# ---- image_proc_ctrl ----
**image_proc_ctrl: clock wires, drivers and flops**

(3 px per micron)
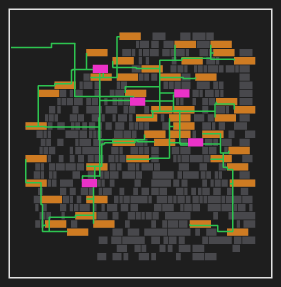

===== src/rtl/image_proc_ctrl_pkg.sv =====
// Shared types and constants for the image_proc_ctrl frame sequencer.
package image_proc_pkg;

    // Frame sequencer states
    typedef enum logic [1:0] {
        IDLE  = 2'd0,
        ARMED = 2'd1,
        RUN   = 2'd2,
        DRAIN = 2'd3
    } state_t;

    localparam int COORD_W     = 11;
    localparam int PIX_CNT_W   = 20;
    localparam int FRAME_CNT_W = 16;

    localparam int DEF_IMG_W   = 640;
    localparam int DEF_IMG_H   = 480;

endpackage


===== src/rtl/image_proc_ctrl_sync_ff.sv =====
// Multi-stage flop synchronizer for a single asynchronous bit; clears to 0 on reset.
module sync_ff #(
    parameter int unsigned DEPTH = 2
) (
    input  logic i_clk,
    input  logic i_rst_n,
    input  logic i_d,
    output logic o_q
);

    logic [DEPTH-1:0] r_chain;

    // Shift the raw input through DEPTH flops
    always_ff @(posedge i_clk) begin
        if (!i_rst_n) begin
            r_chain <= '0;
        end else begin
            r_chain <= {r_chain[DEPTH-2:0], i_d};
        end
    end

    assign o_q = r_chain[DEPTH-1];

endmodule


===== src/rtl/image_proc_ctrl.sv =====
// Frame-level sequencer in front of the greyscale/convolution/abs pipeline.
// Gates pixel-valid on frame boundaries, freezes the filter direction per
// frame, drains the pipeline latency and reports frame completion.
// Optional feature macro: IMG_PROC_CTRL_STATS_EN (adds oLastPixCnt).
module image_proc_ctrl
    import image_proc_pkg::*;
#(
    parameter int unsigned IMG_W       = DEF_IMG_W,
    parameter int unsigned IMG_H       = DEF_IMG_H,
    parameter int unsigned PIPE_LAT    = 4,
    parameter int unsigned SYNC_STAGES = 2
) (
    input  logic                   iCLK,
    input  logic                   iRST,
    input  logic                   iEnable,
    input  logic                   iSwitch,
    input  logic [COORD_W-1:0]     iX_Cont,
    input  logic [COORD_W-1:0]     iY_Cont,
    input  logic                   iDVAL,
    output logic                   oDVAL,
    output logic                   oMode,
    output logic                   oBusy,
    output logic                   oFrameStart,
    output logic                   oFrameDone,
    output logic [FRAME_CNT_W-1:0] oFrameCnt,
    output logic                   oErr
`ifdef IMG_PROC_CTRL_STATS_EN
    ,
    output logic [PIX_CNT_W-1:0]   oLastPixCnt
`endif
);

    localparam int unsigned DRAIN_W = (PIPE_LAT > 1) ? $clog2(PIPE_LAT) : 1;

    localparam logic [PIX_CNT_W-1:0] FRAME_PIX  = PIX_CNT_W'(IMG_W * IMG_H);
    localparam logic [PIX_CNT_W-1:0] ONE_PIX    = PIX_CNT_W'(1);
    localparam logic [COORD_W-1:0]   LAST_X     = COORD_W'(IMG_W - 1);
    localparam logic [COORD_W-1:0]   LAST_Y     = COORD_W'(IMG_H - 1);
    localparam logic [DRAIN_W-1:0]   LAST_DRAIN = DRAIN_W'(PIPE_LAT - 1);

    state_t                   r_state;
    logic [PIX_CNT_W-1:0]     r_pix_cnt;
    logic [DRAIN_W-1:0]       r_drain_cnt;
    logic                     r_mode;
    logic                     r_start;
    logic                     r_done;
    logic [FRAME_CNT_W-1:0]   r_frame_cnt;
    logic                     r_err;
`ifdef IMG_PROC_CTRL_STATS_EN
    logic [PIX_CNT_W-1:0]     r_last_pix;
`else
    // no per-frame pixel statistics register in this build
`endif

    logic                     w_sw_s;
    logic                     w_sof;
    logic                     w_eof;
    logic [PIX_CNT_W-1:0]     w_pix_inc;

    sync_ff #(
        .DEPTH (SYNC_STAGES)
    ) u_sw_sync (
        .i_clk   (iCLK),
        .i_rst_n (iRST),
        .i_d     (iSwitch),
        .o_q     (w_sw_s)
    );

    assign w_sof     = iDVAL && (iX_Cont == '0) && (iY_Cont == '0);
    assign w_eof     = iDVAL && (iX_Cont == LAST_X) && (iY_Cont == LAST_Y);
    assign w_pix_inc = r_pix_cnt + 1'b1;

    // Zero-latency pixel-valid gate; the first pixel of a frame passes straight from ARMED
    always_comb begin
        oDVAL = 1'b0;
        case (r_state)
            ARMED:   oDVAL = w_sof;
            RUN:     oDVAL = iDVAL;
            default: oDVAL = 1'b0;
        endcase
    end

    // Frame sequencer with registered mode, pulses, counters and sticky error
    always_ff @(posedge iCLK) begin
        if (!iRST) begin
            r_state     <= IDLE;
            r_pix_cnt   <= '0;
            r_drain_cnt <= '0;
            r_mode      <= 1'b0;
            r_start     <= 1'b0;
            r_done      <= 1'b0;
            r_frame_cnt <= '0;
            r_err       <= 1'b0;
`ifdef IMG_PROC_CTRL_STATS_EN
            r_last_pix  <= '0;
`endif
        end else begin
            r_start <= 1'b0;
            r_done  <= 1'b0;
            case (r_state)
                IDLE: begin
                    if (iEnable) begin
                        r_state <= ARMED;
                        r_mode  <= w_sw_s;
                    end
                end
                ARMED: begin
                    if (!iEnable) begin
                        r_state <= IDLE;
                    end else if (w_sof) begin
                        r_start   <= 1'b1;
                        r_pix_cnt <= ONE_PIX;
                        // A 1x1 frame's only pixel is also its EOF
                        if (w_eof) begin
                            r_state     <= DRAIN;
                            r_drain_cnt <= '0;
                            if (FRAME_PIX != ONE_PIX) begin
                                r_err <= 1'b1;
                            end
                        end else begin
                            r_state <= RUN;
                        end
                    end
                end
                RUN: begin
                    if (iDVAL) begin
                        if (w_eof) begin
                            r_state     <= DRAIN;
                            r_drain_cnt <= '0;
                            r_pix_cnt   <= w_pix_inc;
                            if (w_pix_inc != FRAME_PIX) begin
                                r_err <= 1'b1;
                            end
                        end else if (w_sof) begin
                            r_err     <= 1'b1;
                            r_pix_cnt <= ONE_PIX;
                            r_start   <= 1'b1;
                        end else begin
                            r_pix_cnt <= w_pix_inc;
                        end
                    end
                end
                DRAIN: begin
                    if (r_drain_cnt == LAST_DRAIN) begin
                        r_done      <= 1'b1;
                        r_frame_cnt <= r_frame_cnt + 1'b1;
`ifdef IMG_PROC_CTRL_STATS_EN
                        r_last_pix  <= r_pix_cnt;
`endif
                        if (iEnable) begin
                            r_state <= ARMED;
                            r_mode  <= w_sw_s;
                        end else begin
                            r_state <= IDLE;
                        end
                    end else begin
                        r_drain_cnt <= r_drain_cnt + 1'b1;
                    end
                end
                default: r_state <= IDLE;
            endcase
        end
    end

    assign oMode       = r_mode;
    assign oBusy       = (r_state == RUN) || (r_state == DRAIN);
    assign oFrameStart = r_start;
    assign oFrameDone  = r_done;
    assign oFrameCnt   = r_frame_cnt;
    assign oErr        = r_err;
`ifdef IMG_PROC_CTRL_STATS_EN
    assign oLastPixCnt = r_last_pix;
`endif

endmodule


===== config.mk =====
export PLATFORM = sky130hd
export DESIGN_NAME = image_proc_ctrl
export DESIGN_NICKNAME = d
export VERILOG_FILES = /design/src/rtl/image_proc_ctrl_pkg.sv /design/src/rtl/image_proc_ctrl_sync_ff.sv /design/src/rtl/image_proc_ctrl.sv
export SDC_FILE = /design/constraint.sdc
export NUM_CORES = 1
export LEC_CHECK = 0
export CAP_MARGIN = 20
export CORE_AREA = 5 5 82 84
export CTS_CLUSTER_DIAMETER = 30
export DETAILED_ROUTE_END_ITERATION = 12
export DIE_AREA = 0 0 87 89
export HOLD_SLACK_MARGIN = 0.08
export PLACE_DENSITY = 0.7
export SYNTH_ARGS = -nofsm -noshare
export SYNTH_HDL_FRONTEND = slang
export SYNTH_SLANG_ARGS = --single-unit
export TNS_END_PERCENT = 5

===== constraint.sdc =====
create_clock -name iCLK -period 2.1 [get_ports iCLK]
set_input_delay 0.525 -clock iCLK [delete_from_list [all_inputs] [get_ports iCLK]]
set_output_delay 0.525 -clock iCLK [all_outputs]
set_load 0.05 [all_outputs]

# ---- staged_control_unit ----
File: src/rtl/riu_pkg.sv
// Shared encodings for the staged control unit: opcodes, ALU operations,
// writeback selects, CSR modes and the issue FSM state type.
package riu_pkg;

    // Instruction opcodes understood by the decoder
    localparam logic [6:0] OP_RTYPE   = 7'h33;
    localparam logic [6:0] OP_ITYPE   = 7'h13;
    localparam logic [6:0] OP_LUI     = 7'h37;
    localparam logic [6:0] OP_SYSTEM  = 7'h73;

    // funct7 qualifiers
    localparam logic [6:0] F7_BASE    = 7'h00;
    localparam logic [6:0] F7_ALT     = 7'h20;
    localparam logic [6:0] F7_MULDIV  = 7'h01;

    // ALU operation encodings
    localparam logic [3:0] ALU_AND    = 4'b0000;
    localparam logic [3:0] ALU_OR     = 4'b0001;
    localparam logic [3:0] ALU_XOR    = 4'b0010;
    localparam logic [3:0] ALU_ADD    = 4'b0011;
    localparam logic [3:0] ALU_SUB    = 4'b0100;
    localparam logic [3:0] ALU_MUL    = 4'b0101;
    localparam logic [3:0] ALU_MULH   = 4'b0110;
    localparam logic [3:0] ALU_MULHU  = 4'b0111;
    localparam logic [3:0] ALU_SLL    = 4'b1000;
    localparam logic [3:0] ALU_SRL    = 4'b1001;
    localparam logic [3:0] ALU_SRA    = 4'b1010;
    localparam logic [3:0] ALU_SLT    = 4'b1100;
    localparam logic [3:0] ALU_SLTU   = 4'b1101;

    // Writeback source selects
    localparam logic [1:0] REGSEL_GPIO = 2'b00;
    localparam logic [1:0] REGSEL_LUI  = 2'b01;
    localparam logic [1:0] REGSEL_ALU  = 2'b10;

    // CSR access modes
    localparam logic [1:0] CSR_NONE   = 2'b00;
    localparam logic [1:0] CSR_WRITE  = 2'b01;
    localparam logic [1:0] CSR_SET    = 2'b10;
    localparam logic [1:0] CSR_CLEAR  = 2'b11;

    // Issue FSM states
    typedef enum logic [1:0] {
        ST_IDLE     = 2'd0,
        ST_ISSUE    = 2'd1,
        ST_MUL_WAIT = 2'd2
    } state_t;

    // Width of the GPIO input channel select; never narrower than one bit
    function automatic int rsel_width(input int n);
        return (n > 1) ? $clog2(n) : 1;
    endfunction

endpackage

File: src/rtl/riu_decoder.sv
// Purely combinational instruction decode. Any unsupported encoding comes out
// as illegal with all side-effect enables cleared.
module riu_decoder
    import riu_pkg::*;
#(
    parameter int          NUM_GPIO    = 2,
    parameter logic [11:0] GPIO_BASE   = 12'hF00,
    parameter int          GPIO_STRIDE = 4,
    parameter int          RSEL_W      = 1
) (
    input  logic [6:0]          i_opcode,
    input  logic [2:0]          i_funct3,
    input  logic [6:0]          i_funct7,
    input  logic [11:0]         i_csr,
    output logic [3:0]          o_aluop,
    output logic                o_alusrc,
    output logic [1:0]          o_regsel,
    output logic                o_regwrite,
    output logic [NUM_GPIO-1:0] o_gpio_we,
    output logic [RSEL_W-1:0]   o_gpio_rsel,
    output logic [1:0]          o_csr_mode,
    output logic                o_illegal,
    output logic                o_is_mul
);

    logic w_illegal;
    logic w_hit;

    // Decode opcode/funct fields and the CSR address into control fields
    always_comb begin
        o_aluop     = ALU_AND;
        o_alusrc    = 1'b0;
        o_regsel    = REGSEL_ALU;
        o_regwrite  = 1'b0;
        o_gpio_we   = '0;
        o_gpio_rsel = '0;
        o_csr_mode  = CSR_NONE;
        o_illegal   = 1'b0;
        o_is_mul    = 1'b0;
        w_illegal   = 1'b0;
        w_hit       = 1'b0;

        case (i_opcode)
            OP_RTYPE: begin
                o_regwrite = 1'b1;
                case ({i_funct7, i_funct3})
                    {F7_BASE,   3'd0}: o_aluop = ALU_ADD;
                    {F7_BASE,   3'd1}: o_aluop = ALU_SLL;
                    {F7_BASE,   3'd2}: o_aluop = ALU_SLT;
                    {F7_BASE,   3'd3}: o_aluop = ALU_SLTU;
                    {F7_BASE,   3'd4}: o_aluop = ALU_XOR;
                    {F7_BASE,   3'd5}: o_aluop = ALU_SRL;
                    {F7_BASE,   3'd6}: o_aluop = ALU_OR;
                    {F7_BASE,   3'd7}: o_aluop = ALU_AND;
                    {F7_ALT,    3'd0}: o_aluop = ALU_SUB;
                    {F7_ALT,    3'd5}: o_aluop = ALU_SRA;
                    {F7_MULDIV, 3'd0}: begin o_aluop = ALU_MUL;   o_is_mul = 1'b1; end
                    {F7_MULDIV, 3'd1}: begin o_aluop = ALU_MULH;  o_is_mul = 1'b1; end
                    {F7_MULDIV, 3'd3}: begin o_aluop = ALU_MULHU; o_is_mul = 1'b1; end
                    default:           w_illegal = 1'b1;
                endcase
            end
            OP_ITYPE: begin
                o_regwrite = 1'b1;
                o_alusrc   = 1'b1;
                case (i_funct3)
                    3'd0: o_aluop = ALU_ADD;
                    3'd1: begin
                        // Shift-immediate only defined with a zero funct7
                        if (i_funct7 == F7_BASE) o_aluop = ALU_SLL;
                        else                     w_illegal = 1'b1;
                    end
                    3'd2: o_aluop = ALU_SLT;
                    3'd3: o_aluop = ALU_SLTU;
                    3'd4: o_aluop = ALU_XOR;
                    3'd5: begin
                        if (i_funct7 == F7_ALT)       o_aluop = ALU_SRA;
                        else if (i_funct7 == F7_BASE) o_aluop = ALU_SRL;
                        else                          w_illegal = 1'b1;
                    end
                    3'd6: o_aluop = ALU_OR;
                    default: o_aluop = ALU_AND;
                endcase
            end
            OP_LUI: begin
                o_regwrite = 1'b1;
                o_alusrc   = 1'b1;
                o_aluop    = ALU_ADD;
                o_regsel   = REGSEL_LUI;
            end
            OP_SYSTEM: begin
                case (i_funct3)
                    3'd1:    o_csr_mode = CSR_WRITE;
                    3'd2:    o_csr_mode = CSR_SET;
                    3'd3:    o_csr_mode = CSR_CLEAR;
                    default: w_illegal  = 1'b1;
                endcase
                // Channel k input sits at base+k*stride, output two above it
                for (int k = 0; k < NUM_GPIO; k++) begin
                    if (i_csr == 12'(int'(GPIO_BASE) + k * GPIO_STRIDE)) begin
                        w_hit       = 1'b1;
                        o_regwrite  = 1'b1;
                        o_regsel    = REGSEL_GPIO;
                        o_gpio_rsel = RSEL_W'(k);
                    end else if (i_csr == 12'(int'(GPIO_BASE) + k * GPIO_STRIDE + 2)) begin
                        w_hit        = 1'b1;
                        o_gpio_we[k] = 1'b1;
                    end
                end
                if (!w_hit) w_illegal = 1'b1;
            end
            default: w_illegal = 1'b1;
        endcase

        // An illegal encoding must not leave any write enable behind
        if (w_illegal) begin
            o_aluop     = ALU_AND;
            o_alusrc    = 1'b0;
            o_regsel    = REGSEL_ALU;
            o_regwrite  = 1'b0;
            o_gpio_we   = '0;
            o_gpio_rsel = '0;
            o_csr_mode  = CSR_NONE;
            o_is_mul    = 1'b0;
            o_illegal   = 1'b1;
        end
    end

endmodule

File: src/rtl/staged_control_unit.sv
// Registered control unit: decodes one instruction per accept and presents
// the controls the following cycle; multiplies stall issue for MUL_LAT-1
// cycles and then present their controls. Handshake: an instruction is taken
// on a rising edge where in_valid and in_ready are both 1; out_valid marks the
// single cycle in which the registered controls are meaningful.
module staged_control_unit
    import riu_pkg::*;
#(
    parameter int          NUM_GPIO    = 2,
    parameter int          MUL_LAT     = 3,
    parameter logic [11:0] GPIO_BASE   = 12'hF00,
    parameter int          GPIO_STRIDE = 4
) (
    input  logic                              clk,
    input  logic                              rst_n,
    input  logic                              in_valid,
    output logic                              in_ready,
    input  logic [6:0]                        opcode,
    input  logic [2:0]                        funct3,
    input  logic [6:0]                        funct7,
    input  logic [11:0]                       csr,
    output logic                              out_valid,
    output logic [3:0]                        aluop,
    output logic                              alusrc,
    output logic [1:0]                        regsel,
    output logic                              regwrite,
    output logic [NUM_GPIO-1:0]               gpio_we,
    output logic [rsel_width(NUM_GPIO)-1:0]   gpio_rsel,
    output logic [1:0]                        csr_mode,
    output logic                              illegal
);

    localparam int         RSEL_W   = rsel_width(NUM_GPIO);
    localparam bit         LONG_MUL = (MUL_LAT > 1);
    // Remaining wait cycles after the first MUL_WAIT cycle
    localparam logic [3:0] CNT_LOAD = (MUL_LAT > 1) ? 4'(MUL_LAT - 2) : 4'd0;

    logic [3:0]          w_aluop;
    logic                w_alusrc;
    logic [1:0]          w_regsel;
    logic                w_regwrite;
    logic [NUM_GPIO-1:0] w_gpio_we;
    logic [RSEL_W-1:0]   w_gpio_rsel;
    logic [1:0]          w_csr_mode;
    logic                w_illegal;
    logic                w_is_mul;
    logic                w_accept;
    logic                w_long_mul;
    logic                w_mul_done;

    state_t              r_state;
    state_t              w_state_nxt;
    logic [3:0]          r_cnt;
    logic [3:0]          r_mul_aluop;

    logic                r_out_valid;
    logic [3:0]          r_aluop;
    logic                r_alusrc;
    logic [1:0]          r_regsel;
    logic                r_regwrite;
    logic [NUM_GPIO-1:0] r_gpio_we;
    logic [RSEL_W-1:0]   r_gpio_rsel;
    logic [1:0]          r_csr_mode;
    logic                r_illegal;

    riu_decoder #(
        .NUM_GPIO    (NUM_GPIO),
        .GPIO_BASE   (GPIO_BASE),
        .GPIO_STRIDE (GPIO_STRIDE),
        .RSEL_W      (RSEL_W)
    ) u_decoder (
        .i_opcode    (opcode),
        .i_funct3    (funct3),
        .i_funct7    (funct7),
        .i_csr       (csr),
        .o_aluop     (w_aluop),
        .o_alusrc    (w_alusrc),
        .o_regsel    (w_regsel),
        .o_regwrite  (w_regwrite),
        .o_gpio_we   (w_gpio_we),
        .o_gpio_rsel (w_gpio_rsel),
        .o_csr_mode  (w_csr_mode),
        .o_illegal   (w_illegal),
        .o_is_mul    (w_is_mul)
    );

    // Ready is gated by reset so nothing is taken while the unit is held
    assign in_ready   = rst_n && (r_state != ST_MUL_WAIT);
    assign w_accept   = in_valid && in_ready;
    assign w_long_mul = w_is_mul && LONG_MUL;
    assign w_mul_done = (r_state == ST_MUL_WAIT) && (r_cnt == 4'd0);

    // FSM state register
    always_ff @(posedge clk or negedge rst_n) begin
        if (!rst_n) r_state <= ST_IDLE;
        else        r_state <= w_state_nxt;
    end

    // FSM next-state logic
    always_comb begin
        w_state_nxt = r_state;
        case (r_state)
            ST_IDLE, ST_ISSUE: begin
                if (w_accept) w_state_nxt = w_long_mul ? ST_MUL_WAIT : ST_ISSUE;
                else          w_state_nxt = ST_IDLE;
            end
            ST_MUL_WAIT: begin
                if (r_cnt == 4'd0) w_state_nxt = ST_ISSUE;
            end
            default: w_state_nxt = ST_IDLE;
        endcase
    end

    // Multiply wait counter and the pending multiply's ALU operation
    always_ff @(posedge clk or negedge rst_n) begin
        if (!rst_n) begin
            r_cnt       <= 4'd0;
            r_mul_aluop <= ALU_AND;
        end else if (w_accept && w_long_mul) begin
            r_cnt       <= CNT_LOAD;
            r_mul_aluop <= w_aluop;
        end else if ((r_state == ST_MUL_WAIT) && (r_cnt != 4'd0)) begin
            r_cnt       <= r_cnt - 4'd1;
        end
    end

    // Output registers: load on issue or multiply completion, otherwise
    // drop valid and every write/side-effect enable
    always_ff @(posedge clk or negedge rst_n) begin
        if (!rst_n) begin
            r_out_valid <= 1'b0;
            r_aluop     <= ALU_AND;
            r_alusrc    <= 1'b0;
            r_regsel    <= REGSEL_ALU;
            r_regwrite  <= 1'b0;
            r_gpio_we   <= '0;
            r_gpio_rsel <= '0;
            r_csr_mode  <= CSR_NONE;
            r_illegal   <= 1'b0;
        end else if (w_accept && !w_long_mul) begin
            r_out_valid <= 1'b1;
            r_aluop     <= w_aluop;
            r_alusrc    <= w_alusrc;
            r_regsel    <= w_regsel;
            r_regwrite  <= w_regwrite;
            r_gpio_we   <= w_gpio_we;
            r_gpio_rsel <= w_gpio_rsel;
            r_csr_mode  <= w_csr_mode;
            r_illegal   <= w_illegal;
        end else if (w_mul_done) begin
            r_out_valid <= 1'b1;
            r_aluop     <= r_mul_aluop;
            r_alusrc    <= 1'b0;
            r_regsel    <= REGSEL_ALU;
            r_regwrite  <= 1'b1;
            r_gpio_we   <= '0;
            r_gpio_rsel <= '0;
            r_csr_mode  <= CSR_NONE;
            r_illegal   <= 1'b0;
        end else begin
            r_out_valid <= 1'b0;
            r_regwrite  <= 1'b0;
            r_gpio_we   <= '0;
            r_csr_mode  <= CSR_NONE;
        end
    end

    assign out_valid = r_out_valid;
    assign aluop     = r_aluop;
    assign alusrc    = r_alusrc;
    assign regsel    = r_regsel;
    assign regwrite  = r_regwrite;
    assign gpio_we   = r_gpio_we;
    assign gpio_rsel = r_gpio_rsel;
    assign csr_mode  = r_csr_mode;
    assign illegal   = r_illegal;

endmodule

File: config.mk
export PLATFORM = sky130hd
export DESIGN_NAME = staged_control_unit
export DESIGN_NICKNAME = d
export VERILOG_FILES = /design/src/rtl/riu_pkg.sv /design/src/rtl/riu_decoder.sv /design/src/rtl/staged_control_unit.sv
export SDC_FILE = /design/constraint.sdc
export NUM_CORES = 1
export LEC_CHECK = 0
export CORE_MARGIN = 2
export CORE_UTILIZATION = 40
export CTS_CLUSTER_DIAMETER = 200
export DETAILED_ROUTE_END_ITERATION = 12
export GPL_TIMING_DRIVEN = 0
export PLACE_DENSITY = 0.69
export SLEW_MARGIN = 40
export SYNTH_ARGS = -nofsm -noshare
export SYNTH_HDL_FRONTEND = slang
export SYNTH_HIERARCHICAL = 1
export SYNTH_SLANG_ARGS = --single-unit
File: constraint.sdc
create_clock -name clk -period 1.6 [get_ports clk]
set_input_delay 0.32 -clock clk [delete_from_list [all_inputs] [get_ports clk]]
set_output_delay 0.32 -clock clk [all_outputs]
set_load 0.01 [all_outputs]
# ---- traffic_phase_scheduler ----
### config.mk
export PLATFORM = sky130hd
export DESIGN_NAME = traffic_phase_scheduler
export DESIGN_NICKNAME = d
export VERILOG_FILES = /design/src/rtl/traffic_phase_scheduler.sv
export SDC_FILE = /design/constraint.sdc
export NUM_CORES = 1
export LEC_CHECK = 0
export ABC_CLOCK_PERIOD_IN_PS = 2500
export CORE_UTILIZATION = 53
export DETAILED_ROUTE_END_ITERATION = 12
export PLACE_DENSITY = 0.8
export SYNTH_ARGS = -nofsm -noshare
export SYNTH_HDL_FRONTEND = slang
export SYNTH_SLANG_ARGS = --single-unit
### constraint.sdc
create_clock -name wb_clk_i -period 2.5 [get_ports wb_clk_i]
set_input_delay 0.625 -clock wb_clk_i [delete_from_list [all_inputs] [get_ports wb_clk_i]]
set_output_delay 0.625 -clock wb_clk_i [all_outputs]
set_load 0.01 [all_outputs]
### src/rtl/traffic_phase_scheduler.sv
// Purpose: demand-driven phase scheduler for a two-road intersection with an optional walk phase.
// Latency: IDLE->G1 one cycle after enable is sampled high; all other transitions land on a 1 s tick edge.
// Backpressure: none; sensor inputs are level samples and the lamp outputs are a Moore decode of state.
//
// Ports:
//   wb_clk_i, wb_rst_i        clock, synchronous active-high reset
//   enable                    1 = run, 0 = wind down to IDLE through yellow/all-red
//   req1, req2                vehicle presence per road (level)
//   ped_req                   pedestrian button (pulse or level)
//   road1_out, road2_out      one-hot lamp codes RED=001 YELLOW=010 GREEN=100
//   walk_out                  walk lamp
//   phase_tick                one-cycle 1 s tick pulse (debug)
//
// Optional feature: define PED_CROSSING_EN to build the pedestrian request latch and WALK phase.
// Without it, ped_req is ignored and WALK is unreachable.

module traffic_phase_scheduler #(
  parameter int TICK_DIV  = 40000000,
  parameter int MIN_GREEN = 5,
  parameter int MAX_GREEN = 10,
  parameter int YELLOW_T  = 2,
  parameter int ALLRED_T  = 1,
  parameter int WALK_T    = 8
) (
  input  logic       wb_clk_i,
  input  logic       wb_rst_i,
  input  logic       enable,
  input  logic       req1,
  input  logic       req2,
  input  logic       ped_req,
  output logic [2:0] road1_out,
  output logic [2:0] road2_out,
  output logic       walk_out,
  output logic       phase_tick
);

  localparam logic [2:0] LAMP_RED    = 3'b001;
  localparam logic [2:0] LAMP_YELLOW = 3'b010;
  localparam logic [2:0] LAMP_GREEN  = 3'b100;

  localparam int CW = (TICK_DIV > 1) ? $clog2(TICK_DIV) : 1;
  localparam logic [CW-1:0] CNT_MAX = CW'(TICK_DIV - 1);

  typedef enum logic [2:0] {
    S_IDLE,
    S_G1,
    S_Y1,
    S_AR1,
    S_G2,
    S_Y2,
    S_AR2,
    S_WALK
  } state_t;

  state_t        state;
  state_t        state_nx;
  logic [CW-1:0] cnt;
  logic          tick;
  logic [4:0]    el;
  logic [5:0]    el_inc;
  logic          ped_pend;
  logic          road2_next;   // 1: next green after WALK is road 2

  // ---------------------------------------------------------------------------
  // 1 s prescaler. Held at 0 in IDLE so the first tick lands exactly TICK_DIV
  // cycles after leaving IDLE; every transition happens on a wrap, so each
  // new phase also starts with the counter at 0.
  // ---------------------------------------------------------------------------
  assign tick       = (state != S_IDLE) && (cnt == CNT_MAX);
  assign phase_tick = tick;

  always_ff @(posedge wb_clk_i) begin
    if (wb_rst_i || state == S_IDLE) begin
      cnt <= '0;
    end else if (tick) begin
      cnt <= '0;
    end else begin
      cnt <= cnt + CW'(1);
    end
  end

  // ---------------------------------------------------------------------------
  // Phase timer: cleared on any state change (this wins over a coincident
  // tick), otherwise counts ticks and saturates at 31.
  // ---------------------------------------------------------------------------
  assign el_inc = {1'b0, el} + 6'd1;

  always_ff @(posedge wb_clk_i) begin
    if (wb_rst_i) begin
      el <= '0;
    end else if (state_nx != state) begin
      el <= '0;
    end else if (tick && el != 5'd31) begin
      el <= el + 5'd1;
    end
  end

  // "Expiring" predicates: this tick completes the stated number of ticks.
  logic min_ok, max_ok, yel_done, ar_done, walk_done;
  assign min_ok    = tick && (el_inc >= 6'(MIN_GREEN));
  assign max_ok    = tick && (el_inc >= 6'(MAX_GREEN));
  assign yel_done  = tick && (el_inc >= 6'(YELLOW_T));
  assign ar_done   = tick && (el_inc >= 6'(ALLRED_T));
  assign walk_done = tick && (el_inc >= 6'(WALK_T));

  // ---------------------------------------------------------------------------
  // Pedestrian request latch. Cleared on the edge entering WALK; a press on
  // that same edge is dropped, a press during WALK re-arms it.
  // ---------------------------------------------------------------------------
`ifdef PED_CROSSING_EN
  always_ff @(posedge wb_clk_i) begin
    if (wb_rst_i) begin
      ped_pend <= 1'b0;
    end else if (state_nx == S_WALK && state != S_WALK) begin
      ped_pend <= 1'b0;
    end else if (ped_req) begin
      ped_pend <= 1'b1;
    end
  end
`else
  logic unused_ped_req;
  assign unused_ped_req = ped_req;
  assign ped_pend       = 1'b0;
`endif

  // Road to serve after a walk phase: the one opposite the all-red just left.
  always_ff @(posedge wb_clk_i) begin
    if (wb_rst_i) begin
      road2_next <= 1'b1;
    end else if (state == S_AR1 && state_nx != S_AR1) begin
      road2_next <= 1'b1;
    end else if (state == S_AR2 && state_nx != S_AR2) begin
      road2_next <= 1'b0;
    end
  end

  // ---------------------------------------------------------------------------
  // State register and next-state logic
  // ---------------------------------------------------------------------------
  always_ff @(posedge wb_clk_i) begin
    if (wb_rst_i) begin
      state <= S_IDLE;
    end else begin
      state <= state_nx;
    end
  end

  logic comp1, comp2;
  assign comp1 = req2 | ped_pend;   // demand competing with road 1 green
  assign comp2 = req1 | ped_pend;   // demand competing with road 2 green

  always_comb begin
    state_nx = state;
    case (state)
      S_IDLE: begin
        if (enable) state_nx = S_G1;
      end
      // Gap-out, max-out, or wind-down once minimum green is served.
      S_G1: begin
        if ((min_ok && comp1 && !req1) || (max_ok && comp1) || (min_ok && !enable))
          state_nx = S_Y1;
      end
      S_Y1: begin
        if (yel_done) state_nx = S_AR1;
      end
      S_AR1: begin
        if (ar_done) begin
          if (ped_pend)     state_nx = S_WALK;
          else if (!enable) state_nx = S_IDLE;
          else              state_nx = S_G2;
        end
      end
      S_G2: begin
        if ((min_ok && comp2 && !req2) || (max_ok && comp2) || (min_ok && !enable))
          state_nx = S_Y2;
      end
      S_Y2: begin
        if (yel_done) state_nx = S_AR2;
      end
      S_AR2: begin
        if (ar_done) begin
          if (ped_pend)     state_nx = S_WALK;
          else if (!enable) state_nx = S_IDLE;
          else              state_nx = S_G1;
        end
      end
      S_WALK: begin
        if (walk_done) begin
          if (!enable)         state_nx = S_IDLE;
          else if (road2_next) state_nx = S_G2;
          else                 state_nx = S_G1;
        end
      end
      default: state_nx = S_IDLE;
    endcase
  end

  // ---------------------------------------------------------------------------
  // Moore lamp decode
  // ---------------------------------------------------------------------------
  always_comb begin
    road1_out = LAMP_RED;
    road2_out = LAMP_RED;
    walk_out  = 1'b0;
    case (state)
      S_G1: road1_out = LAMP_GREEN;
      S_Y1: road1_out = LAMP_YELLOW;
      S_G2: road2_out = LAMP_GREEN;
      S_Y2: road2_out = LAMP_YELLOW;
`ifdef PED_CROSSING_EN
      S_WALK: walk_out = 1'b1;
`endif
      default: ;
    endcase
  end

endmodule

# ---- microc_callstack ----
## config.mk

```make
export PLATFORM = sky130hd
export DESIGN_NAME = microc_callstack
export DESIGN_NICKNAME = d
export VERILOG_FILES = /design/src/rtl/microc_callstack.sv
export SDC_FILE = /design/constraint.sdc
export NUM_CORES = 1
export LEC_CHECK = 0
export CORE_MARGIN = 4
export CORE_UTILIZATION = 39
export CTS_CLUSTER_SIZE = 14
export DETAILED_ROUTE_END_ITERATION = 8
export PLACE_DENSITY = 0.69
export SLEW_MARGIN = 25
export SYNTH_ARGS = -nofsm -noshare
export SYNTH_HDL_FRONTEND = slang
export SYNTH_SLANG_ARGS = --single-unit
```

## constraint.sdc

```tcl
create_clock -name clk -period 4.6 [get_ports clk]
set_input_delay 0.46 -clock clk [delete_from_list [all_inputs] [get_ports clk]]
set_output_delay 0.46 -clock clk [all_outputs]
set_load 0.005 [all_outputs]
```

## src/rtl/microc_callstack.sv

```systemverilog
// Single-cycle microcontroller datapath with a hardware return-address stack for CALL/RET.
// Optional build macro CARRY_FLAG_EN adds a carry flag driven by the add/subtract ALU ops.
module microc_callstack #(
   parameter int PW = 10,
   parameter int SD = 4
) (
   input  logic          clk,
   input  logic          reset,
   input  logic [15:0]   instr,
   input  logic          s_abs,
   input  logic          s_inc,
   input  logic          s_inm,
   input  logic          we3,
   input  logic          wez,
   input  logic [2:0]    op,
   input  logic          push,
   input  logic          pop,
   input  logic          wec,
   output logic [PW-1:0] pc,
   output logic [5:0]    opcode,
   output logic          z,
   output logic          c,
   output logic          stk_full,
   output logic          stk_empty,
   output logic          stk_ovf,
   output logic          stk_unf
);

   localparam int CW = $clog2(SD + 1);

   logic [PW-1:0] pc_q, pc_d;
   logic          z_q, z_d;
   logic [7:0]    regs_q [16];
   logic [7:0]    regs_d [16];
   logic [PW-1:0] stk_q [SD];
   logic [PW-1:0] stk_d [SD];
   logic [CW-1:0] count_q, count_d;
   logic          ovf_q, ovf_d;
   logic          unf_q, unf_d;

   logic [7:0]    rd1, rd2, alu_y, wd;
   logic [PW-1:0] pc_inc, target, pc_mux, stk_top;
   logic          carry_n;

   assign rd1    = (instr[11:8] == 4'd0) ? 8'd0 : regs_q[instr[11:8]];
   assign rd2    = (instr[7:4] == 4'd0) ? 8'd0 : regs_q[instr[7:4]];
   assign wd     = s_inm ? instr[11:4] : alu_y;
   assign target = instr[PW-1:0];
   assign pc_inc = pc_q + PW'(1);
   assign pc_mux = s_abs ? target : (s_inc ? pc_inc : pc_q + target);

   // carry_n is the 9th sum bit: carry-out for add, NOT borrow for subtract
   always_comb begin
      alu_y   = '0;
      carry_n = 1'b0;
      unique case (op)
         3'b000: alu_y = rd1;
         3'b001: alu_y = ~rd1;
`ifdef CARRY_FLAG_EN
         3'b010: {carry_n, alu_y} = {1'b0, rd1} + {1'b0, rd2};
         3'b011: {carry_n, alu_y} = {1'b0, rd1} + {1'b0, ~rd2} + 9'd1;
`else
         3'b010: alu_y = rd1 + rd2;
         3'b011: alu_y = rd1 - rd2;
`endif
         3'b100: alu_y = rd1 & rd2;
         3'b101: alu_y = rd1 | rd2;
         3'b110: alu_y = 8'd0 - rd1;
         3'b111: alu_y = 8'd0 - rd2;
         default: alu_y = '0;
      endcase
   end

   always_comb begin
      stk_top = '0;
      for (int i = 0; i < SD; i++) begin
         if (CW'(i + 1) == count_q) stk_top = stk_q[i];
      end
   end

   always_comb begin
      regs_d = regs_q;
      if (we3 && instr[3:0] != 4'd0) regs_d[instr[3:0]] = wd;
      z_d = wez ? (alu_y == 8'd0) : z_q;
   end

   // A pop on an empty stack never blocks a simultaneous push
   always_comb begin
      pc_d    = pc_mux;
      stk_d   = stk_q;
      count_d = count_q;
      ovf_d   = ovf_q;
      unf_d   = unf_q;
      if (pop && count_q != '0) begin
         pc_d = stk_top;
         if (push) begin
            for (int i = 0; i < SD; i++) begin
               if (CW'(i + 1) == count_q) stk_d[i] = pc_inc;
            end
         end else begin
            count_d = count_q - CW'(1);
         end
      end else begin
         if (pop) begin
            unf_d = 1'b1;
            if (!push) pc_d = pc_inc;
         end
         if (push) begin
            if (count_q == CW'(SD)) begin
               ovf_d = 1'b1;
            end else begin
               for (int i = 0; i < SD; i++) begin
                  if (CW'(i) == count_q) stk_d[i] = pc_inc;
               end
               count_d = count_q + CW'(1);
            end
         end
      end
   end

   always_ff @(posedge clk) begin
      if (reset) begin
         pc_q    <= '0;
         z_q     <= 1'b0;
         count_q <= '0;
         ovf_q   <= 1'b0;
         unf_q   <= 1'b0;
         for (int i = 0; i < 16; i++) regs_q[i] <= '0;
         for (int i = 0; i < SD; i++) stk_q[i] <= '0;
      end else begin
         pc_q    <= pc_d;
         z_q     <= z_d;
         count_q <= count_d;
         ovf_q   <= ovf_d;
         unf_q   <= unf_d;
         regs_q  <= regs_d;
         stk_q   <= stk_d;
      end
   end

`ifdef CARRY_FLAG_EN
   logic c_q, c_d;

   always_comb begin
      c_d = c_q;
      if (wec) c_d = (op == 3'b010 || op == 3'b011) ? carry_n : 1'b0;
   end

   always_ff @(posedge clk) begin
      if (reset) c_q <= 1'b0;
      else       c_q <= c_d;
   end

   assign c = c_q;
`else
   logic unused_carry;
   assign unused_carry = wec ^ carry_n;
   assign c = 1'b0;
`endif

   assign pc        = pc_q;
   assign opcode    = instr[15:10];
   assign z         = z_q;
   assign stk_full  = (count_q == CW'(SD));
   assign stk_empty = (count_q == '0);
   assign stk_ovf   = ovf_q;
   assign stk_unf   = unf_q;

endmodule
```


==> gallery <==
M3 wires.
(a)
(3 px per micron) Cells faint in the background.
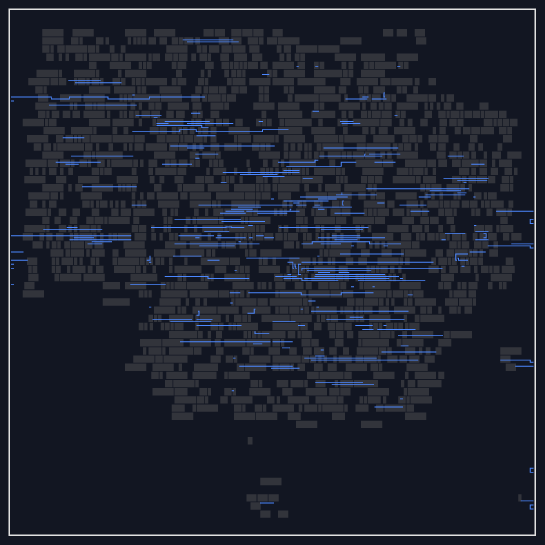
(b)
(10 px per micron) Cells faint in the background.
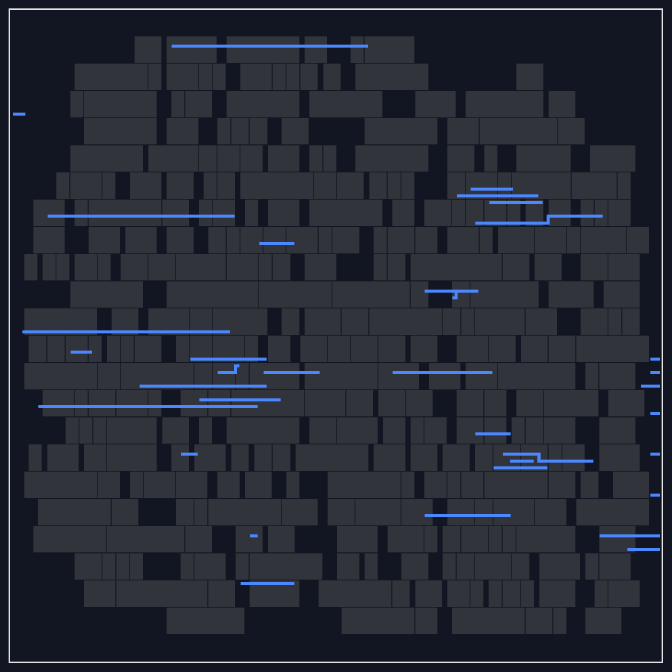
(c)
(6 px per micron) Cells faint in the background.
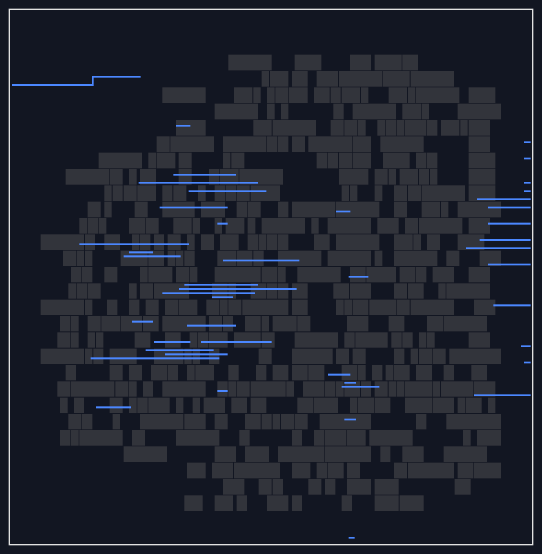
(d)
(8 px per micron) Cells faint in the background.
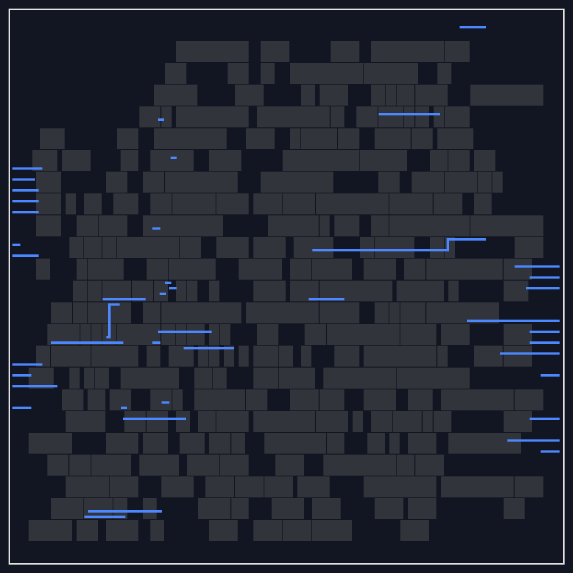
| picture | from |
|---|---|
| (a) | microc_callstack |
| (d) | staged_control_unit |
| (c) | image_proc_ctrl |
| (b) | traffic_phase_scheduler |
- largest die: (a)

**traffic_phase_scheduler: clock wires, drivers and flops**

(4 px per micron)
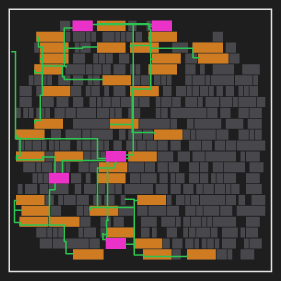
- flip-flops: orange (count 35)
- clock wires: green (length 454 microns)
- cells driving clock nets: magenta (count 5)
- routed clock nets: 6
clk_skew: 2.07 ps
clk pwr: 0.000452 W
clk latency of the worst-skew pair: 290 ps
clock share of power: 0.411

==> impl_metrics.ini, traffic_phase_scheduler <==
; flow metrics
[status]
status = complete, but fails checks
violations = negative setup slack

[route]
drt_pass1_iterations = 4
wl_per_cell_microns = 14.3
wl_met1_mm = 2.40
drtIter0Drc = 131

[setup_path]
worstReg2RegEnd = road2_next$_SDFFE_PP1P_
reg2reg_depth = 10

[sta]
fin_ws_ps = -143
timing.final.crit_period_ps = 2640
drv_slew = 0
setup_viol = 8
hold_viol = 0

[cells_and_area]
final-comb-area_sq_um = 1490
fill_cells = 263
nMultiInputCombCells = 213

[synth]
synthCells = 274

[power_and_ir_drop]
power.group.top = sequential cells
ir_drop_mv = 0.379
powerDensity_nw_per_um2 = 375

[worst_hold_path]
holdPathStages = 2

[place]
io_buffers = 11

[job]
drv_cap = 0

[clock_tree]
clock-sinks = 35
==> traffic_phase_scheduler: cells by family (layout without fill, tap and decap cells) <==
| logic type | Yosys count | count (layout) | synth area share |
|---|---|---|---|
| and+or+nand+nor | 135 | 135 | 0.338 |
| buffers and inverters | 26 | 81 | 0.0485 |
| adders and majority gates | 6 | 6 | 0.0355 |
| other | 1 | 1 | 0.00177 |
| DFF | 35 | 35 | 0.331 |
| xor gates and xnor gates | 21 | 21 | 0.0870 |
| AOI/OAI and AO/OA | 49 | 49 | 0.153 |
| muxes | 1 | 1 | 0.00473 |
==> traffic_phase_scheduler: state kept, by name (all words and copies together), names as in the netlist <==
| name | count |
|---|---|
| cnt | 26 |
| road2_next | 1 |
| el | 5 |
| state | 3 |
==> traffic_phase_scheduler: through the flow <==
step                      TNS [ps]  hold slack (ps)  instance area [sq um]
after detailed placement     -1010              498                   2600
after floorplan              -4.56              428                   2150
after CTS                     -569              516                   2830
final                         -483              529                   2930
after global placement        -613              488                   2600
after global routing          -942              544                   2930
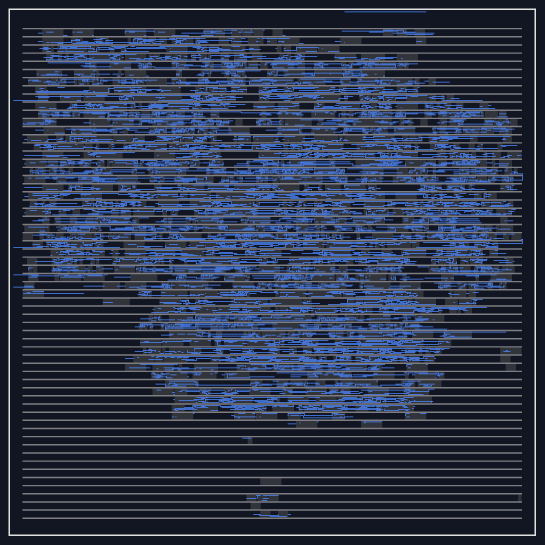
**Above:** microc_callstack (the metal 1 layer).
(3 px per micron) Supply wires on this layer in grey. Cells faint in the background.
- wire length on this layer: 13,800 microns
- nets with wire on the layer: 1,303
- longest straight run: 44.6 microns
- main direction: horizontal
via count: 9,884
overall routed net length: 31.9 mm
met1 usage: 0.271

==> impl_metrics.ini, microc_callstack <==
; flow metrics
[cells_and_area]
antennaDiodeCount = 0
clock_cell_area_share = 0.0485
stdcell_count = 1708
nonClkBufAreaFrac = 0.0763

[synth]
ff_type = dfxtp_1
ys_sh_simple = 0.184
top_cell_area_share = 0.330
yosys_warnings = 0
top_area_cell = dfxtp_1

[place]
place_inst = 1676

[setup_path]
crit_fanout = 15
crit_top_cell = buf_4
worstReg2RegEnd = regs_q[5]$_SDFFE_PP0P_

[clock_tree]
cts_max_level = 4
cts_buffer_depth = 2

[power_and_ir_drop]
power_leakage_nw = 4.50
power.group.top = sequential cells

[die]
dieHeight_microns = 175
rows = 60
die_w_microns = 175
io_pins = 51

[sta]
hold_viol = 0

[route]
viasPerCell = 5.79
drtIter0Drc = 995

[status]
status = completed
## microc_callstack: state kept, by name, summed over array words and instances (netlist names)
name / count
regs_q: 123
stk_q: 40
pc: 10
count_q: 3
stk_ovf: 1
stk_unf: 1
z: 1
## microc_callstack: per-layer routing
| layer | routed length, microns | GRT usage |
|---|---|---|
| met1 | 13800 | 0.271 |
| met2 | 15100 | 0.335 |
| met3 | 2130 | 0.0357 |
| met4 | 915 | 0.0697 |
| met5 | 0 | 0 |
## microc_callstack: how the worst min path moves through the flow
| stage | cells after the start | to | start | slack, ps |
|---|---|---|---|---|
| CTS | 2 | regs_q[121]$_SDFFE_PP0P_ | reset | 460 |
| finish | 2 | regs_q[98]$_SDFFE_PP0P_ | regs_q[98]$_SDFFE_PP0P_ | 470 |
| global route | 2 | regs_q[121]$_SDFFE_PP0P_ | reset | 480 |
| detailed placement | 2 | regs_q[98]$_SDFFE_PP0P_ | regs_q[98]$_SDFFE_PP0P_ | 460 |
| floorplan | 1 | regs_q[120]$_SDFFE_PP0P_ | regs_q[120]$_SDFFE_PP0P_ | 430 |
| global placement | 1 | regs_q[120]$_SDFFE_PP0P_ | regs_q[120]$_SDFFE_PP0P_ | 450 |
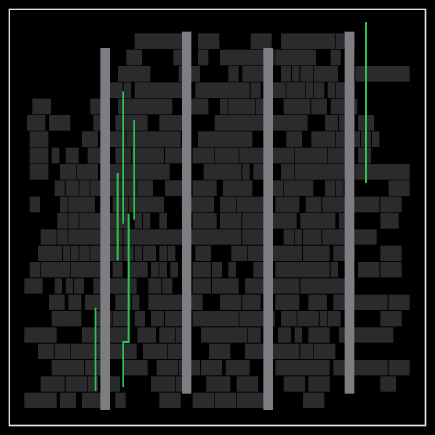
**Above:** staged_control_unit (metal 4).
(6 px per micron) Supply wires on this layer in grey. Cells faint in the background.
- wire length on this layer: 122 microns
- share of all routed wire: 2.6%
- nets with wire on the layer: 6

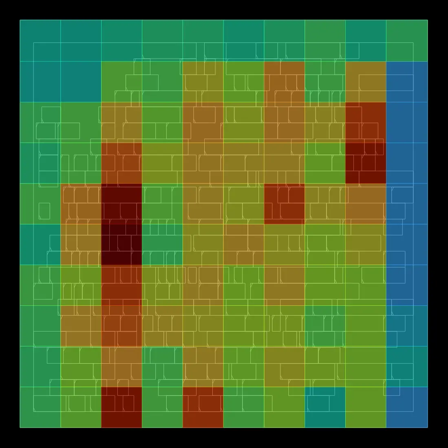
**Above:** staged_control_unit (routing congestion).
total track usage: 0.195
global routing's busiest layer: met2
post-DR wirelength/cell: 15.4 microns

==> impl_metrics.ini, staged_control_unit <==
; flow metrics
[status]
status = complete, but fails checks
violations = negative hold slack, negative setup slack

[route]
wl_met1_mm = 1.97

[cells_and_area]
nClkBuffers = 4
seq_share = 0.227

[synth]
fa_ha_area_frac = 0.0147
synth_xor_xnor_area_share = 0.0103
ys_types = 56
synthCells = 179
synth_stat.cells = 179
yosys_warnings = 6
ys_top_logic_family = simple AND/OR/NAND/NOR gates

[setup_path]
path_buffers = 1
crit_path_top_delay_cell = or4_4

[sta]
setup_viol = 18
fin_crit_sh = 1.27
fin_ws_ps = -427
hold_viol = 24
hold_slack_ps = -11.6

[place]
post-place-ws_ps = -1100

[die]
rows = 23

[power_and_ir_drop]
p_int_w = 0.00113

[grt]
grt_pass1_vias = 1681
==> staged_control_unit: final timing paths <==
kind	slack [ps]	cells after the start	start	end
max	-430	7	csr[5]	regsel[1]$_DFFE_PN1P_
min	-10	1	rst_n	r_cnt[2]$_DFFE_PN0P_
max reg2reg	-50	6	r_cnt[0]$_DFFE_PN0P_	aluop[2]$_DFFE_PN0P_
min reg2reg	470	2	regsel[1]$_DFFE_PN1P_	regsel[1]$_DFFE_PN1P_
max in group asynchronous	1300	1	rst_n	regsel[1]$_DFFE_PN1P_
min in group clk	470	2	regsel[1]$_DFFE_PN1P_	regsel[1]$_DFFE_PN1P_
==> staged_control_unit: power groups by stage <==
stage | clock network (W) | registers [W] | logic, W
final | 0.000363 | 0.000773 | 0.000516
after global routing | 0.000402 | 0.000782 | 0.000570
after detailed placement | 0 | 0.000782 | 0.000423
after CTS | 0.000373 | 0.000768 | 0.000473
after global placement | 0 | 0.000780 | 0.000415
after floorplan | 0 | 0.000765 | 0.000265
==> staged_control_unit: timing repair <==
item / in CTS / in global routing
gates resized: 95 / 33
pin swaps: 20 / 23
endpoints found under the setup margin: 27 / 24
setup buffers: 26 / 3
hold endpoints to repair: 0 / 0
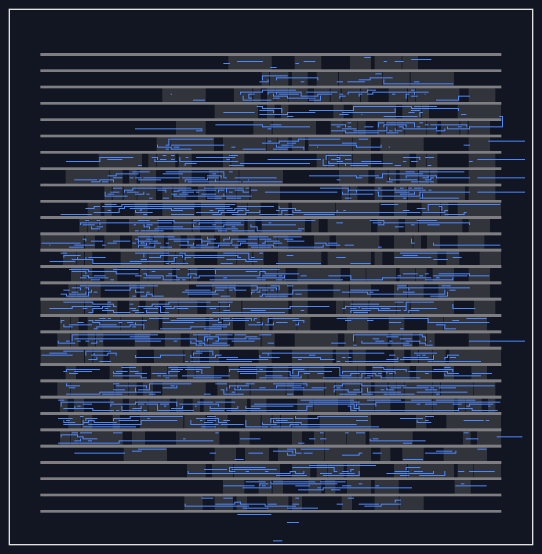
**Above:** image_proc_ctrl (the metal 1 layer).
(6 px per micron) Supply wires on this layer in grey. Cells faint in the background.
- nets with wire on the layer: 410
- wire length on this layer: 3,270 microns
via count: 2,731
met1 usage: 0.240
overall routed net length: 7.16 mm

Notes on 'clock wires, drivers and flops' of image_proc_ctrl above:
- cells driving clock nets: magenta (count 5)
- flip-flops: orange (count 46)
- clock wires: green (length 655 microns)
- routed clock nets: 6
- flops lie: widely spread
clk latency of the worst-skew pair: 310 ps
clk_skew: 6.55 ps

==> impl_metrics.ini, image_proc_ctrl <==
; flow metrics
[cells_and_area]
nClkBuffers = 5
largest_cell_class = combinational gates
num-nonclk-inverters = 10
nFlopsAndLatches = 46
nonClkBufAreaFrac = 0.191
fin_nets = 440

[grt]
grt_start_max_net_pins = 26
overflow = 0

[status]
violations = negative setup slack
status = complete, but fails checks

[sta]
fin_crit_sh = 1.05
slew_headroom = 0.653
setup_viol = 2
fin_ws_ps = -106
timing.final.crit_period_ps = 2210
drv_slew = 0

[setup_path]
crit_arrival_ps = 1680
cp.depth = 6
path_buffers = 3

[synth]
synthCells = 334
synth_stat.cells = 334
synthTopCellsByCount = dfxtp_1 (46), nand2_1 (40), nor2_1 (36)
yosysMostFrequentCell = dfxtp_1
ys_types = 48

[clock_tree]
cts_max_level = 2

[die]
core_util_floorplan = 0.443
dieHeight_microns = 89

[power_and_ir_drop]
p_int_w = 0.00127
==> image_proc_ctrl: sequential cells by signal, summed over array words and instances, names as in the netlist, named ones only <==
| register | flops |
|---|---|
| oMode | 1 |
| oFrameStart | 1 |
| r_pix_cnt | 20 |
| oFrameCnt | 16 |
| r_state | 1 |
| oFrameDone | 1 |
| oErr | 1 |
| u_sw_sync.r_chain | 2 |
| r_drain_cnt | 2 |
==> image_proc_ctrl: path summary, 6_finish.rpt <==
path,slack [ps],end,startpoint
min,460,u_sw_sync.r_chain[1]$_SDFF_PN0_,u_sw_sync.r_chain[0]$_SDFF_PN0_
max,-110,oDVAL,r_state[0]$_SDFFE_PN0P_
min reg2reg,460,u_sw_sync.r_chain[1]$_SDFF_PN0_,u_sw_sync.r_chain[0]$_SDFF_PN0_
max reg2reg,50,r_pix_cnt[9]$_SDFFE_PN0P_,r_state[0]$_SDFFE_PN0P_
==> image_proc_ctrl: routing by layer <==
layer	track usage	share of wire	up-vias
met5	0	0	-
met4	0.0552	0.014	0
met3	0.0295	0.047	11
met2	0.325	0.48	68
met1	0.240	0.46	1285
li1	-	-	1367

# ---- interp_scheduler ----
**interp_scheduler: the metal 1 layer**

(3 px per micron) Supply wires on this layer in grey. Cells faint in the background.
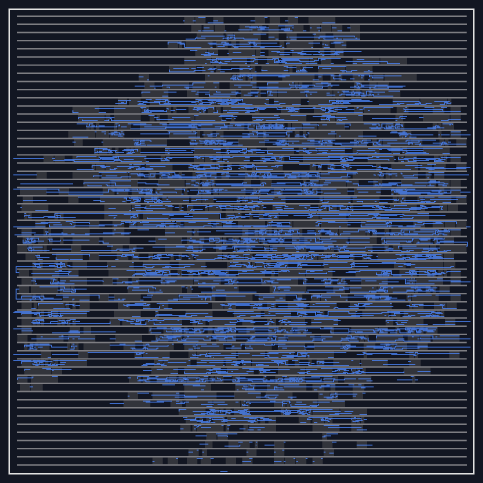

--- config.mk ---
export PLATFORM = sky130hd
export DESIGN_NAME = interp_scheduler
export DESIGN_NICKNAME = d
export VERILOG_FILES = /design/src/rtl/interp_scheduler.sv
export SDC_FILE = /design/constraint.sdc
export NUM_CORES = 1
export LEC_CHECK = 0
export CAP_MARGIN = 10
export CORE_MARGIN = 2
export CORE_UTILIZATION = 41
export CTS_CLUSTER_SIZE = 20
export DETAILED_ROUTE_END_ITERATION = 6
export HOLD_SLACK_MARGIN = 0.05
export PLACE_DENSITY = 0.71
export SYNTH_ARGS = -nofsm -noshare
export SYNTH_HDL_FRONTEND = slang
export SYNTH_SLANG_ARGS = --single-unit
export TNS_END_PERCENT = 30
--- constraint.sdc ---
create_clock -name clk -period 8.05 [get_ports clk]
set_input_delay 1.2075 -clock clk [delete_from_list [all_inputs] [get_ports clk]]
set_output_delay 1.2075 -clock clk [all_outputs]
set_load 0.02 [all_outputs]
--- src/rtl/interp_scheduler.sv ---
// Sequencer for the 10x interpolator path: derives the 480k/48k enables, loads the
// x0/x1 pair, double-buffers output frames and replays them one sample per fast tick.
module interp_scheduler #(
  parameter int SAMPLE_WIDTH = 8,
  parameter int DIV_BASE     = 100,
  parameter int RATIO        = 10
) (
  input  logic                          clk,
  input  logic                          reset,
  input  logic                          enable,
  input  logic [SAMPLE_WIDTH-1:0]       src_sample,
  output logic                          src_req,
  output logic [SAMPLE_WIDTH-1:0]       x0,
  output logic [SAMPLE_WIDTH-1:0]       x1,
  output logic                          clk_en,
  output logic                          clk_en_10x,
  input  logic                          end_stage,
  input  logic [RATIO*SAMPLE_WIDTH-1:0] y_bus,
  output logic [SAMPLE_WIDTH-1:0]       out_sample,
  output logic                          out_valid,
  output logic                          running,
  output logic                          underrun
);
  localparam int DW = $clog2(DIV_BASE);
  localparam int FW = RATIO * SAMPLE_WIDTH;
  localparam logic [DW-1:0] DIV_LAST   = DW'(DIV_BASE - 1);
  localparam logic [3:0]    PHASE_LAST = 4'(RATIO - 1);

  typedef enum logic [1:0] {IDLE, PRIME, RUN} state_t;

  state_t                  state_reg, state_next;
  logic [DW-1:0]           div_cnt_reg, div_cnt_next;
  logic [3:0]              phase_reg, phase_next;
  logic [1:0]              loads_reg, loads_next;
  logic                    shadow_full_reg, shadow_full_next;
  logic [FW-1:0]           shadow_reg, shadow_next;
  logic [FW-1:0]           active_reg, active_next;
  logic [SAMPLE_WIDTH-1:0] x0_reg, x0_next;
  logic [SAMPLE_WIDTH-1:0] x1_reg, x1_next;
  logic [SAMPLE_WIDTH-1:0] out_sample_reg, out_sample_next;
  logic                    underrun_reg, underrun_next;

  logic                    tick, frame_tick, swap, swap_data, replay;
  logic [3:0]              replay_idx;
  logic [SAMPLE_WIDTH-1:0] active_elem [RATIO];

  // Strobes are decoded from registered state so an async reset drops them at once.
  assign tick       = (state_reg != IDLE) && (div_cnt_reg == DIV_LAST);
  assign frame_tick = tick && (phase_reg == PHASE_LAST);
  assign swap       = frame_tick && (loads_reg == 2'd2);
  assign swap_data  = swap && (end_stage || shadow_full_reg);
  assign replay     = tick && ((state_reg == RUN) || ((state_reg == PRIME) && swap_data));
  assign replay_idx = (phase_reg == PHASE_LAST) ? 4'd0 : phase_reg + 4'd1;

  assign clk_en_10x = tick;
  assign clk_en     = frame_tick;
  assign src_req    = frame_tick;
  assign out_valid  = replay;
  assign running    = (state_reg == RUN);
  assign underrun   = underrun_reg;
  assign x0         = x0_reg;
  assign x1         = x1_reg;
  assign out_sample = out_sample_reg;

  genvar gi;
  generate
    for (gi = 0; gi < RATIO; gi++) begin : g_elem
      assign active_elem[gi] = active_next[gi*SAMPLE_WIDTH +: SAMPLE_WIDTH];
    end
  endgenerate

  always_comb begin
    state_next       = state_reg;
    div_cnt_next     = div_cnt_reg;
    phase_next       = phase_reg;
    loads_next       = loads_reg;
    shadow_full_next = shadow_full_reg;
    shadow_next      = shadow_reg;
    active_next      = active_reg;
    x0_next          = x0_reg;
    x1_next          = x1_reg;
    underrun_next    = underrun_reg;
    if (state_reg == IDLE) begin
      div_cnt_next     = '0;
      phase_next       = '0;
      loads_next       = '0;
      shadow_full_next = 1'b0;
      if (enable) begin
        state_next    = PRIME;
        underrun_next = 1'b0;
      end
    end else begin
      div_cnt_next = tick ? '0 : div_cnt_reg + DW'(1);
      if (tick)
        phase_next = (phase_reg == PHASE_LAST) ? 4'd0 : phase_reg + 4'd1;
      if (frame_tick) begin
        x1_next = src_sample;
        x0_next = x1_reg;
        if (loads_reg != 2'd2)
          loads_next = loads_reg + 2'd1;
      end
      // A frame arriving in the swap cycle bypasses the shadow buffer.
      if (swap) begin
        if (end_stage)
          active_next = y_bus;
        else if (shadow_full_reg)
          active_next = shadow_reg;
        else if (state_reg == RUN)
          underrun_next = 1'b1;
        shadow_full_next = 1'b0;
      end else if (end_stage) begin
        shadow_next      = y_bus;
        shadow_full_next = 1'b1;
      end
      if ((state_reg == PRIME) && swap_data)
        state_next = RUN;
      if (!enable)
        state_next = IDLE;
    end
  end

  always_comb begin
    out_sample_next = out_sample_reg;
    if (replay)
      out_sample_next = active_elem[replay_idx];
  end

  always_ff @(posedge clk or posedge reset) begin
    if (reset) begin
      state_reg       <= IDLE;
      div_cnt_reg     <= '0;
      phase_reg       <= '0;
      loads_reg       <= '0;
      shadow_full_reg <= 1'b0;
      shadow_reg      <= '0;
      active_reg      <= '0;
      x0_reg          <= '0;
      x1_reg          <= '0;
      out_sample_reg  <= '0;
      underrun_reg    <= 1'b0;
    end else begin
      state_reg       <= state_next;
      div_cnt_reg     <= div_cnt_next;
      phase_reg       <= phase_next;
      loads_reg       <= loads_next;
      shadow_full_reg <= shadow_full_next;
      shadow_reg      <= shadow_next;
      active_reg      <= active_next;
      x0_reg          <= x0_next;
      x1_reg          <= x1_next;
      out_sample_reg  <= out_sample_next;
      underrun_reg    <= underrun_next;
    end
  end
endmodule

# ---- case_conv_buffer ----
===== config.mk =====
export PLATFORM = sky130hd
export DESIGN_NAME = case_conv_buffer
export DESIGN_NICKNAME = d
export VERILOG_FILES = /design/src/rtl/uart_pkg.sv /design/src/rtl/sync_fifo.sv /design/src/rtl/case_conv_buffer.sv
export SDC_FILE = /design/constraint.sdc
export NUM_CORES = 1
export LEC_CHECK = 0
export ABC_AREA = 0
export CAP_MARGIN = 20
export CELL_PAD_IN_SITES_DETAIL_PLACEMENT = 0
export CELL_PAD_IN_SITES_GLOBAL_PLACEMENT = 1
export CORE_UTILIZATION = 51
export DETAILED_ROUTE_END_ITERATION = 8
export GPL_ROUTABILITY_DRIVEN = 0
export PLACE_DENSITY = 0.77
export SYNTH_ARGS = -nofsm -noshare
export SYNTH_HDL_FRONTEND = slang
export SYNTH_SLANG_ARGS = --single-unit

===== constraint.sdc =====
create_clock -name i_clk -period 3.3 [get_ports i_clk]
set_input_delay 0.66 -clock i_clk [delete_from_list [all_inputs] [get_ports i_clk]]
set_output_delay 0.66 -clock i_clk [all_outputs]
set_load 0.01 [all_outputs]

===== src/rtl/uart_pkg.sv =====
// Shared definitions for the UART byte path: case-conversion mode codes,
// ASCII letter bounds and the conversion function used by the RX-side buffer.
package uart_pkg;

  typedef enum logic [1:0] {
    MODE_PASS  = 2'b00,
    MODE_UPPER = 2'b01,
    MODE_LOWER = 2'b10,
    MODE_SWAP  = 2'b11
  } mode_e;

  localparam logic [7:0] ASCII_UP_LO = 8'h41;  // 'A'
  localparam logic [7:0] ASCII_UP_HI = 8'h5A;  // 'Z'
  localparam logic [7:0] ASCII_LO_LO = 8'h61;  // 'a'
  localparam logic [7:0] ASCII_LO_HI = 8'h7A;  // 'z'
  localparam logic [7:0] CASE_DELTA  = 8'h20;

  // Letters move between cases by the fixed ASCII offset; everything else,
  // including the upper half of the byte range, is returned untouched.
  function automatic logic [7:0] ascii_case(input logic [7:0] b, input mode_e mode);
    logic       is_upper;
    logic       is_lower;
    logic [7:0] r;
    is_upper = (b >= ASCII_UP_LO) && (b <= ASCII_UP_HI);
    is_lower = (b >= ASCII_LO_LO) && (b <= ASCII_LO_HI);
    r        = b;
    case (mode)
      MODE_UPPER: if (is_lower) r = b - CASE_DELTA;
      MODE_LOWER: if (is_upper) r = b + CASE_DELTA;
      MODE_SWAP: begin
        if (is_lower)      r = b - CASE_DELTA;
        else if (is_upper) r = b + CASE_DELTA;
      end
      default: r = b;
    endcase
    return r;
  endfunction

endpackage


===== src/rtl/sync_fifo.sv =====
// First-word-fall-through synchronous FIFO. The head entry is visible on
// o_rd_data whenever o_empty is low; o_rd_data reads as zero while empty.
// Pointers carry one extra wrap bit so full and empty are distinguishable.
module sync_fifo #(
  parameter  int WIDTH = 8,
  parameter  int DEPTH = 16,
  localparam int AW    = $clog2(DEPTH),
  localparam int LW    = AW + 1
) (
  input  logic             i_clk,
  input  logic             i_rst,
  input  logic             i_wr_en,
  input  logic [WIDTH-1:0] i_wr_data,
  input  logic             i_rd_en,
  output logic [WIDTH-1:0] o_rd_data,
  output logic             o_full,
  output logic             o_empty,
  output logic [LW-1:0]    o_level
);

  logic [WIDTH-1:0] mem_q [DEPTH];
  logic [AW:0]      wr_ptr_q, wr_ptr_d;
  logic [AW:0]      rd_ptr_q, rd_ptr_d;
  logic             wr_fire;
  logic             rd_fire;

  assign o_full  = (wr_ptr_q[AW] != rd_ptr_q[AW]) &&
                   (wr_ptr_q[AW-1:0] == rd_ptr_q[AW-1:0]);
  assign o_empty = (wr_ptr_q == rd_ptr_q);
  assign o_level = wr_ptr_q - rd_ptr_q;

  // A write into a full FIFO is only legal when the head leaves on the same
  // edge; in that case the write lands in the slot being vacated.
  assign wr_fire = i_wr_en && (!o_full || i_rd_en);
  assign rd_fire = i_rd_en && !o_empty;

  // Head of queue presented combinationally; zero while nothing is stored.
  always_comb begin
    o_rd_data = '0;
    if (!o_empty) o_rd_data = mem_q[rd_ptr_q[AW-1:0]];
  end

  // Pointer advance, wrapping naturally through the extra MSB.
  always_comb begin
    wr_ptr_d = wr_ptr_q;
    rd_ptr_d = rd_ptr_q;
    if (wr_fire) wr_ptr_d = wr_ptr_q + LW'(1);
    if (rd_fire) rd_ptr_d = rd_ptr_q + LW'(1);
  end

  // Pointer registers; reset empties the FIFO.
  always_ff @(posedge i_clk or posedge i_rst) begin
    if (i_rst) begin
      wr_ptr_q <= '0;
      rd_ptr_q <= '0;
    end else begin
      wr_ptr_q <= wr_ptr_d;
      rd_ptr_q <= rd_ptr_d;
    end
  end

  // Storage array; contents need no reset since empty masks the output.
  always_ff @(posedge i_clk) begin
    if (wr_fire) mem_q[wr_ptr_q[AW-1:0]] <= i_wr_data;
  end

endmodule


===== src/rtl/case_conv_buffer.sv =====
// Sits between the UART receiver and transmitter. Each received byte is
// case-converted, registered in a one-entry stage, then written into a FWFT
// FIFO that feeds the transmitter over valid/ready.
//
// Handshake: the receive side is a 1-cycle strobe with no backpressure. The
// transmit side transfers a byte on every clock edge where o_valid and i_ready
// are both high; o_valid stays high and o_data stays stable until that edge,
// and i_ready is ignored while o_valid is low.
//
// Bytes arriving while the FIFO is full (and not popping) are dropped and
// recorded in a sticky flag plus a saturating counter.
module case_conv_buffer
  import uart_pkg::*;
#(
  parameter  int DEPTH = 16,
  parameter  int CNT_W = 8,
  localparam int LW    = $clog2(DEPTH) + 1
) (
  input  logic             i_clk,
  input  logic             i_rst,
  input  logic [7:0]       i_data,
  input  logic             i_valid,
  input  logic [1:0]       i_mode,
  input  logic             i_clr_ovf,
  output logic [7:0]       o_data,
  output logic             o_valid,
  input  logic             i_ready,
  output logic [LW-1:0]    o_level,
  output logic             o_overflow,
  output logic [CNT_W-1:0] o_drop_cnt
);

  logic [7:0]       conv_byte;
  logic [7:0]       stage_q, stage_d;
  logic             stage_vld_q, stage_vld_d;
  logic             ovf_q, ovf_d;
  logic [CNT_W-1:0] cnt_q, cnt_d;
  logic             fifo_full;
  logic             fifo_empty;
  logic             pop;
  logic             wr_en;
  logic             drop;

  assign conv_byte = ascii_case(i_data, mode_e'(i_mode));

  assign pop   = !fifo_empty && i_ready;
  assign wr_en = stage_vld_q && (!fifo_full || pop);
  assign drop  = stage_vld_q && fifo_full && !pop;

  // Stage register: reloads on every strobe, so back-to-back strobes keep it
  // valid and the FIFO sees one write per cycle.
  always_comb begin
    stage_vld_d = i_valid;
    stage_d     = stage_q;
    if (i_valid) stage_d = conv_byte;
  end

  // Overflow bookkeeping; a drop on the same edge as a clear still counts.
  always_comb begin
    ovf_d = ovf_q;
    cnt_d = cnt_q;
    if (i_clr_ovf) begin
      ovf_d = 1'b0;
      cnt_d = '0;
    end
    if (drop) begin
      ovf_d = 1'b1;
      if (cnt_d != {CNT_W{1'b1}}) cnt_d = cnt_d + CNT_W'(1);
    end
  end

  // Stage and overflow state registers.
  always_ff @(posedge i_clk or posedge i_rst) begin
    if (i_rst) begin
      stage_q     <= '0;
      stage_vld_q <= 1'b0;
      ovf_q       <= 1'b0;
      cnt_q       <= '0;
    end else begin
      stage_q     <= stage_d;
      stage_vld_q <= stage_vld_d;
      ovf_q       <= ovf_d;
      cnt_q       <= cnt_d;
    end
  end

  sync_fifo #(
    .WIDTH (8),
    .DEPTH (DEPTH)
  ) u_fifo (
    .i_clk     (i_clk),
    .i_rst     (i_rst),
    .i_wr_en   (wr_en),
    .i_wr_data (stage_q),
    .i_rd_en   (pop),
    .o_rd_data (o_data),
    .o_full    (fifo_full),
    .o_empty   (fifo_empty),
    .o_level   (o_level)
  );

  assign o_valid    = !fifo_empty;
  assign o_overflow = ovf_q;
  assign o_drop_cnt = cnt_q;

endmodule



## Gallery

Routing congestion.
panel A
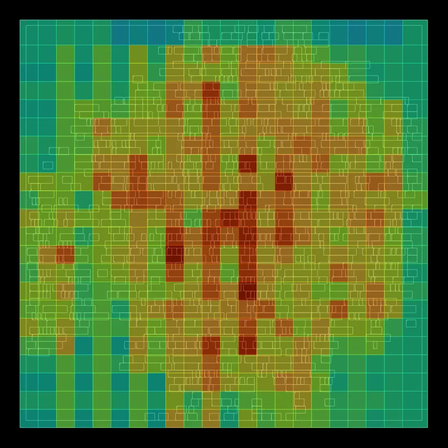
panel B
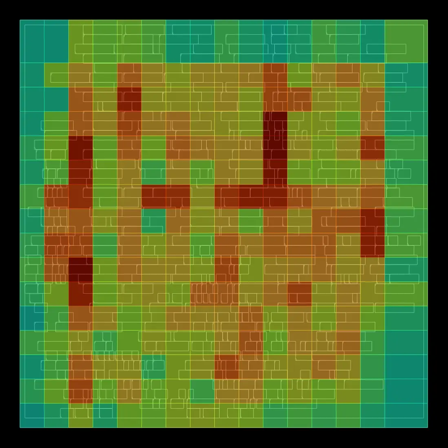
The one with the highest utilization is panel B.
interp_scheduler is panel A.
case_conv_buffer is panel B.

**case_conv_buffer: M3 wires**

(4 px per micron) Cells faint in the background.
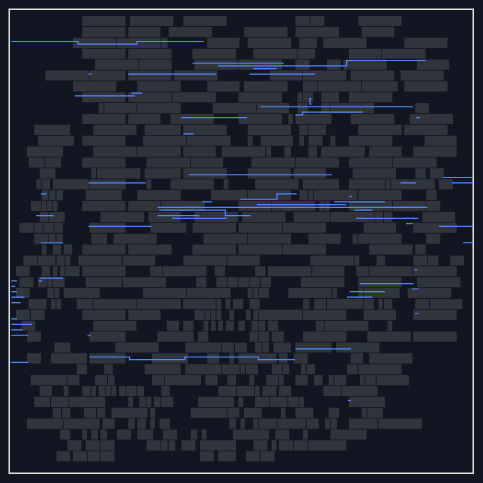
- longest straight run: 67.2 microns
- nets with wire on the layer: 40
- share of all routed wire: 5.1%
- wire length on this layer: 675 microns
- main direction: horizontal

==> impl_metrics.ini, case_conv_buffer <==
; flow metrics
[status]
status = completed

[cells_and_area]
drive_gt1_frac = 0.213
layout_top_cells = edfxtp_1 (128), clkdlybuf4s50_1 (34), nand2_1 (32), mux4_2 (32), dfrtp_1 (26)
antennaDiodeCount = 0

[route]
drtIter0Drc = 269
vias = 3642
drt_pass1_iterations = 4

[setup_path]
reg2reg_depth = 5
path_cells = buf_12, mux4_2, nand2_1, and3_1, a211oi_1, clkdlybuf4s50_1
r2r_slack_ps = 790
worstReg2RegEnd = o_drop_cnt[1]$_DFF_PP0_
endpoint_kind = primary output

[die]
io_pins = 38

[sta]
timing.final.crit_period_ps = 3200

[clock_tree]
cts_resized = 4
cts_buffer_depth = 2

[synth]
yosysMostFrequentCell = edfxtp_1
synth-compound-area-share = 0.0370
ys_types = 45
ff_type = edfxtp_1
ys_top_logic_family = multiplexers

[grt]
overflow = 0
gr-max-usage-layer = met2

[power_and_ir_drop]
powerSeq_w = 0.00257
[case_conv_buffer: metal layers]
metal,vias up,part of all wire
met5,-,0
met4,0,0.019
met2,96,0.49
li1,1662,-
met3,19,0.051
met1,1865,0.44
[case_conv_buffer: metrics by stage]
| stage | setup slack, ps | total power [W] | cell area, sq um | hold WS, ps | utilization |
|---|---|---|---|---|---|
| detailed placement | 360 | 0.00505 | 7300 | 491 | 0.578 |
| global placement | 417 | 0.00503 | 7300 | 481 | 0.578 |
| CTS | 14.8 | 0.00703 | 7900 | 503 | 0.626 |
| global route | 2.31 | 0.00730 | 7920 | 534 | 0.627 |
| floorplan | 408 | 0.00404 | 6590 | 462 | - |
| finish | 104 | 0.00698 | 7920 | 504 | 0.627 |
[case_conv_buffer: worst register-to-register path: stages, from the launching register on]
cell	delay (ps)
dfrtp_2	470
ha_1	370
nand4_1	150
or4b_1	700
nor2_1	340
mux2_2	370
[case_conv_buffer: flip-flops by register name, summed over array words and instances, names as in the netlist]
| signal | cells |
|---|---|
| o_overflow | 1 |
| stage_q | 8 |
| u_fifo.wr_ptr_q | 5 |
| stage_vld_q | 1 |
| u_fifo.rd_ptr_q | 5 |
| u_fifo.mem_q | 128 |
| o_drop_cnt | 8 |
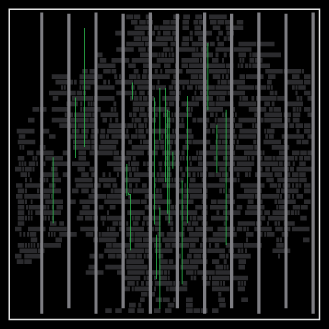
**Above:** interp_scheduler (metal 4).
(2 px per micron) Supply wires on this layer in grey. Cells faint in the background.
- share of all routed wire: 3.2%
- main direction: vertical
overall routed net length: 23.4 mm
via count: 6,959

About 'the metal 1 layer' of interp_scheduler:
- main direction: horizontal
- longest straight run: 44.2 microns
- wire length on this layer: 10,600 microns

==> impl_metrics.ini, interp_scheduler <==
; flow metrics
[status]
status = completed

[clock_tree]
post_cts_buffers = 0
cts_max_level = 1
cts_tree = done

[die]
io_pins = 122

[grt]
grt_use_total = 0.199
overflow = 0
grt_pass1_wl_mm = 38.1

[cells_and_area]
nClkBuffers = 27
largest_cell_class = flip-flops and latches

[synth]
synth_stat.cells = 874
yosys_warnings = 0
top_area_cell = dfrtp_1
async_flop_share = 1.00
synthCells = 874
syn_nets = 968
synth_area_per_cell_sq_um = 10.6

[sta]
timing.final.crit_period_ps = 4870
fin_setup_tns_ps = 0
rsz0062_at_grt = false

[setup_path]
startpoint_type = input pin
path_cells = buf_2, buf_4, nor2_1, and3b_1, nand3b_1, a21oi_1, clkdlybuf4s50_1
reg2reg_depth = 8

[power_and_ir_drop]
seq_power_share = 0.453
p_int_w = 0.00191
swShare = 0.223
powerDensity_nw_per_um2 = 217

[place]
post-place-ws_ps = 3200
[interp_scheduler: worst paths after layout]
path | endpoint | slack [ps]
worst max register to register | out_sample[2]$_DFFE_PP0P_ | 4720
worst min register to register | div_cnt_reg[0]$_DFF_PP0_ | 460
max in group asynchronous | active_reg[37]$_DFF_PP0_ | 5350
worst max-delay path | out_valid | 3180
worst min-delay path | div_cnt_reg[0]$_DFF_PP0_ | 460
min in group asynchronous | x0[7]$_DFFE_PP0P_ | 1310
[interp_scheduler: routing by layer]
metal  share of wire  up-vias  wire length (microns)
met3           0.058       45                   1360
met5               0        -                      0
met1            0.45     3438                  10600
li1                -     3269                      -
met2            0.46      207                  10700
met4           0.032        0                    738
[interp_scheduler: per-stage QoR]
step                      hold WS [ps]  cell area [sq um]  std cells
final                              459              11400       1261
after global routing               489              11400       1261
after CTS                          462              11400       1261
after detailed placement           454              10600       1222
after global placement             445              10600       1222
after floorplan                    433               9270        874
[interp_scheduler: cell families after synthesis]
logic type                 share of synthesized area
muxes                                          0.104
xor gates and xnor gates                     0.00661
DFF                                            0.543
AOI/OAI and AO/OA                              0.170
buffers and inverters                         0.0490
adders and majority gates                    0.00270
and+or+nand+nor                                0.126

# ---- seq_mult_div ----
**seq_mult_div: metal 4**

(3 px per micron) Supply wires on this layer in grey. Cells faint in the background.
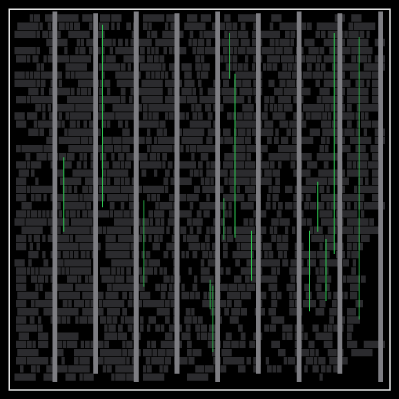

--- src/rtl/mult_div_pkg.sv ---
// Shared opcode, state encodings and default operand width for the
// sequential multiplier/divider.
package mult_div_pkg;

    localparam int W_DEF = 16;

    localparam logic OP_MUL = 1'b0;
    localparam logic OP_DIV = 1'b1;

    typedef enum logic [1:0] {
        S_IDLE = 2'd0,
        S_CALC = 2'd1,
        S_FIN  = 2'd2
    } state_t;

endpackage

--- src/rtl/mult_div_datapath.sv ---
// Operand/accumulator/remainder/quotient registers with one shift-add or
// restoring-divide iteration per step.
module mult_div_datapath
    import mult_div_pkg::*;
#(
    parameter int W     = W_DEF,
    parameter int CNT_W = $clog2(W)
) (
    input  logic             CLK,
    input  logic             RST,
    input  logic             load,
    input  logic             step,
    input  logic [CNT_W-1:0] cnt,
    input  logic             op_in,
    input  logic [W-1:0]     a,
    input  logic [W-1:0]     b,
    output logic [2*W-1:0]   dp_result,
    output logic             op_div,
    output logic             b_zero
);

    logic [W-1:0]   mcand;
    logic [W-1:0]   mplier;
    logic [W-1:0]   divisor;
    logic [2*W-1:0] acc;
    logic [W-1:0]   rem;
    logic [W-1:0]   quo;
    logic           op_reg;

    logic [2*W-1:0] acc_next;
    logic [W:0]     r_sh;
    logic [W:0]     r_sub;
    logic           r_ge;

    always_comb begin
        acc_next = acc;
        if (mplier[0])
            acc_next = acc + ({{W{1'b0}}, mcand} << cnt);
    end

    // Partial remainder needs W+1 bits only between shift and compare;
    // after a restoring subtract it always fits back into W bits.
    assign r_sh  = {rem, quo[W-1]};
    assign r_ge  = (r_sh >= {1'b0, divisor});
    assign r_sub = r_sh - {1'b0, divisor};

    always_ff @(posedge CLK) begin
        if (RST) begin
            mcand   <= '0;
            mplier  <= '0;
            divisor <= '0;
            acc     <= '0;
            rem     <= '0;
            quo     <= '0;
            op_reg  <= OP_MUL;
        end else if (load) begin
            mcand   <= a;
            mplier  <= b;
            divisor <= b;
            acc     <= '0;
            rem     <= '0;
            quo     <= a;
            op_reg  <= op_in;
        end else if (step) begin
            acc    <= acc_next;
            mplier <= mplier >> 1;
            if (r_ge) begin
                rem <= r_sub[W-1:0];
                quo <= {quo[W-2:0], 1'b1};
            end else begin
                rem <= r_sh[W-1:0];
                quo <= {quo[W-2:0], 1'b0};
            end
        end
    end

    assign dp_result = (op_reg == OP_DIV) ? {rem, quo} : acc;
    assign op_div    = (op_reg == OP_DIV);
    assign b_zero    = (divisor == '0);

endmodule

--- src/rtl/seq_mult_div.sv ---
// Start/busy/done sequencer around the multiply/divide datapath; result is
// only updated in FIN so a downstream display never sees partial values.
module seq_mult_div
    import mult_div_pkg::*;
#(
    parameter int W = W_DEF
) (
    input  logic           CLK,
    input  logic           RST,
    input  logic           start,
    input  logic           op,
    input  logic [W-1:0]   a,
    input  logic [W-1:0]   b,
    output logic [2*W-1:0] result,
    output logic           busy,
    output logic           done,
    output logic           valid,
    output logic           dz
);

    localparam int CNT_W = $clog2(W);

    state_t           state;
    logic [CNT_W-1:0] cnt;
    logic             load;
    logic             step;
    logic [2*W-1:0]   dp_result;
    logic             op_div;
    logic             b_zero;

    assign load = (state == S_IDLE) && start;
    assign step = (state == S_CALC);

    mult_div_datapath #(.W(W), .CNT_W(CNT_W)) u_datapath (
        .CLK       (CLK),
        .RST       (RST),
        .load      (load),
        .step      (step),
        .cnt       (cnt),
        .op_in     (op),
        .a         (a),
        .b         (b),
        .dp_result (dp_result),
        .op_div    (op_div),
        .b_zero    (b_zero)
    );

    always_ff @(posedge CLK) begin
        if (RST) begin
            state  <= S_IDLE;
            cnt    <= '0;
            result <= '0;
            busy   <= 1'b0;
            done   <= 1'b0;
            valid  <= 1'b0;
            dz     <= 1'b0;
        end else begin
            done <= 1'b0;
            case (state)
                S_IDLE: begin
                    if (start) begin
                        state <= S_CALC;
                        cnt   <= '0;
                        busy  <= 1'b1;
                    end
                end
                S_CALC: begin
                    cnt <= cnt + 1'b1;
                    if (cnt == CNT_W'(W - 1))
                        state <= S_FIN;
                end
                S_FIN: begin
                    result <= dp_result;
                    done   <= 1'b1;
                    valid  <= 1'b1;
                    dz     <= op_div && b_zero;
                    busy   <= 1'b0;
                    state  <= S_IDLE;
                end
                default: state <= S_IDLE;
            endcase
        end
    end

endmodule
--- config.mk ---
export PLATFORM = sky130hd
export DESIGN_NAME = seq_mult_div
export DESIGN_NICKNAME = d
export VERILOG_FILES = /design/src/rtl/mult_div_pkg.sv /design/src/rtl/mult_div_datapath.sv /design/src/rtl/seq_mult_div.sv
export SDC_FILE = /design/constraint.sdc
export NUM_CORES = 1
export LEC_CHECK = 0
export CORE_UTILIZATION = 59
export DETAILED_ROUTE_END_ITERATION = 12
export PLACE_DENSITY_LB_ADDON = 0.05
export SKIP_LAST_GASP = 1
export SYNTH_ARGS = -nofsm -noshare
export SYNTH_HDL_FRONTEND = slang
export SYNTH_SLANG_ARGS = --single-unit
--- constraint.sdc ---
create_clock -name CLK -period 4.74 [get_ports CLK]
set_input_delay 1.185 -clock CLK [delete_from_list [all_inputs] [get_ports CLK]]
set_output_delay 1.185 -clock CLK [all_outputs]
set_load 0.01 [all_outputs]
# ---- alu_mdu ----
===== config.mk =====
export PLATFORM = sky130hd
export DESIGN_NAME = alu_mdu
export DESIGN_NICKNAME = d
export VERILOG_FILES = /design/src/rtl/alu_pkg.sv /design/src/rtl/alu_core.sv /design/src/rtl/alu_mdu.sv
export SDC_FILE = /design/constraint.sdc
export NUM_CORES = 2
export LEC_CHECK = 0
export ABC_AREA = 1
export CAP_MARGIN = 15
export CORE_MARGIN = 5
export CORE_UTILIZATION = 52
export CTS_CLUSTER_DIAMETER = 120
export DETAILED_ROUTE_END_ITERATION = 16
export MAX_ROUTING_LAYER = met4
export PLACE_DENSITY = 0.7
export SLEW_MARGIN = 20
export SYNTH_ARGS = -nofsm -noshare
export SYNTH_HDL_FRONTEND = slang
export SYNTH_SLANG_ARGS = --single-unit

===== constraint.sdc =====
create_clock -name clk -period 7.15 [get_ports clk]
set_input_delay 1.43 -clock clk [delete_from_list [all_inputs] [get_ports clk]]
set_output_delay 1.43 -clock clk [all_outputs]
set_load 0.05 [all_outputs]

===== src/rtl/alu_pkg.sv =====
// Shared encodings for the ALU/MDU block: ALUFun groups and sub-codes, MdOp classes, FSM states.
package alu_pkg;

  localparam logic [1:0] GRP_ARITH = 2'b00;
  localparam logic [1:0] GRP_LOGIC = 2'b01;
  localparam logic [1:0] GRP_SHIFT = 2'b10;
  localparam logic [1:0] GRP_CMP   = 2'b11;

  localparam logic [3:0] LOG_AND   = 4'b1000;
  localparam logic [3:0] LOG_OR    = 4'b1110;
  localparam logic [3:0] LOG_XOR   = 4'b0110;
  localparam logic [3:0] LOG_NOR   = 4'b0001;
  localparam logic [3:0] LOG_PASSA = 4'b1010;

  localparam logic [1:0] SH_SLL = 2'b00;
  localparam logic [1:0] SH_SRL = 2'b01;
  localparam logic [1:0] SH_SRA = 2'b11;

  localparam logic [2:0] CMP_NE  = 3'b000;
  localparam logic [2:0] CMP_EQ  = 3'b001;
  localparam logic [2:0] CMP_LT  = 3'b010;
  localparam logic [2:0] CMP_LTZ = 3'b101;
  localparam logic [2:0] CMP_LEZ = 3'b110;
  localparam logic [2:0] CMP_GTZ = 3'b111;

  typedef enum logic [1:0] {
    MD_ALU   = 2'b00,
    MD_MULLO = 2'b01,
    MD_MULHI = 2'b10,
    MD_DIV   = 2'b11
  } md_op_e;

  typedef enum logic [1:0] {
    IDLE = 2'b00,
    MUL  = 2'b01,
    DIV  = 2'b10,
    DONE = 2'b11
  } state_e;

endpackage


===== src/rtl/alu_core.sv =====
// Single-cycle combinational ALU: arithmetic, logic, shift and compare groups.
module alu_core
  import alu_pkg::*;
#(
  parameter int WIDTH = 32
) (
  input  logic [WIDTH-1:0] a,
  input  logic [WIDTH-1:0] b,
  input  logic [5:0]       alu_fun,
  input  logic             sign,
  output logic [WIDTH-1:0] z
);
  localparam int SHAMT_W = $clog2(WIDTH);

  logic [SHAMT_W-1:0] shamt;
  logic               lt, ltz, lez, gtz, flag;

  assign shamt = a[SHAMT_W-1:0];

  always_comb begin
    lt   = sign ? ($signed(a) < $signed(b)) : (a < b);
    ltz  = sign & a[WIDTH-1];
    lez  = ltz | (a == '0);
    gtz  = ~lez;
    flag = 1'b0;
    case (alu_fun[3:1])
      CMP_EQ:  flag = (a == b);
      CMP_NE:  flag = (a != b);
      CMP_LT:  flag = lt;
      CMP_LEZ: flag = lez;
      CMP_LTZ: flag = ltz;
      CMP_GTZ: flag = gtz;
      default: flag = 1'b0;
    endcase

    z = '0;
    case (alu_fun[5:4])
      GRP_ARITH: z = alu_fun[0] ? (a - b) : (a + b);
      GRP_LOGIC: begin
        case (alu_fun[3:0])
          LOG_AND:   z = a & b;
          LOG_OR:    z = a | b;
          LOG_XOR:   z = a ^ b;
          LOG_NOR:   z = ~(a | b);
          LOG_PASSA: z = a;
          default:   z = '0;
        endcase
      end
      GRP_SHIFT: begin
        case (alu_fun[1:0])
          SH_SLL:  z = b << shamt;
          SH_SRL:  z = b >> shamt;
          SH_SRA:  z = WIDTH'($signed(b) >>> shamt);
          default: z = '0;
        endcase
      end
      default: z = {{(WIDTH-1){1'b0}}, flag};
    endcase
  end

endmodule


===== src/rtl/alu_mdu.sv =====
// ALU plus iterative multiply/divide unit with valid/ready handshake on both sides.
module alu_mdu
  import alu_pkg::*;
#(
  parameter int WIDTH = 32
) (
  input  logic             clk,
  input  logic             reset,
  input  logic             in_valid,
  output logic             in_ready,
  input  logic [WIDTH-1:0] A,
  input  logic [WIDTH-1:0] B,
  input  logic [5:0]       ALUFun,
  input  logic [1:0]       MdOp,
  input  logic             Sign,
  output logic             out_valid,
  input  logic             out_ready,
  output logic [WIDTH-1:0] Z,
  output logic [WIDTH-1:0] R
);
  localparam int SHAMT_W = $clog2(WIDTH);

  state_e               state;
  logic [WIDTH-1:0]     a_q, md, lo, acc;
  logic [SHAMT_W-1:0]   cnt;
  logic                 is_hi, neg_z, neg_r, div_zero;
  logic                 accept, last;
  logic [WIDTH-1:0]     alu_z, abs_a, abs_b;
  logic [WIDTH:0]       mul_sum, rem_sh, diff;
  logic [WIDTH-1:0]     step_acc, step_lo, q_fix, r_fix;
  logic [2*WIDTH-1:0]   prod, prod_fix;

  alu_core #(.WIDTH(WIDTH)) u_core (
    .a       (A),
    .b       (B),
    .alu_fun (ALUFun),
    .sign    (Sign),
    .z       (alu_z)
  );

  assign in_ready  = (state == IDLE) | ((state == DONE) & out_ready);
  assign out_valid = (state == DONE);
  assign accept    = in_valid & in_ready;
  assign last      = (cnt == SHAMT_W'(WIDTH-1));
  assign abs_a     = (Sign & A[WIDTH-1]) ? -A : A;
  assign abs_b     = (Sign & B[WIDTH-1]) ? -B : B;

  // Magnitudes are iterated unsigned; signs are re-applied on the final step.
  always_comb begin
    mul_sum = {1'b0, acc} + {1'b0, md & {WIDTH{lo[0]}}};
    rem_sh  = {acc, lo[WIDTH-1]};
    diff    = rem_sh - {1'b0, md};
    if (state == DIV) begin
      step_acc = diff[WIDTH] ? rem_sh[WIDTH-1:0] : diff[WIDTH-1:0];
      step_lo  = {lo[WIDTH-2:0], ~diff[WIDTH]};
    end else begin
      step_acc = mul_sum[WIDTH:1];
      step_lo  = {mul_sum[0], lo[WIDTH-1:1]};
    end
    prod     = {step_acc, step_lo};
    prod_fix = neg_z ? -prod : prod;
    q_fix    = neg_z ? -step_lo : step_lo;
    r_fix    = neg_r ? -step_acc : step_acc;
  end

  always_ff @(posedge clk or posedge reset) begin
    if (reset) begin
      state    <= IDLE;
      Z        <= '0;
      R        <= '0;
      a_q      <= '0;
      md       <= '0;
      lo       <= '0;
      acc      <= '0;
      cnt      <= '0;
      is_hi    <= 1'b0;
      neg_z    <= 1'b0;
      neg_r    <= 1'b0;
      div_zero <= 1'b0;
    end else begin
      case (state)
        MUL, DIV: begin
          acc <= step_acc;
          lo  <= step_lo;
          cnt <= cnt + 1'b1;
          if (last) begin
            state <= DONE;
            cnt   <= '0;
            if (state == MUL) begin
              Z <= is_hi ? prod_fix[2*WIDTH-1:WIDTH] : prod_fix[WIDTH-1:0];
              R <= '0;
            end else if (div_zero) begin
              Z <= '1;
              R <= a_q;
            end else begin
              Z <= q_fix;
              R <= r_fix;
            end
          end
        end
        DONE: if (out_ready & ~accept) state <= IDLE;
        default: ;
      endcase

      // Accept only happens in IDLE/DONE, so it never collides with an iteration.
      if (accept) begin
        cnt      <= '0;
        acc      <= '0;
        a_q      <= A;
        is_hi    <= (MdOp == MD_MULHI);
        div_zero <= (B == '0);
        neg_z    <= Sign & (A[WIDTH-1] ^ B[WIDTH-1]);
        neg_r    <= Sign & A[WIDTH-1];
        case (MdOp)
          MD_ALU: begin
            Z     <= alu_z;
            R     <= '0;
            state <= DONE;
          end
          MD_DIV: begin
            lo    <= abs_a;
            md    <= abs_b;
            state <= DIV;
          end
          default: begin
            lo    <= abs_b;
            md    <= abs_a;
            state <= MUL;
          end
        endcase
      end
    end
  end

endmodule


# ---- capture_sequencer ----
**src/rtl/capture_sequencer.sv**
```systemverilog
// Capture control FSM in the adc_sampleclk domain: trigger qualification, pre/post sample
// counting, segmenting and FIFO write strobe. Define CAPTURE_TRIGLEN_EN to build the trigger_length counter.
module capture_sequencer #(
  parameter int pSEG_W = 16
) (
  input  logic              adc_sampleclk,
  input  logic              reset,
  input  logic              arm,
  input  logic              trigger_in,
  input  logic              trigger_mode,
  input  logic              trigger_wait,
  input  logic              trigger_now,
  input  logic [31:0]       trigger_offset,
  input  logic [14:0]       presamples,
  input  logic [31:0]       maxsamples,
  input  logic [12:0]       downsample,
  input  logic [pSEG_W-1:0] num_segments,
  input  logic [19:0]       segment_cycles,
  input  logic              segment_cycle_counter_en,
  input  logic              fifo_full,
  output logic              fifo_wr,
  output logic              fifo_pre,
  output logic              capture_active,
  output logic              capture_done,
  output logic              triggered,
  output logic              overflow,
  output logic [pSEG_W-1:0] seg_count,
  output logic [31:0]       trigger_length,
  output logic [2:0]        capture_state
);

  typedef enum logic [2:0] {
    S_IDLE    = 3'd0,
    S_WAITLOW = 3'd1,
    S_ARMED   = 3'd2,
    S_OFFSET  = 3'd3,
    S_CAPTURE = 3'd4,
    S_SEGWAIT = 3'd5,
    S_DONE    = 3'd6
  } state_t;

  state_t      state;
  logic        arm_q;
  logic        trig_q;
  logic [14:0] pre_cnt;
  logic [31:0] post_cnt;
  logic [31:0] off_cnt;
  logic [12:0] dec_cnt;
  logic [19:0] seg_cyc;

  logic [31:0]     pre_ext;
  logic [31:0]     pre_eff;
  logic [31:0]     post_total;
  logic            dec_zero;
  logic [12:0]     dec_next;
  logic            pre_done;
  logic            post_left;
  logic            arm_rise;
  logic            trig_accept;
  logic            seg_last;
  logic [pSEG_W:0] seg_inc;
  logic [pSEG_W:0] seg_target;

  // Handshake: fifo_wr is a one-cycle strobe with no back-pressure; fifo_full sampled in the
  // same cycle as a pending write suppresses it and ends the capture with overflow set.
  assign pre_ext     = {17'd0, presamples};
  assign pre_eff     = (pre_ext < maxsamples) ? pre_ext : maxsamples;
  assign post_total  = maxsamples - pre_eff;
  assign dec_zero    = (dec_cnt == 13'd0);
  assign dec_next    = (dec_cnt >= downsample) ? 13'd0 : dec_cnt + 13'd1;
  assign pre_done    = ({17'd0, pre_cnt} >= pre_eff);
  assign post_left   = (post_cnt < post_total);
  assign arm_rise    = arm & ~arm_q;
  assign trig_accept = (state == S_ARMED) && arm && pre_done && trig_q;
  assign seg_inc     = {1'b0, seg_count} + (pSEG_W+1)'(1);
  assign seg_target  = (num_segments == '0) ? (pSEG_W+1)'(1) : {1'b0, num_segments};
  assign seg_last    = (seg_inc >= seg_target);
  assign capture_state = state;

  always_ff @(posedge adc_sampleclk) begin
    if (reset) begin
      state          <= S_IDLE;
      arm_q          <= 1'b0;
      trig_q         <= 1'b0;
      fifo_wr        <= 1'b0;
      fifo_pre       <= 1'b0;
      capture_active <= 1'b0;
      capture_done   <= 1'b0;
      triggered      <= 1'b0;
      overflow       <= 1'b0;
      seg_count      <= '0;
      pre_cnt        <= '0;
      post_cnt       <= '0;
      off_cnt        <= '0;
      dec_cnt        <= '0;
      seg_cyc        <= '0;
    end else begin
      arm_q    <= arm;
      trig_q   <= (trigger_in ^ ~trigger_mode) | trigger_now;
      fifo_wr  <= 1'b0;
      fifo_pre <= 1'b0;
      if (seg_cyc != '1) seg_cyc <= seg_cyc + 20'd1;

      // Disarm has priority over every state transition, including a same-cycle trigger.
      if (!arm) begin
        state          <= S_IDLE;
        capture_active <= 1'b0;
        capture_done   <= 1'b0;
        triggered      <= 1'b0;
      end else begin
        case (state)
          S_IDLE: begin
            if (arm_rise) begin
              seg_count      <= '0;
              triggered      <= 1'b0;
              overflow       <= 1'b0;
              capture_active <= 1'b1;
              pre_cnt        <= '0;
              dec_cnt        <= '0;
              state          <= trigger_wait ? S_WAITLOW : S_ARMED;
            end
          end
          S_WAITLOW: begin
            if (!trig_q) begin
              state   <= S_ARMED;
              pre_cnt <= '0;
              dec_cnt <= '0;
            end
          end
          S_ARMED: begin
            if (trig_accept) begin
              state     <= S_OFFSET;
              off_cnt   <= trigger_offset;
              triggered <= 1'b1;
              seg_cyc   <= 20'd1;
              post_cnt  <= '0;
            end else begin
              dec_cnt <= dec_next;
              if (dec_zero && !pre_done) begin
                if (fifo_full) begin
                  overflow       <= 1'b1;
                  capture_active <= 1'b0;
                  capture_done   <= 1'b1;
                  state          <= S_DONE;
                end else begin
                  fifo_wr  <= 1'b1;
                  fifo_pre <= 1'b1;
                  pre_cnt  <= pre_cnt + 15'd1;
                end
              end
            end
          end
          S_OFFSET: begin
            if (off_cnt == 32'd0) begin
              state   <= S_CAPTURE;
              dec_cnt <= '0;
            end else begin
              off_cnt <= off_cnt - 32'd1;
            end
          end
          S_CAPTURE: begin
            if (!post_left) begin
              seg_count <= seg_inc[pSEG_W-1:0];
              if (seg_last) begin
                capture_active <= 1'b0;
                capture_done   <= 1'b1;
                state          <= S_DONE;
              end else if (segment_cycle_counter_en) begin
                state <= S_SEGWAIT;
              end else begin
                state   <= trigger_wait ? S_WAITLOW : S_ARMED;
                pre_cnt <= '0;
                dec_cnt <= '0;
              end
            end else begin
              dec_cnt <= dec_next;
              if (dec_zero) begin
                if (fifo_full) begin
                  overflow       <= 1'b1;
                  capture_active <= 1'b0;
                  capture_done   <= 1'b1;
                  state          <= S_DONE;
                end else begin
                  fifo_wr  <= 1'b1;
                  post_cnt <= post_cnt + 32'd1;
                end
              end
            end
          end
          S_SEGWAIT: begin
            // Counter runs from the previous trigger; reaching or passing the period acts as a trigger.
            if (seg_cyc >= segment_cycles) begin
              state    <= S_OFFSET;
              off_cnt  <= trigger_offset;
              seg_cyc  <= 20'd1;
              post_cnt <= '0;
            end
          end
          S_DONE: begin
          end
          default: state <= S_IDLE;
        endcase
      end
    end
  end

`ifdef CAPTURE_TRIGLEN_EN
  logic tl_run;
  logic tl_seen;

  // Measures only the first accepted trigger after arming; the accepting cycle counts as one.
  always_ff @(posedge adc_sampleclk) begin
    if (reset) begin
      trigger_length <= '0;
      tl_run         <= 1'b0;
      tl_seen        <= 1'b0;
    end else if (state == S_IDLE && arm && arm_rise) begin
      trigger_length <= '0;
      tl_run         <= 1'b0;
      tl_seen        <= 1'b0;
    end else if (trig_accept && !tl_seen) begin
      trigger_length <= 32'd1;
      tl_run         <= 1'b1;
      tl_seen        <= 1'b1;
    end else if (tl_run) begin
      if (!trig_q) tl_run <= 1'b0;
      else if (trigger_length != 32'hFFFF_FFFF) trigger_length <= trigger_length + 32'd1;
    end
  end
`else
  assign trigger_length = 32'd0;
`endif

endmodule

```
**config.mk**
```make
export PLATFORM = sky130hd
export DESIGN_NAME = capture_sequencer
export DESIGN_NICKNAME = d
export VERILOG_FILES = /design/src/rtl/capture_sequencer.sv
export SDC_FILE = /design/constraint.sdc
export NUM_CORES = 1
export LEC_CHECK = 0
export ABC_AREA = 1
export CORE_UTILIZATION = 25
export DETAILED_ROUTE_END_ITERATION = 12
export DONT_BUFFER_PORTS = 1
export MAX_ROUTING_LAYER = met4
export PLACE_DENSITY = 0.4
export SKIP_CTS_REPAIR_TIMING = 1
export SLEW_MARGIN = 15
export SYNTH_ARGS = -nofsm -noshare
export SYNTH_HDL_FRONTEND = slang
export SYNTH_SLANG_ARGS = --single-unit
```
**constraint.sdc**
```tcl
create_clock -name adc_sampleclk -period 7.5 [get_ports adc_sampleclk]
set_clock_uncertainty 0.05 [all_clocks]
set_input_delay 1.875 -clock adc_sampleclk [delete_from_list [all_inputs] [get_ports adc_sampleclk]]
set_output_delay 1.875 -clock adc_sampleclk [all_outputs]
set_load 0.005 [all_outputs]
```
**alu_mdu: met2 routing**

(2 px per micron)
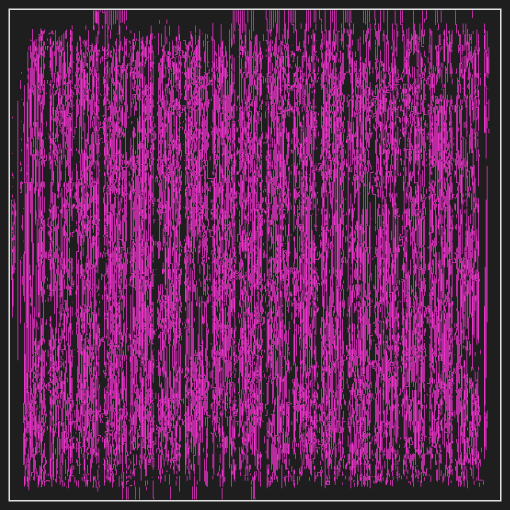
- longest straight run: 130 microns
- main direction: vertical
- wire length on this layer: 61.3 mm
met2 Use GR: 0.707
overall routed net length: 149 mm
via count: 36,400

==> impl_metrics.ini, alu_mdu <==
; flow metrics
[status]
status = completed

[place]
gp_congestion = 1.19
dp_hpwl_mm = 117

[power_and_ir_drop]
ir_drop_mv = 0.313
power.switching_w = 0.00912

[cells_and_area]
sh_comb_area = 0.642
nFlopsAndLatches = 203
buffers = 214

[clock_tree]
post_cts_buffers = 0
cts_resized = 0

[setup_path]
cp-endpoint = md[30]$_DFFE_PP0P_
crit_path_top_delay_cell = nor4_1
startpoint_type = input pin

[grt]
antenna_found_initial = 12
overflow = 0

[synth]
top_cell_area_share = 0.189
syn_nets = 5226
ys_top_cells_by_area = nand2_1 (19%), dfrtp_1 (18%), o21ai_0 (8.5%)
async_flop_share = 1.00

[route]
wl_met1_mm = 52.4

[die]
die-area_sq_um = 60000
==> alu_mdu: cells by family after synthesis <==
family          after synthesis  synth area share
fa+ha+maj                   178            0.0786
mux                          11           0.00384
buf+inv                     883             0.118
compound gates             1224             0.247
simple gates               2354             0.339
xor+xnor                    118            0.0360
flops                       203             0.177
==> alu_mdu: per-stage QoR <==
step                hold slack (ps)   util  worst slack (ps)  power (W)
floorplan                       454      -               181    0.00920
global placement                467  0.558              1490     0.0127
detailed placement              474  0.558              1510     0.0128
CTS                             489  0.576              2060     0.0143
global route                    499  0.576              1520     0.0156
finish                          487  0.576              1800     0.0148
==> alu_mdu: power groups by stage <==
stage / clock network [W] / logic [W] / registers [W]
after floorplan: 0 / 0.00664 / 0.00255
after detailed placement: 0 / 0.0106 / 0.00213
after global routing: 0.00155 / 0.0118 / 0.00218
after CTS: 0.00151 / 0.0107 / 0.00212
after global placement: 0 / 0.0105 / 0.00213
final: 0.00152 / 0.0111 / 0.00215
==> alu_mdu: worst max-delay path: cells and delay by family <==
kind,cells,cell delay (ps)
AOI/OAI and AO/OA,3,740
xor gates and xnor gates,1,220
adders and majority gates,1,230
buffers and inverters,5,1120
and+or+nand+nor,7,2010
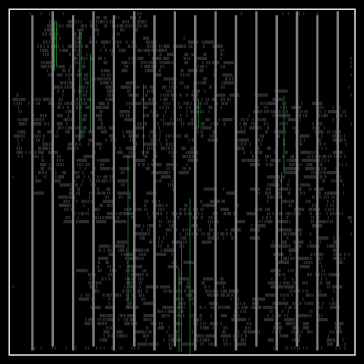
**Above:** capture_sequencer (metal 4).
(1.5 px per micron) Supply wires on this layer in grey. Cells faint in the background.
- main direction: vertical
- share of all routed wire: 1.9%
- nets with wire on the layer: 10
- longest straight run: 103 microns
overall routed net length: 40.4 mm
via count: 12,600

==> impl_metrics.ini, capture_sequencer <==
; flow metrics
[status]
status = completed

[sta]
max_slew.worst_pin.slew_ps = 1080
fin_setup_tns_ps = 0
fin_ws_ps = 780
rsz0062_at_grt = false

[grt]
grt_pass1_wl_mm = 65.7
grt_start_max_net_pins = 88
grt_pass1_vias = 12300

[clock_tree]
cts.clk_slew.worst_paths_ps = 60
cts_max_level = 4

[power_and_ir_drop]
power.switching_w = 0.000663
power_w = 0.00220
pg_comb_w = 0.000435
seq_power_share = 0.356

[cells_and_area]
final_core_util = 0.279
drive_gt1_frac = 0.0551
final_area_sq_um = 14300

[worst_hold_path]
holdPathStages = 2

[setup_path]
cpPeakStageDelay_ps = 350
worstReg2RegEnd = off_cnt[17]$_SDFFE_PP0P_
crit_path_top_delay_cell = a311oi_1

[die]
io_pins = 194
die-area_sq_um = 52700

[synth]
async_flop_share = 0
syn_area_sq_um = 12900

[route]
viasPerCell = 4.63
capture_sequencer: area by class of cell:
| class | count | area, sq um | share of cell area |
|---|---|---|---|
| Multi-Input combinational cell | 1557 | 8640 | 0.605 |
| Sequential cell | 139 | 2780 | 0.195 |
| Inverter | 271 | 1020 | 0.0712 |
| Tap cell | 680 | 851 | 0.0595 |
| Clock buffer | 21 | 480 | 0.0336 |
| Timing Repair Buffer | 36 | 333 | 0.0233 |
| Clock inverter | 10 | 188 | 0.0131 |
capture_sequencer: worst reg2reg max path, delay by kind of cell (launching register included):
kind                       cells  cell delay (ps)
AOI/OAI and AO/OA              5             1290
and+or+nand+nor               10             1580
DFF                            1              360
buffers and inverters          3              550
adders and majority gates      1              260
capture_sequencer: cells by family after synthesis:
kind of cell,synth area share
other,0.000290
AOI/OAI and AO/OA,0.141
and+or+nand+nor,0.326
DFF,0.215
adders and majority gates,0.124
xor gates and xnor gates,0.0650
muxes,0.000774
buffers and inverters,0.127
capture_sequencer: metal layers:
layer | global-route usage | share of wire
met1 | 0.202 | 0.48
met2 | 0.255 | 0.46
met3 | 0.0294 | 0.041
met4 | 0.0517 | 0.019
met5 | - | 0
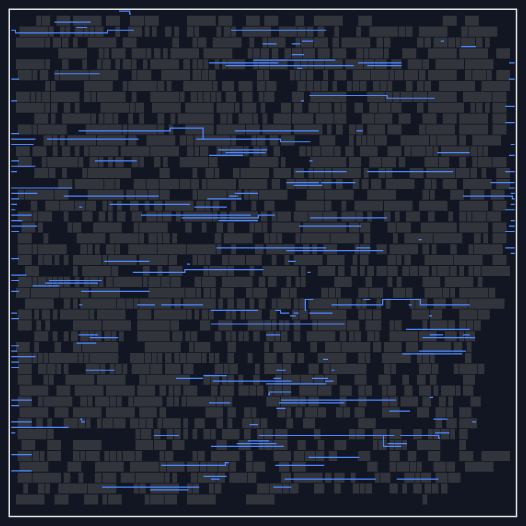
**Above:** seq_mult_div (M3 wires).
(4 px per micron) Cells faint in the background.
- nets with wire on the layer: 142
- share of all routed wire: 5.7%

Notes on 'metal 4' of seq_mult_div above:
- main direction: vertical
- share of all routed wire: 1.9%
- longest straight run: 93.8 microns
- wire length on this layer: 475 microns
- nets with wire on the layer: 11
via count: 8,537
overall routed net length: 25.2 mm

==> impl_metrics.ini, seq_mult_div <==
; flow metrics
[status]
status = completed

[die]
dieHeight_microns = 126
rows = 45

[route]
drt_pass1_iterations = 7

[clock_tree]
cts_buffer_depth = 2
cts_resized = 0

[power_and_ir_drop]
clkPwrFrac = 0.415
swShare = 0.286
powerDensity_nw_per_um2 = 327
pg_clk_w = 0.00142

[grt]
grt_pass1_wl_mm = 40.0
antenna_found_initial = 0

[worst_hold_path]
hp-start = result[13]$_SDFFE_PP0P_

[synth]
ff_type = dfxtp_1
synthMuxAreaShare = 0.0867
async_flop_share = 0
synth_stat.cells = 1183
synth_area_per_cell_sq_um = 7.72
synth_xor_xnor_area_share = 0.0278

[setup_path]
worstPathRequired_ps = 5040
path_delay_family = AND-OR/OR-AND gates
crit_top_cell = mux2i_1

[place]
place_inst = 1383
place_area_sq_um = 9900

[job]
warning_count = 26

[sta]
fin_ws_ps = 667
max_slew.worst_pin.slew_ps = 1140
[seq_mult_div: worst min-delay path: cells and delay by family (launching register included)]
kind            cells  cell delay, ps
flops               1             320
compound gates      1              50
simple gates        1              40
[seq_mult_div: sequential cells by signal, indices dropped and copies added, names as in the netlist]
name	cells
u_datapath.op_div	1
valid	1
u_datapath.mcand	16
dz	1
u_datapath.acc	32
u_datapath.mplier	16
u_datapath.rem	16
cnt	4
u_datapath.quo	16
result	32
busy	1
done	1
u_datapath.divisor	16
state	2
[seq_mult_div: cell usage after synthesis, types with 5 or more instances]
master and instances:
and3_1 9, o21ai_0 86, a21oi_1 124, nor2_1 54, a21o_1 8, inv_1 32
xnor2_1 15, or3_1 6, a31oi_1 40, o21ai_1 5, clkbuf_1 59, nor3_1 13
o21a_1 5, mux2i_1 60, o21bai_1 7, o31ai_1 6, a211oi_1 5, ha_1 48
dfxtp_1 155, a211o_1 8, nor4_1 7, nand3_1 32, xor2_1 14, nand2_1 254
nor2b_1 15, and2_1 6, nand2b_1 9, mux4_2 5, buf_2 7, mux2_2 7
nand4_1 8, buf_1 6

# ---- uart_tx_arbiter ----
[config.mk]
export PLATFORM = sky130hd
export DESIGN_NAME = uart_tx_arbiter
export DESIGN_NICKNAME = d
export VERILOG_FILES = /design/src/rtl/uart_tx_arbiter.sv
export SDC_FILE = /design/constraint.sdc
export NUM_CORES = 1
export LEC_CHECK = 0
export CORE_ASPECT_RATIO = 1.1
export CORE_MARGIN = 4
export CORE_UTILIZATION = 50
export CTS_CLUSTER_DIAMETER = 40
export DETAILED_ROUTE_END_ITERATION = 16
export DONT_BUFFER_PORTS = 1
export SLEW_MARGIN = 20
export SYNTH_ARGS = -nofsm -noshare
export SYNTH_HDL_FRONTEND = slang
export SYNTH_SLANG_ARGS = --single-unit
[constraint.sdc]
create_clock -name clk -period 2.7 [get_ports clk]
set_input_delay 0.54 -clock clk [delete_from_list [all_inputs] [get_ports clk]]
set_output_delay 0.54 -clock clk [all_outputs]
set_load 0.05 [all_outputs]
[src/rtl/uart_tx_arbiter.sv]
// uart_tx_arbiter: round-robin packet arbiter feeding one UART transmitter.
// Optional HOLD timeout with pkt_abort is built only when UART_ARB_TIMEOUT_EN is defined.
module uart_tx_arbiter #(
  parameter int NUM_REQ        = 4,
  parameter int TIMEOUT_CYCLES = 1000000
) (
  input  logic                       clk,
  input  logic                       rst,
  input  logic [NUM_REQ-1:0]         req_valid,
  input  logic [8*NUM_REQ-1:0]       req_data,
  input  logic [NUM_REQ-1:0]         req_last,
  output logic [NUM_REQ-1:0]         req_ready,
  output logic                       trmt,
  output logic [7:0]                 tx_data,
  input  logic                       tx_done,
  output logic [$clog2(NUM_REQ)-1:0] grant_id,
  output logic                       busy,
  output logic                       pkt_abort
);
  localparam int GW = $clog2(NUM_REQ);
  typedef enum logic [1:0] {IDLE, ISSUE, WAIT, HOLD} state_e;
  state_e          state_q, state_d;
  logic [GW-1:0]   grant_q, grant_d, rr_q, rr_d, pick, idx, grant_nxt;
  logic            busy_q, busy_d, last_q, last_d, trmt_q, trmt_d, fin;
  logic [7:0]      data_q, data_d;
`ifdef UART_ARB_TIMEOUT_EN
  localparam int CW = $clog2(TIMEOUT_CYCLES + 1);
  logic [CW-1:0]   cnt_q, cnt_d;
  logic            abort_q, abort_d;
`endif
  // Lowest circular offset from rr_q wins, so scan offsets high to low.
  always_comb begin
    pick = rr_q;
    idx  = rr_q;
    for (int i = NUM_REQ - 1; i >= 0; i--) begin
      idx = GW'((int'(rr_q) + i) % NUM_REQ);
      if (req_valid[idx]) pick = idx;
    end
  end
  assign grant_nxt = (grant_q == GW'(NUM_REQ - 1)) ? '0 : grant_q + 1'b1;
  always_comb begin
    state_d = state_q;
    grant_d = grant_q;
    busy_d  = busy_q;
    rr_d    = rr_q;
    data_d  = data_q;
    last_d  = last_q;
    trmt_d  = 1'b0;
    fin     = 1'b0;
`ifdef UART_ARB_TIMEOUT_EN
    cnt_d   = cnt_q;
    abort_d = 1'b0;
`endif
    case (state_q)
      IDLE: if (|req_valid) begin
        grant_d = pick;
        busy_d  = 1'b1;
        state_d = ISSUE;
      end
      ISSUE: begin
        data_d  = req_data[{grant_q, 3'b000} +: 8];
        last_d  = req_last[grant_q];
        trmt_d  = 1'b1;
        state_d = WAIT;
      end
      // tx_done is stale during the trmt cycle; the UART clears it one cycle later.
      WAIT: if (!trmt_q && tx_done) begin
        state_d = last_q ? IDLE : HOLD;
        fin     = last_q;
`ifdef UART_ARB_TIMEOUT_EN
        cnt_d   = '0;
`endif
      end
      HOLD: begin
        if (req_valid[grant_q]) state_d = ISSUE;
`ifdef UART_ARB_TIMEOUT_EN
        else if (cnt_q == CW'(TIMEOUT_CYCLES - 1)) begin
          state_d = IDLE;
          fin     = 1'b1;
          abort_d = 1'b1;
        end
        else cnt_d = cnt_q + 1'b1;
`endif
      end
      default: state_d = IDLE;
    endcase
    if (fin) begin
      busy_d = 1'b0;
      rr_d   = grant_nxt;
    end
  end
  always_ff @(posedge clk or posedge rst) begin
    if (rst) begin
      state_q <= IDLE;
      grant_q <= '0;
      busy_q  <= 1'b0;
      rr_q    <= '0;
      data_q  <= 8'h00;
      last_q  <= 1'b0;
      trmt_q  <= 1'b0;
    end else begin
      state_q <= state_d;
      grant_q <= grant_d;
      busy_q  <= busy_d;
      rr_q    <= rr_d;
      data_q  <= data_d;
      last_q  <= last_d;
      trmt_q  <= trmt_d;
    end
  end
`ifdef UART_ARB_TIMEOUT_EN
  always_ff @(posedge clk or posedge rst) begin
    if (rst) begin
      cnt_q   <= '0;
      abort_q <= 1'b0;
    end else begin
      cnt_q   <= cnt_d;
      abort_q <= abort_d;
    end
  end
  assign pkt_abort = abort_q;
`else
  assign pkt_abort = 1'b0;
`endif
  assign req_ready = (state_q == ISSUE) ? (NUM_REQ'(1) << grant_q) : '0;
  assign trmt      = trmt_q;
  assign tx_data   = data_q;
  assign grant_id  = grant_q;
  assign busy      = busy_q;
endmodule

==> impl_metrics.ini <==
; flow metrics
[status]
status = completed

[setup_path]
reg2reg_from = grant_id[0]$_DFFE_PP0P_
reg2reg_depth = 3
path_buffers = 2
cp.depth = 4

[cells_and_area]
nMultiInputCombCells = 66
syn_to_final_growth_pct = 5.15
seq_share = 0.340

[clock_tree]
clock-sinks = 17

[sta]
timing.final.crit_period_ps = 2210
fin_crit_sh = 0.820

[die]
core_util_floorplan = 0.528
die_w_microns = 54.5

[power_and_ir_drop]
ir_drop_mv = 0.653

[grt]
grt_pass1_wl_mm = 3.57

[synth]
yosys_area_sq_um = 1190
-- cell families after synthesis --
| group | after synthesis | share of synthesized area |
|---|---|---|
| muxes | 23 | 0.327 |
| adders and majority gates | 8 | 0.0841 |
| DFF | 17 | 0.358 |
| and+or+nand+nor | 24 | 0.111 |
| AOI/OAI and AO/OA | 10 | 0.0515 |
| other | 1 | 0.00315 |
| buffers and inverters | 13 | 0.0652 |
-- power by group through the flow --
stage               Clock, W  Sequential (W)  Combinational, W
CTS                 0.000147        0.000768          0.000720
finish              0.000139        0.000764          0.000705
detailed placement         0        0.000775          0.000718
global route        0.000157        0.000787          0.000777
global placement           0        0.000769          0.000711
floorplan                  0        0.000756          0.000625
-- sequential cells by signal, summed over array words and instances (netlist names) --
| register | flops |
|---|---|
| state_q | 2 |
| grant_id | 2 |
| trmt | 1 |
| tx_data | 8 |
| busy | 1 |
| rr_q | 2 |
| last_q | 1 |
-- per-stage QoR --
step	setup slack, ps	hold slack, ps
2_1_floorplan	597	466
3_3_place_gp	829	510
3_5_place_dp	789	519
4_1_cts	462	235
5_1_grt	337	285
6_report	487	221
-- worst reg2reg max path, stage by stage, from the launching register on --
cell and delay, ps:
dfrtp_1 570, buf_4 280, mux4_1 560, mux2_2 270
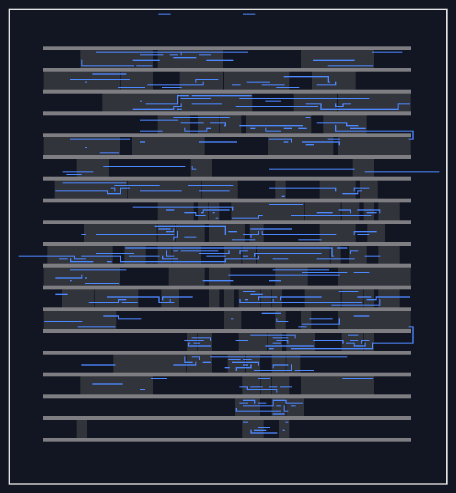
**Above:** uart_tx_arbiter (the metal 1 layer).
(8 px per micron) Supply wires on this layer in grey. Cells faint in the background.
- wire length on this layer: 848 microns
- longest straight run: 25.8 microns
- main direction: horizontal
- share of all routed wire: 38%
- nets with wire on the layer: 122



==> notes/layouts.md <==
Pictures saved along the way, in no particular order.

Metal 4.
shot_01.png
(1.5 px per micron) Supply wires on this layer in grey. Cells faint in the background.
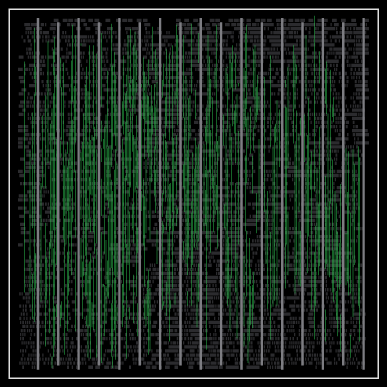
shot_02.png
(2 px per micron) Supply wires on this layer in grey. Cells faint in the background.
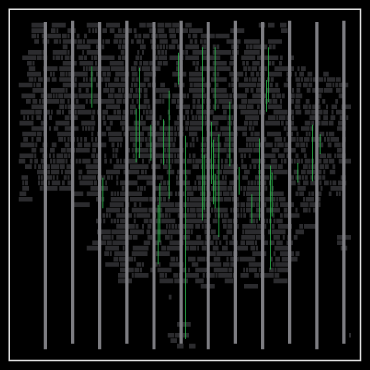
shot_03.png
(3 px per micron) Supply wires on this layer in grey. Cells faint in the background.
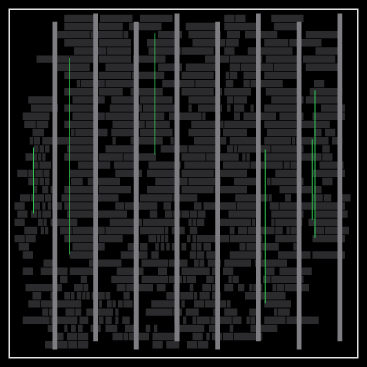
| picture | from |
|---|---|
| shot_01.png | alu_mdu |
| shot_02.png | microc_callstack |
| shot_03.png | case_conv_buffer |
- largest die: shot_01.png
- smallest die: shot_03.png


==> layout pictures side by side <==
The metal 1 layer.
picture 1
(2 px per micron) Supply wires on this layer in grey. Cells faint in the background.
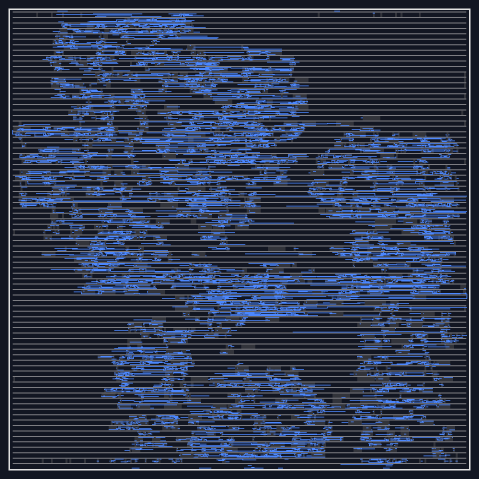
picture 2
(4 px per micron) Supply wires on this layer in grey. Cells faint in the background.
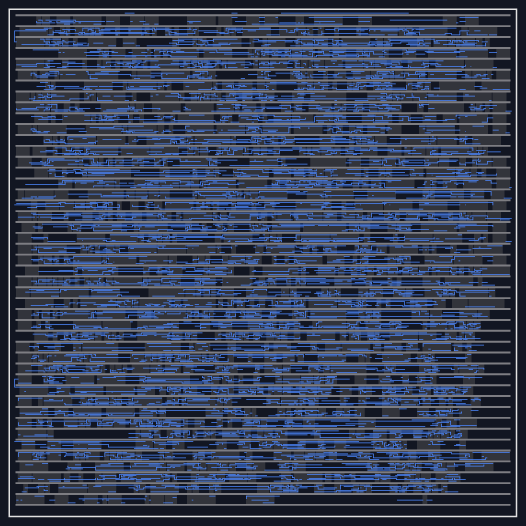
picture 3
(2 px per micron) Supply wires on this layer in grey. Cells faint in the background.
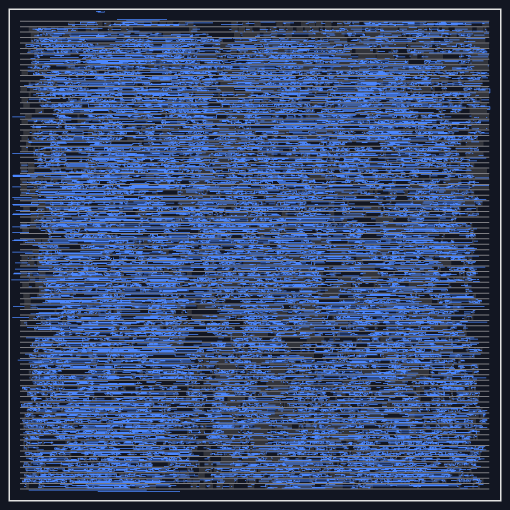
picture 4
(6 px per micron) Supply wires on this layer in grey. Cells faint in the background.
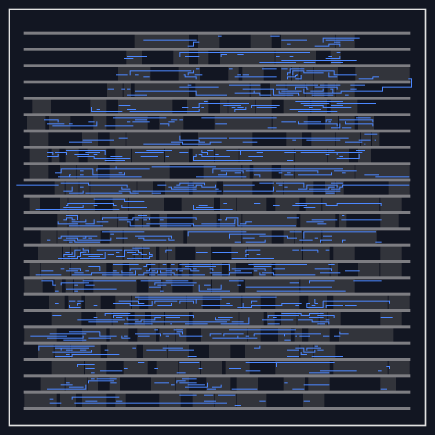
picture 5
(4 px per micron) Supply wires on this layer in grey. Cells faint in the background.
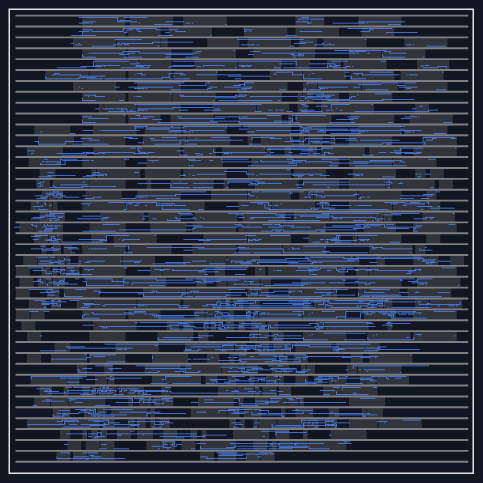
picture 6
(8 px per micron) Supply wires on this layer in grey. Cells faint in the background.
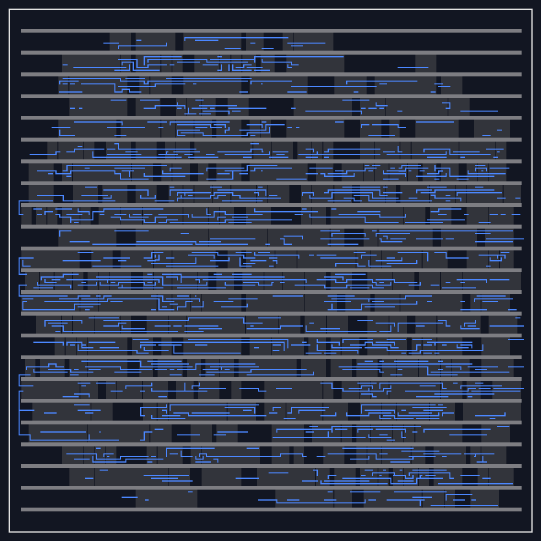
Picture 1 is capture_sequencer.
Picture 3 is alu_mdu.
Picture 5 is case_conv_buffer.
Picture 6 is traffic_phase_scheduler.
Picture 4 is staged_control_unit.
Picture 2 is seq_mult_div.

Key to picture 4:
- main direction: horizontal
- share of all routed wire: 42%

Power figures rest on the tool's default switching activity, not on a simulated workload.
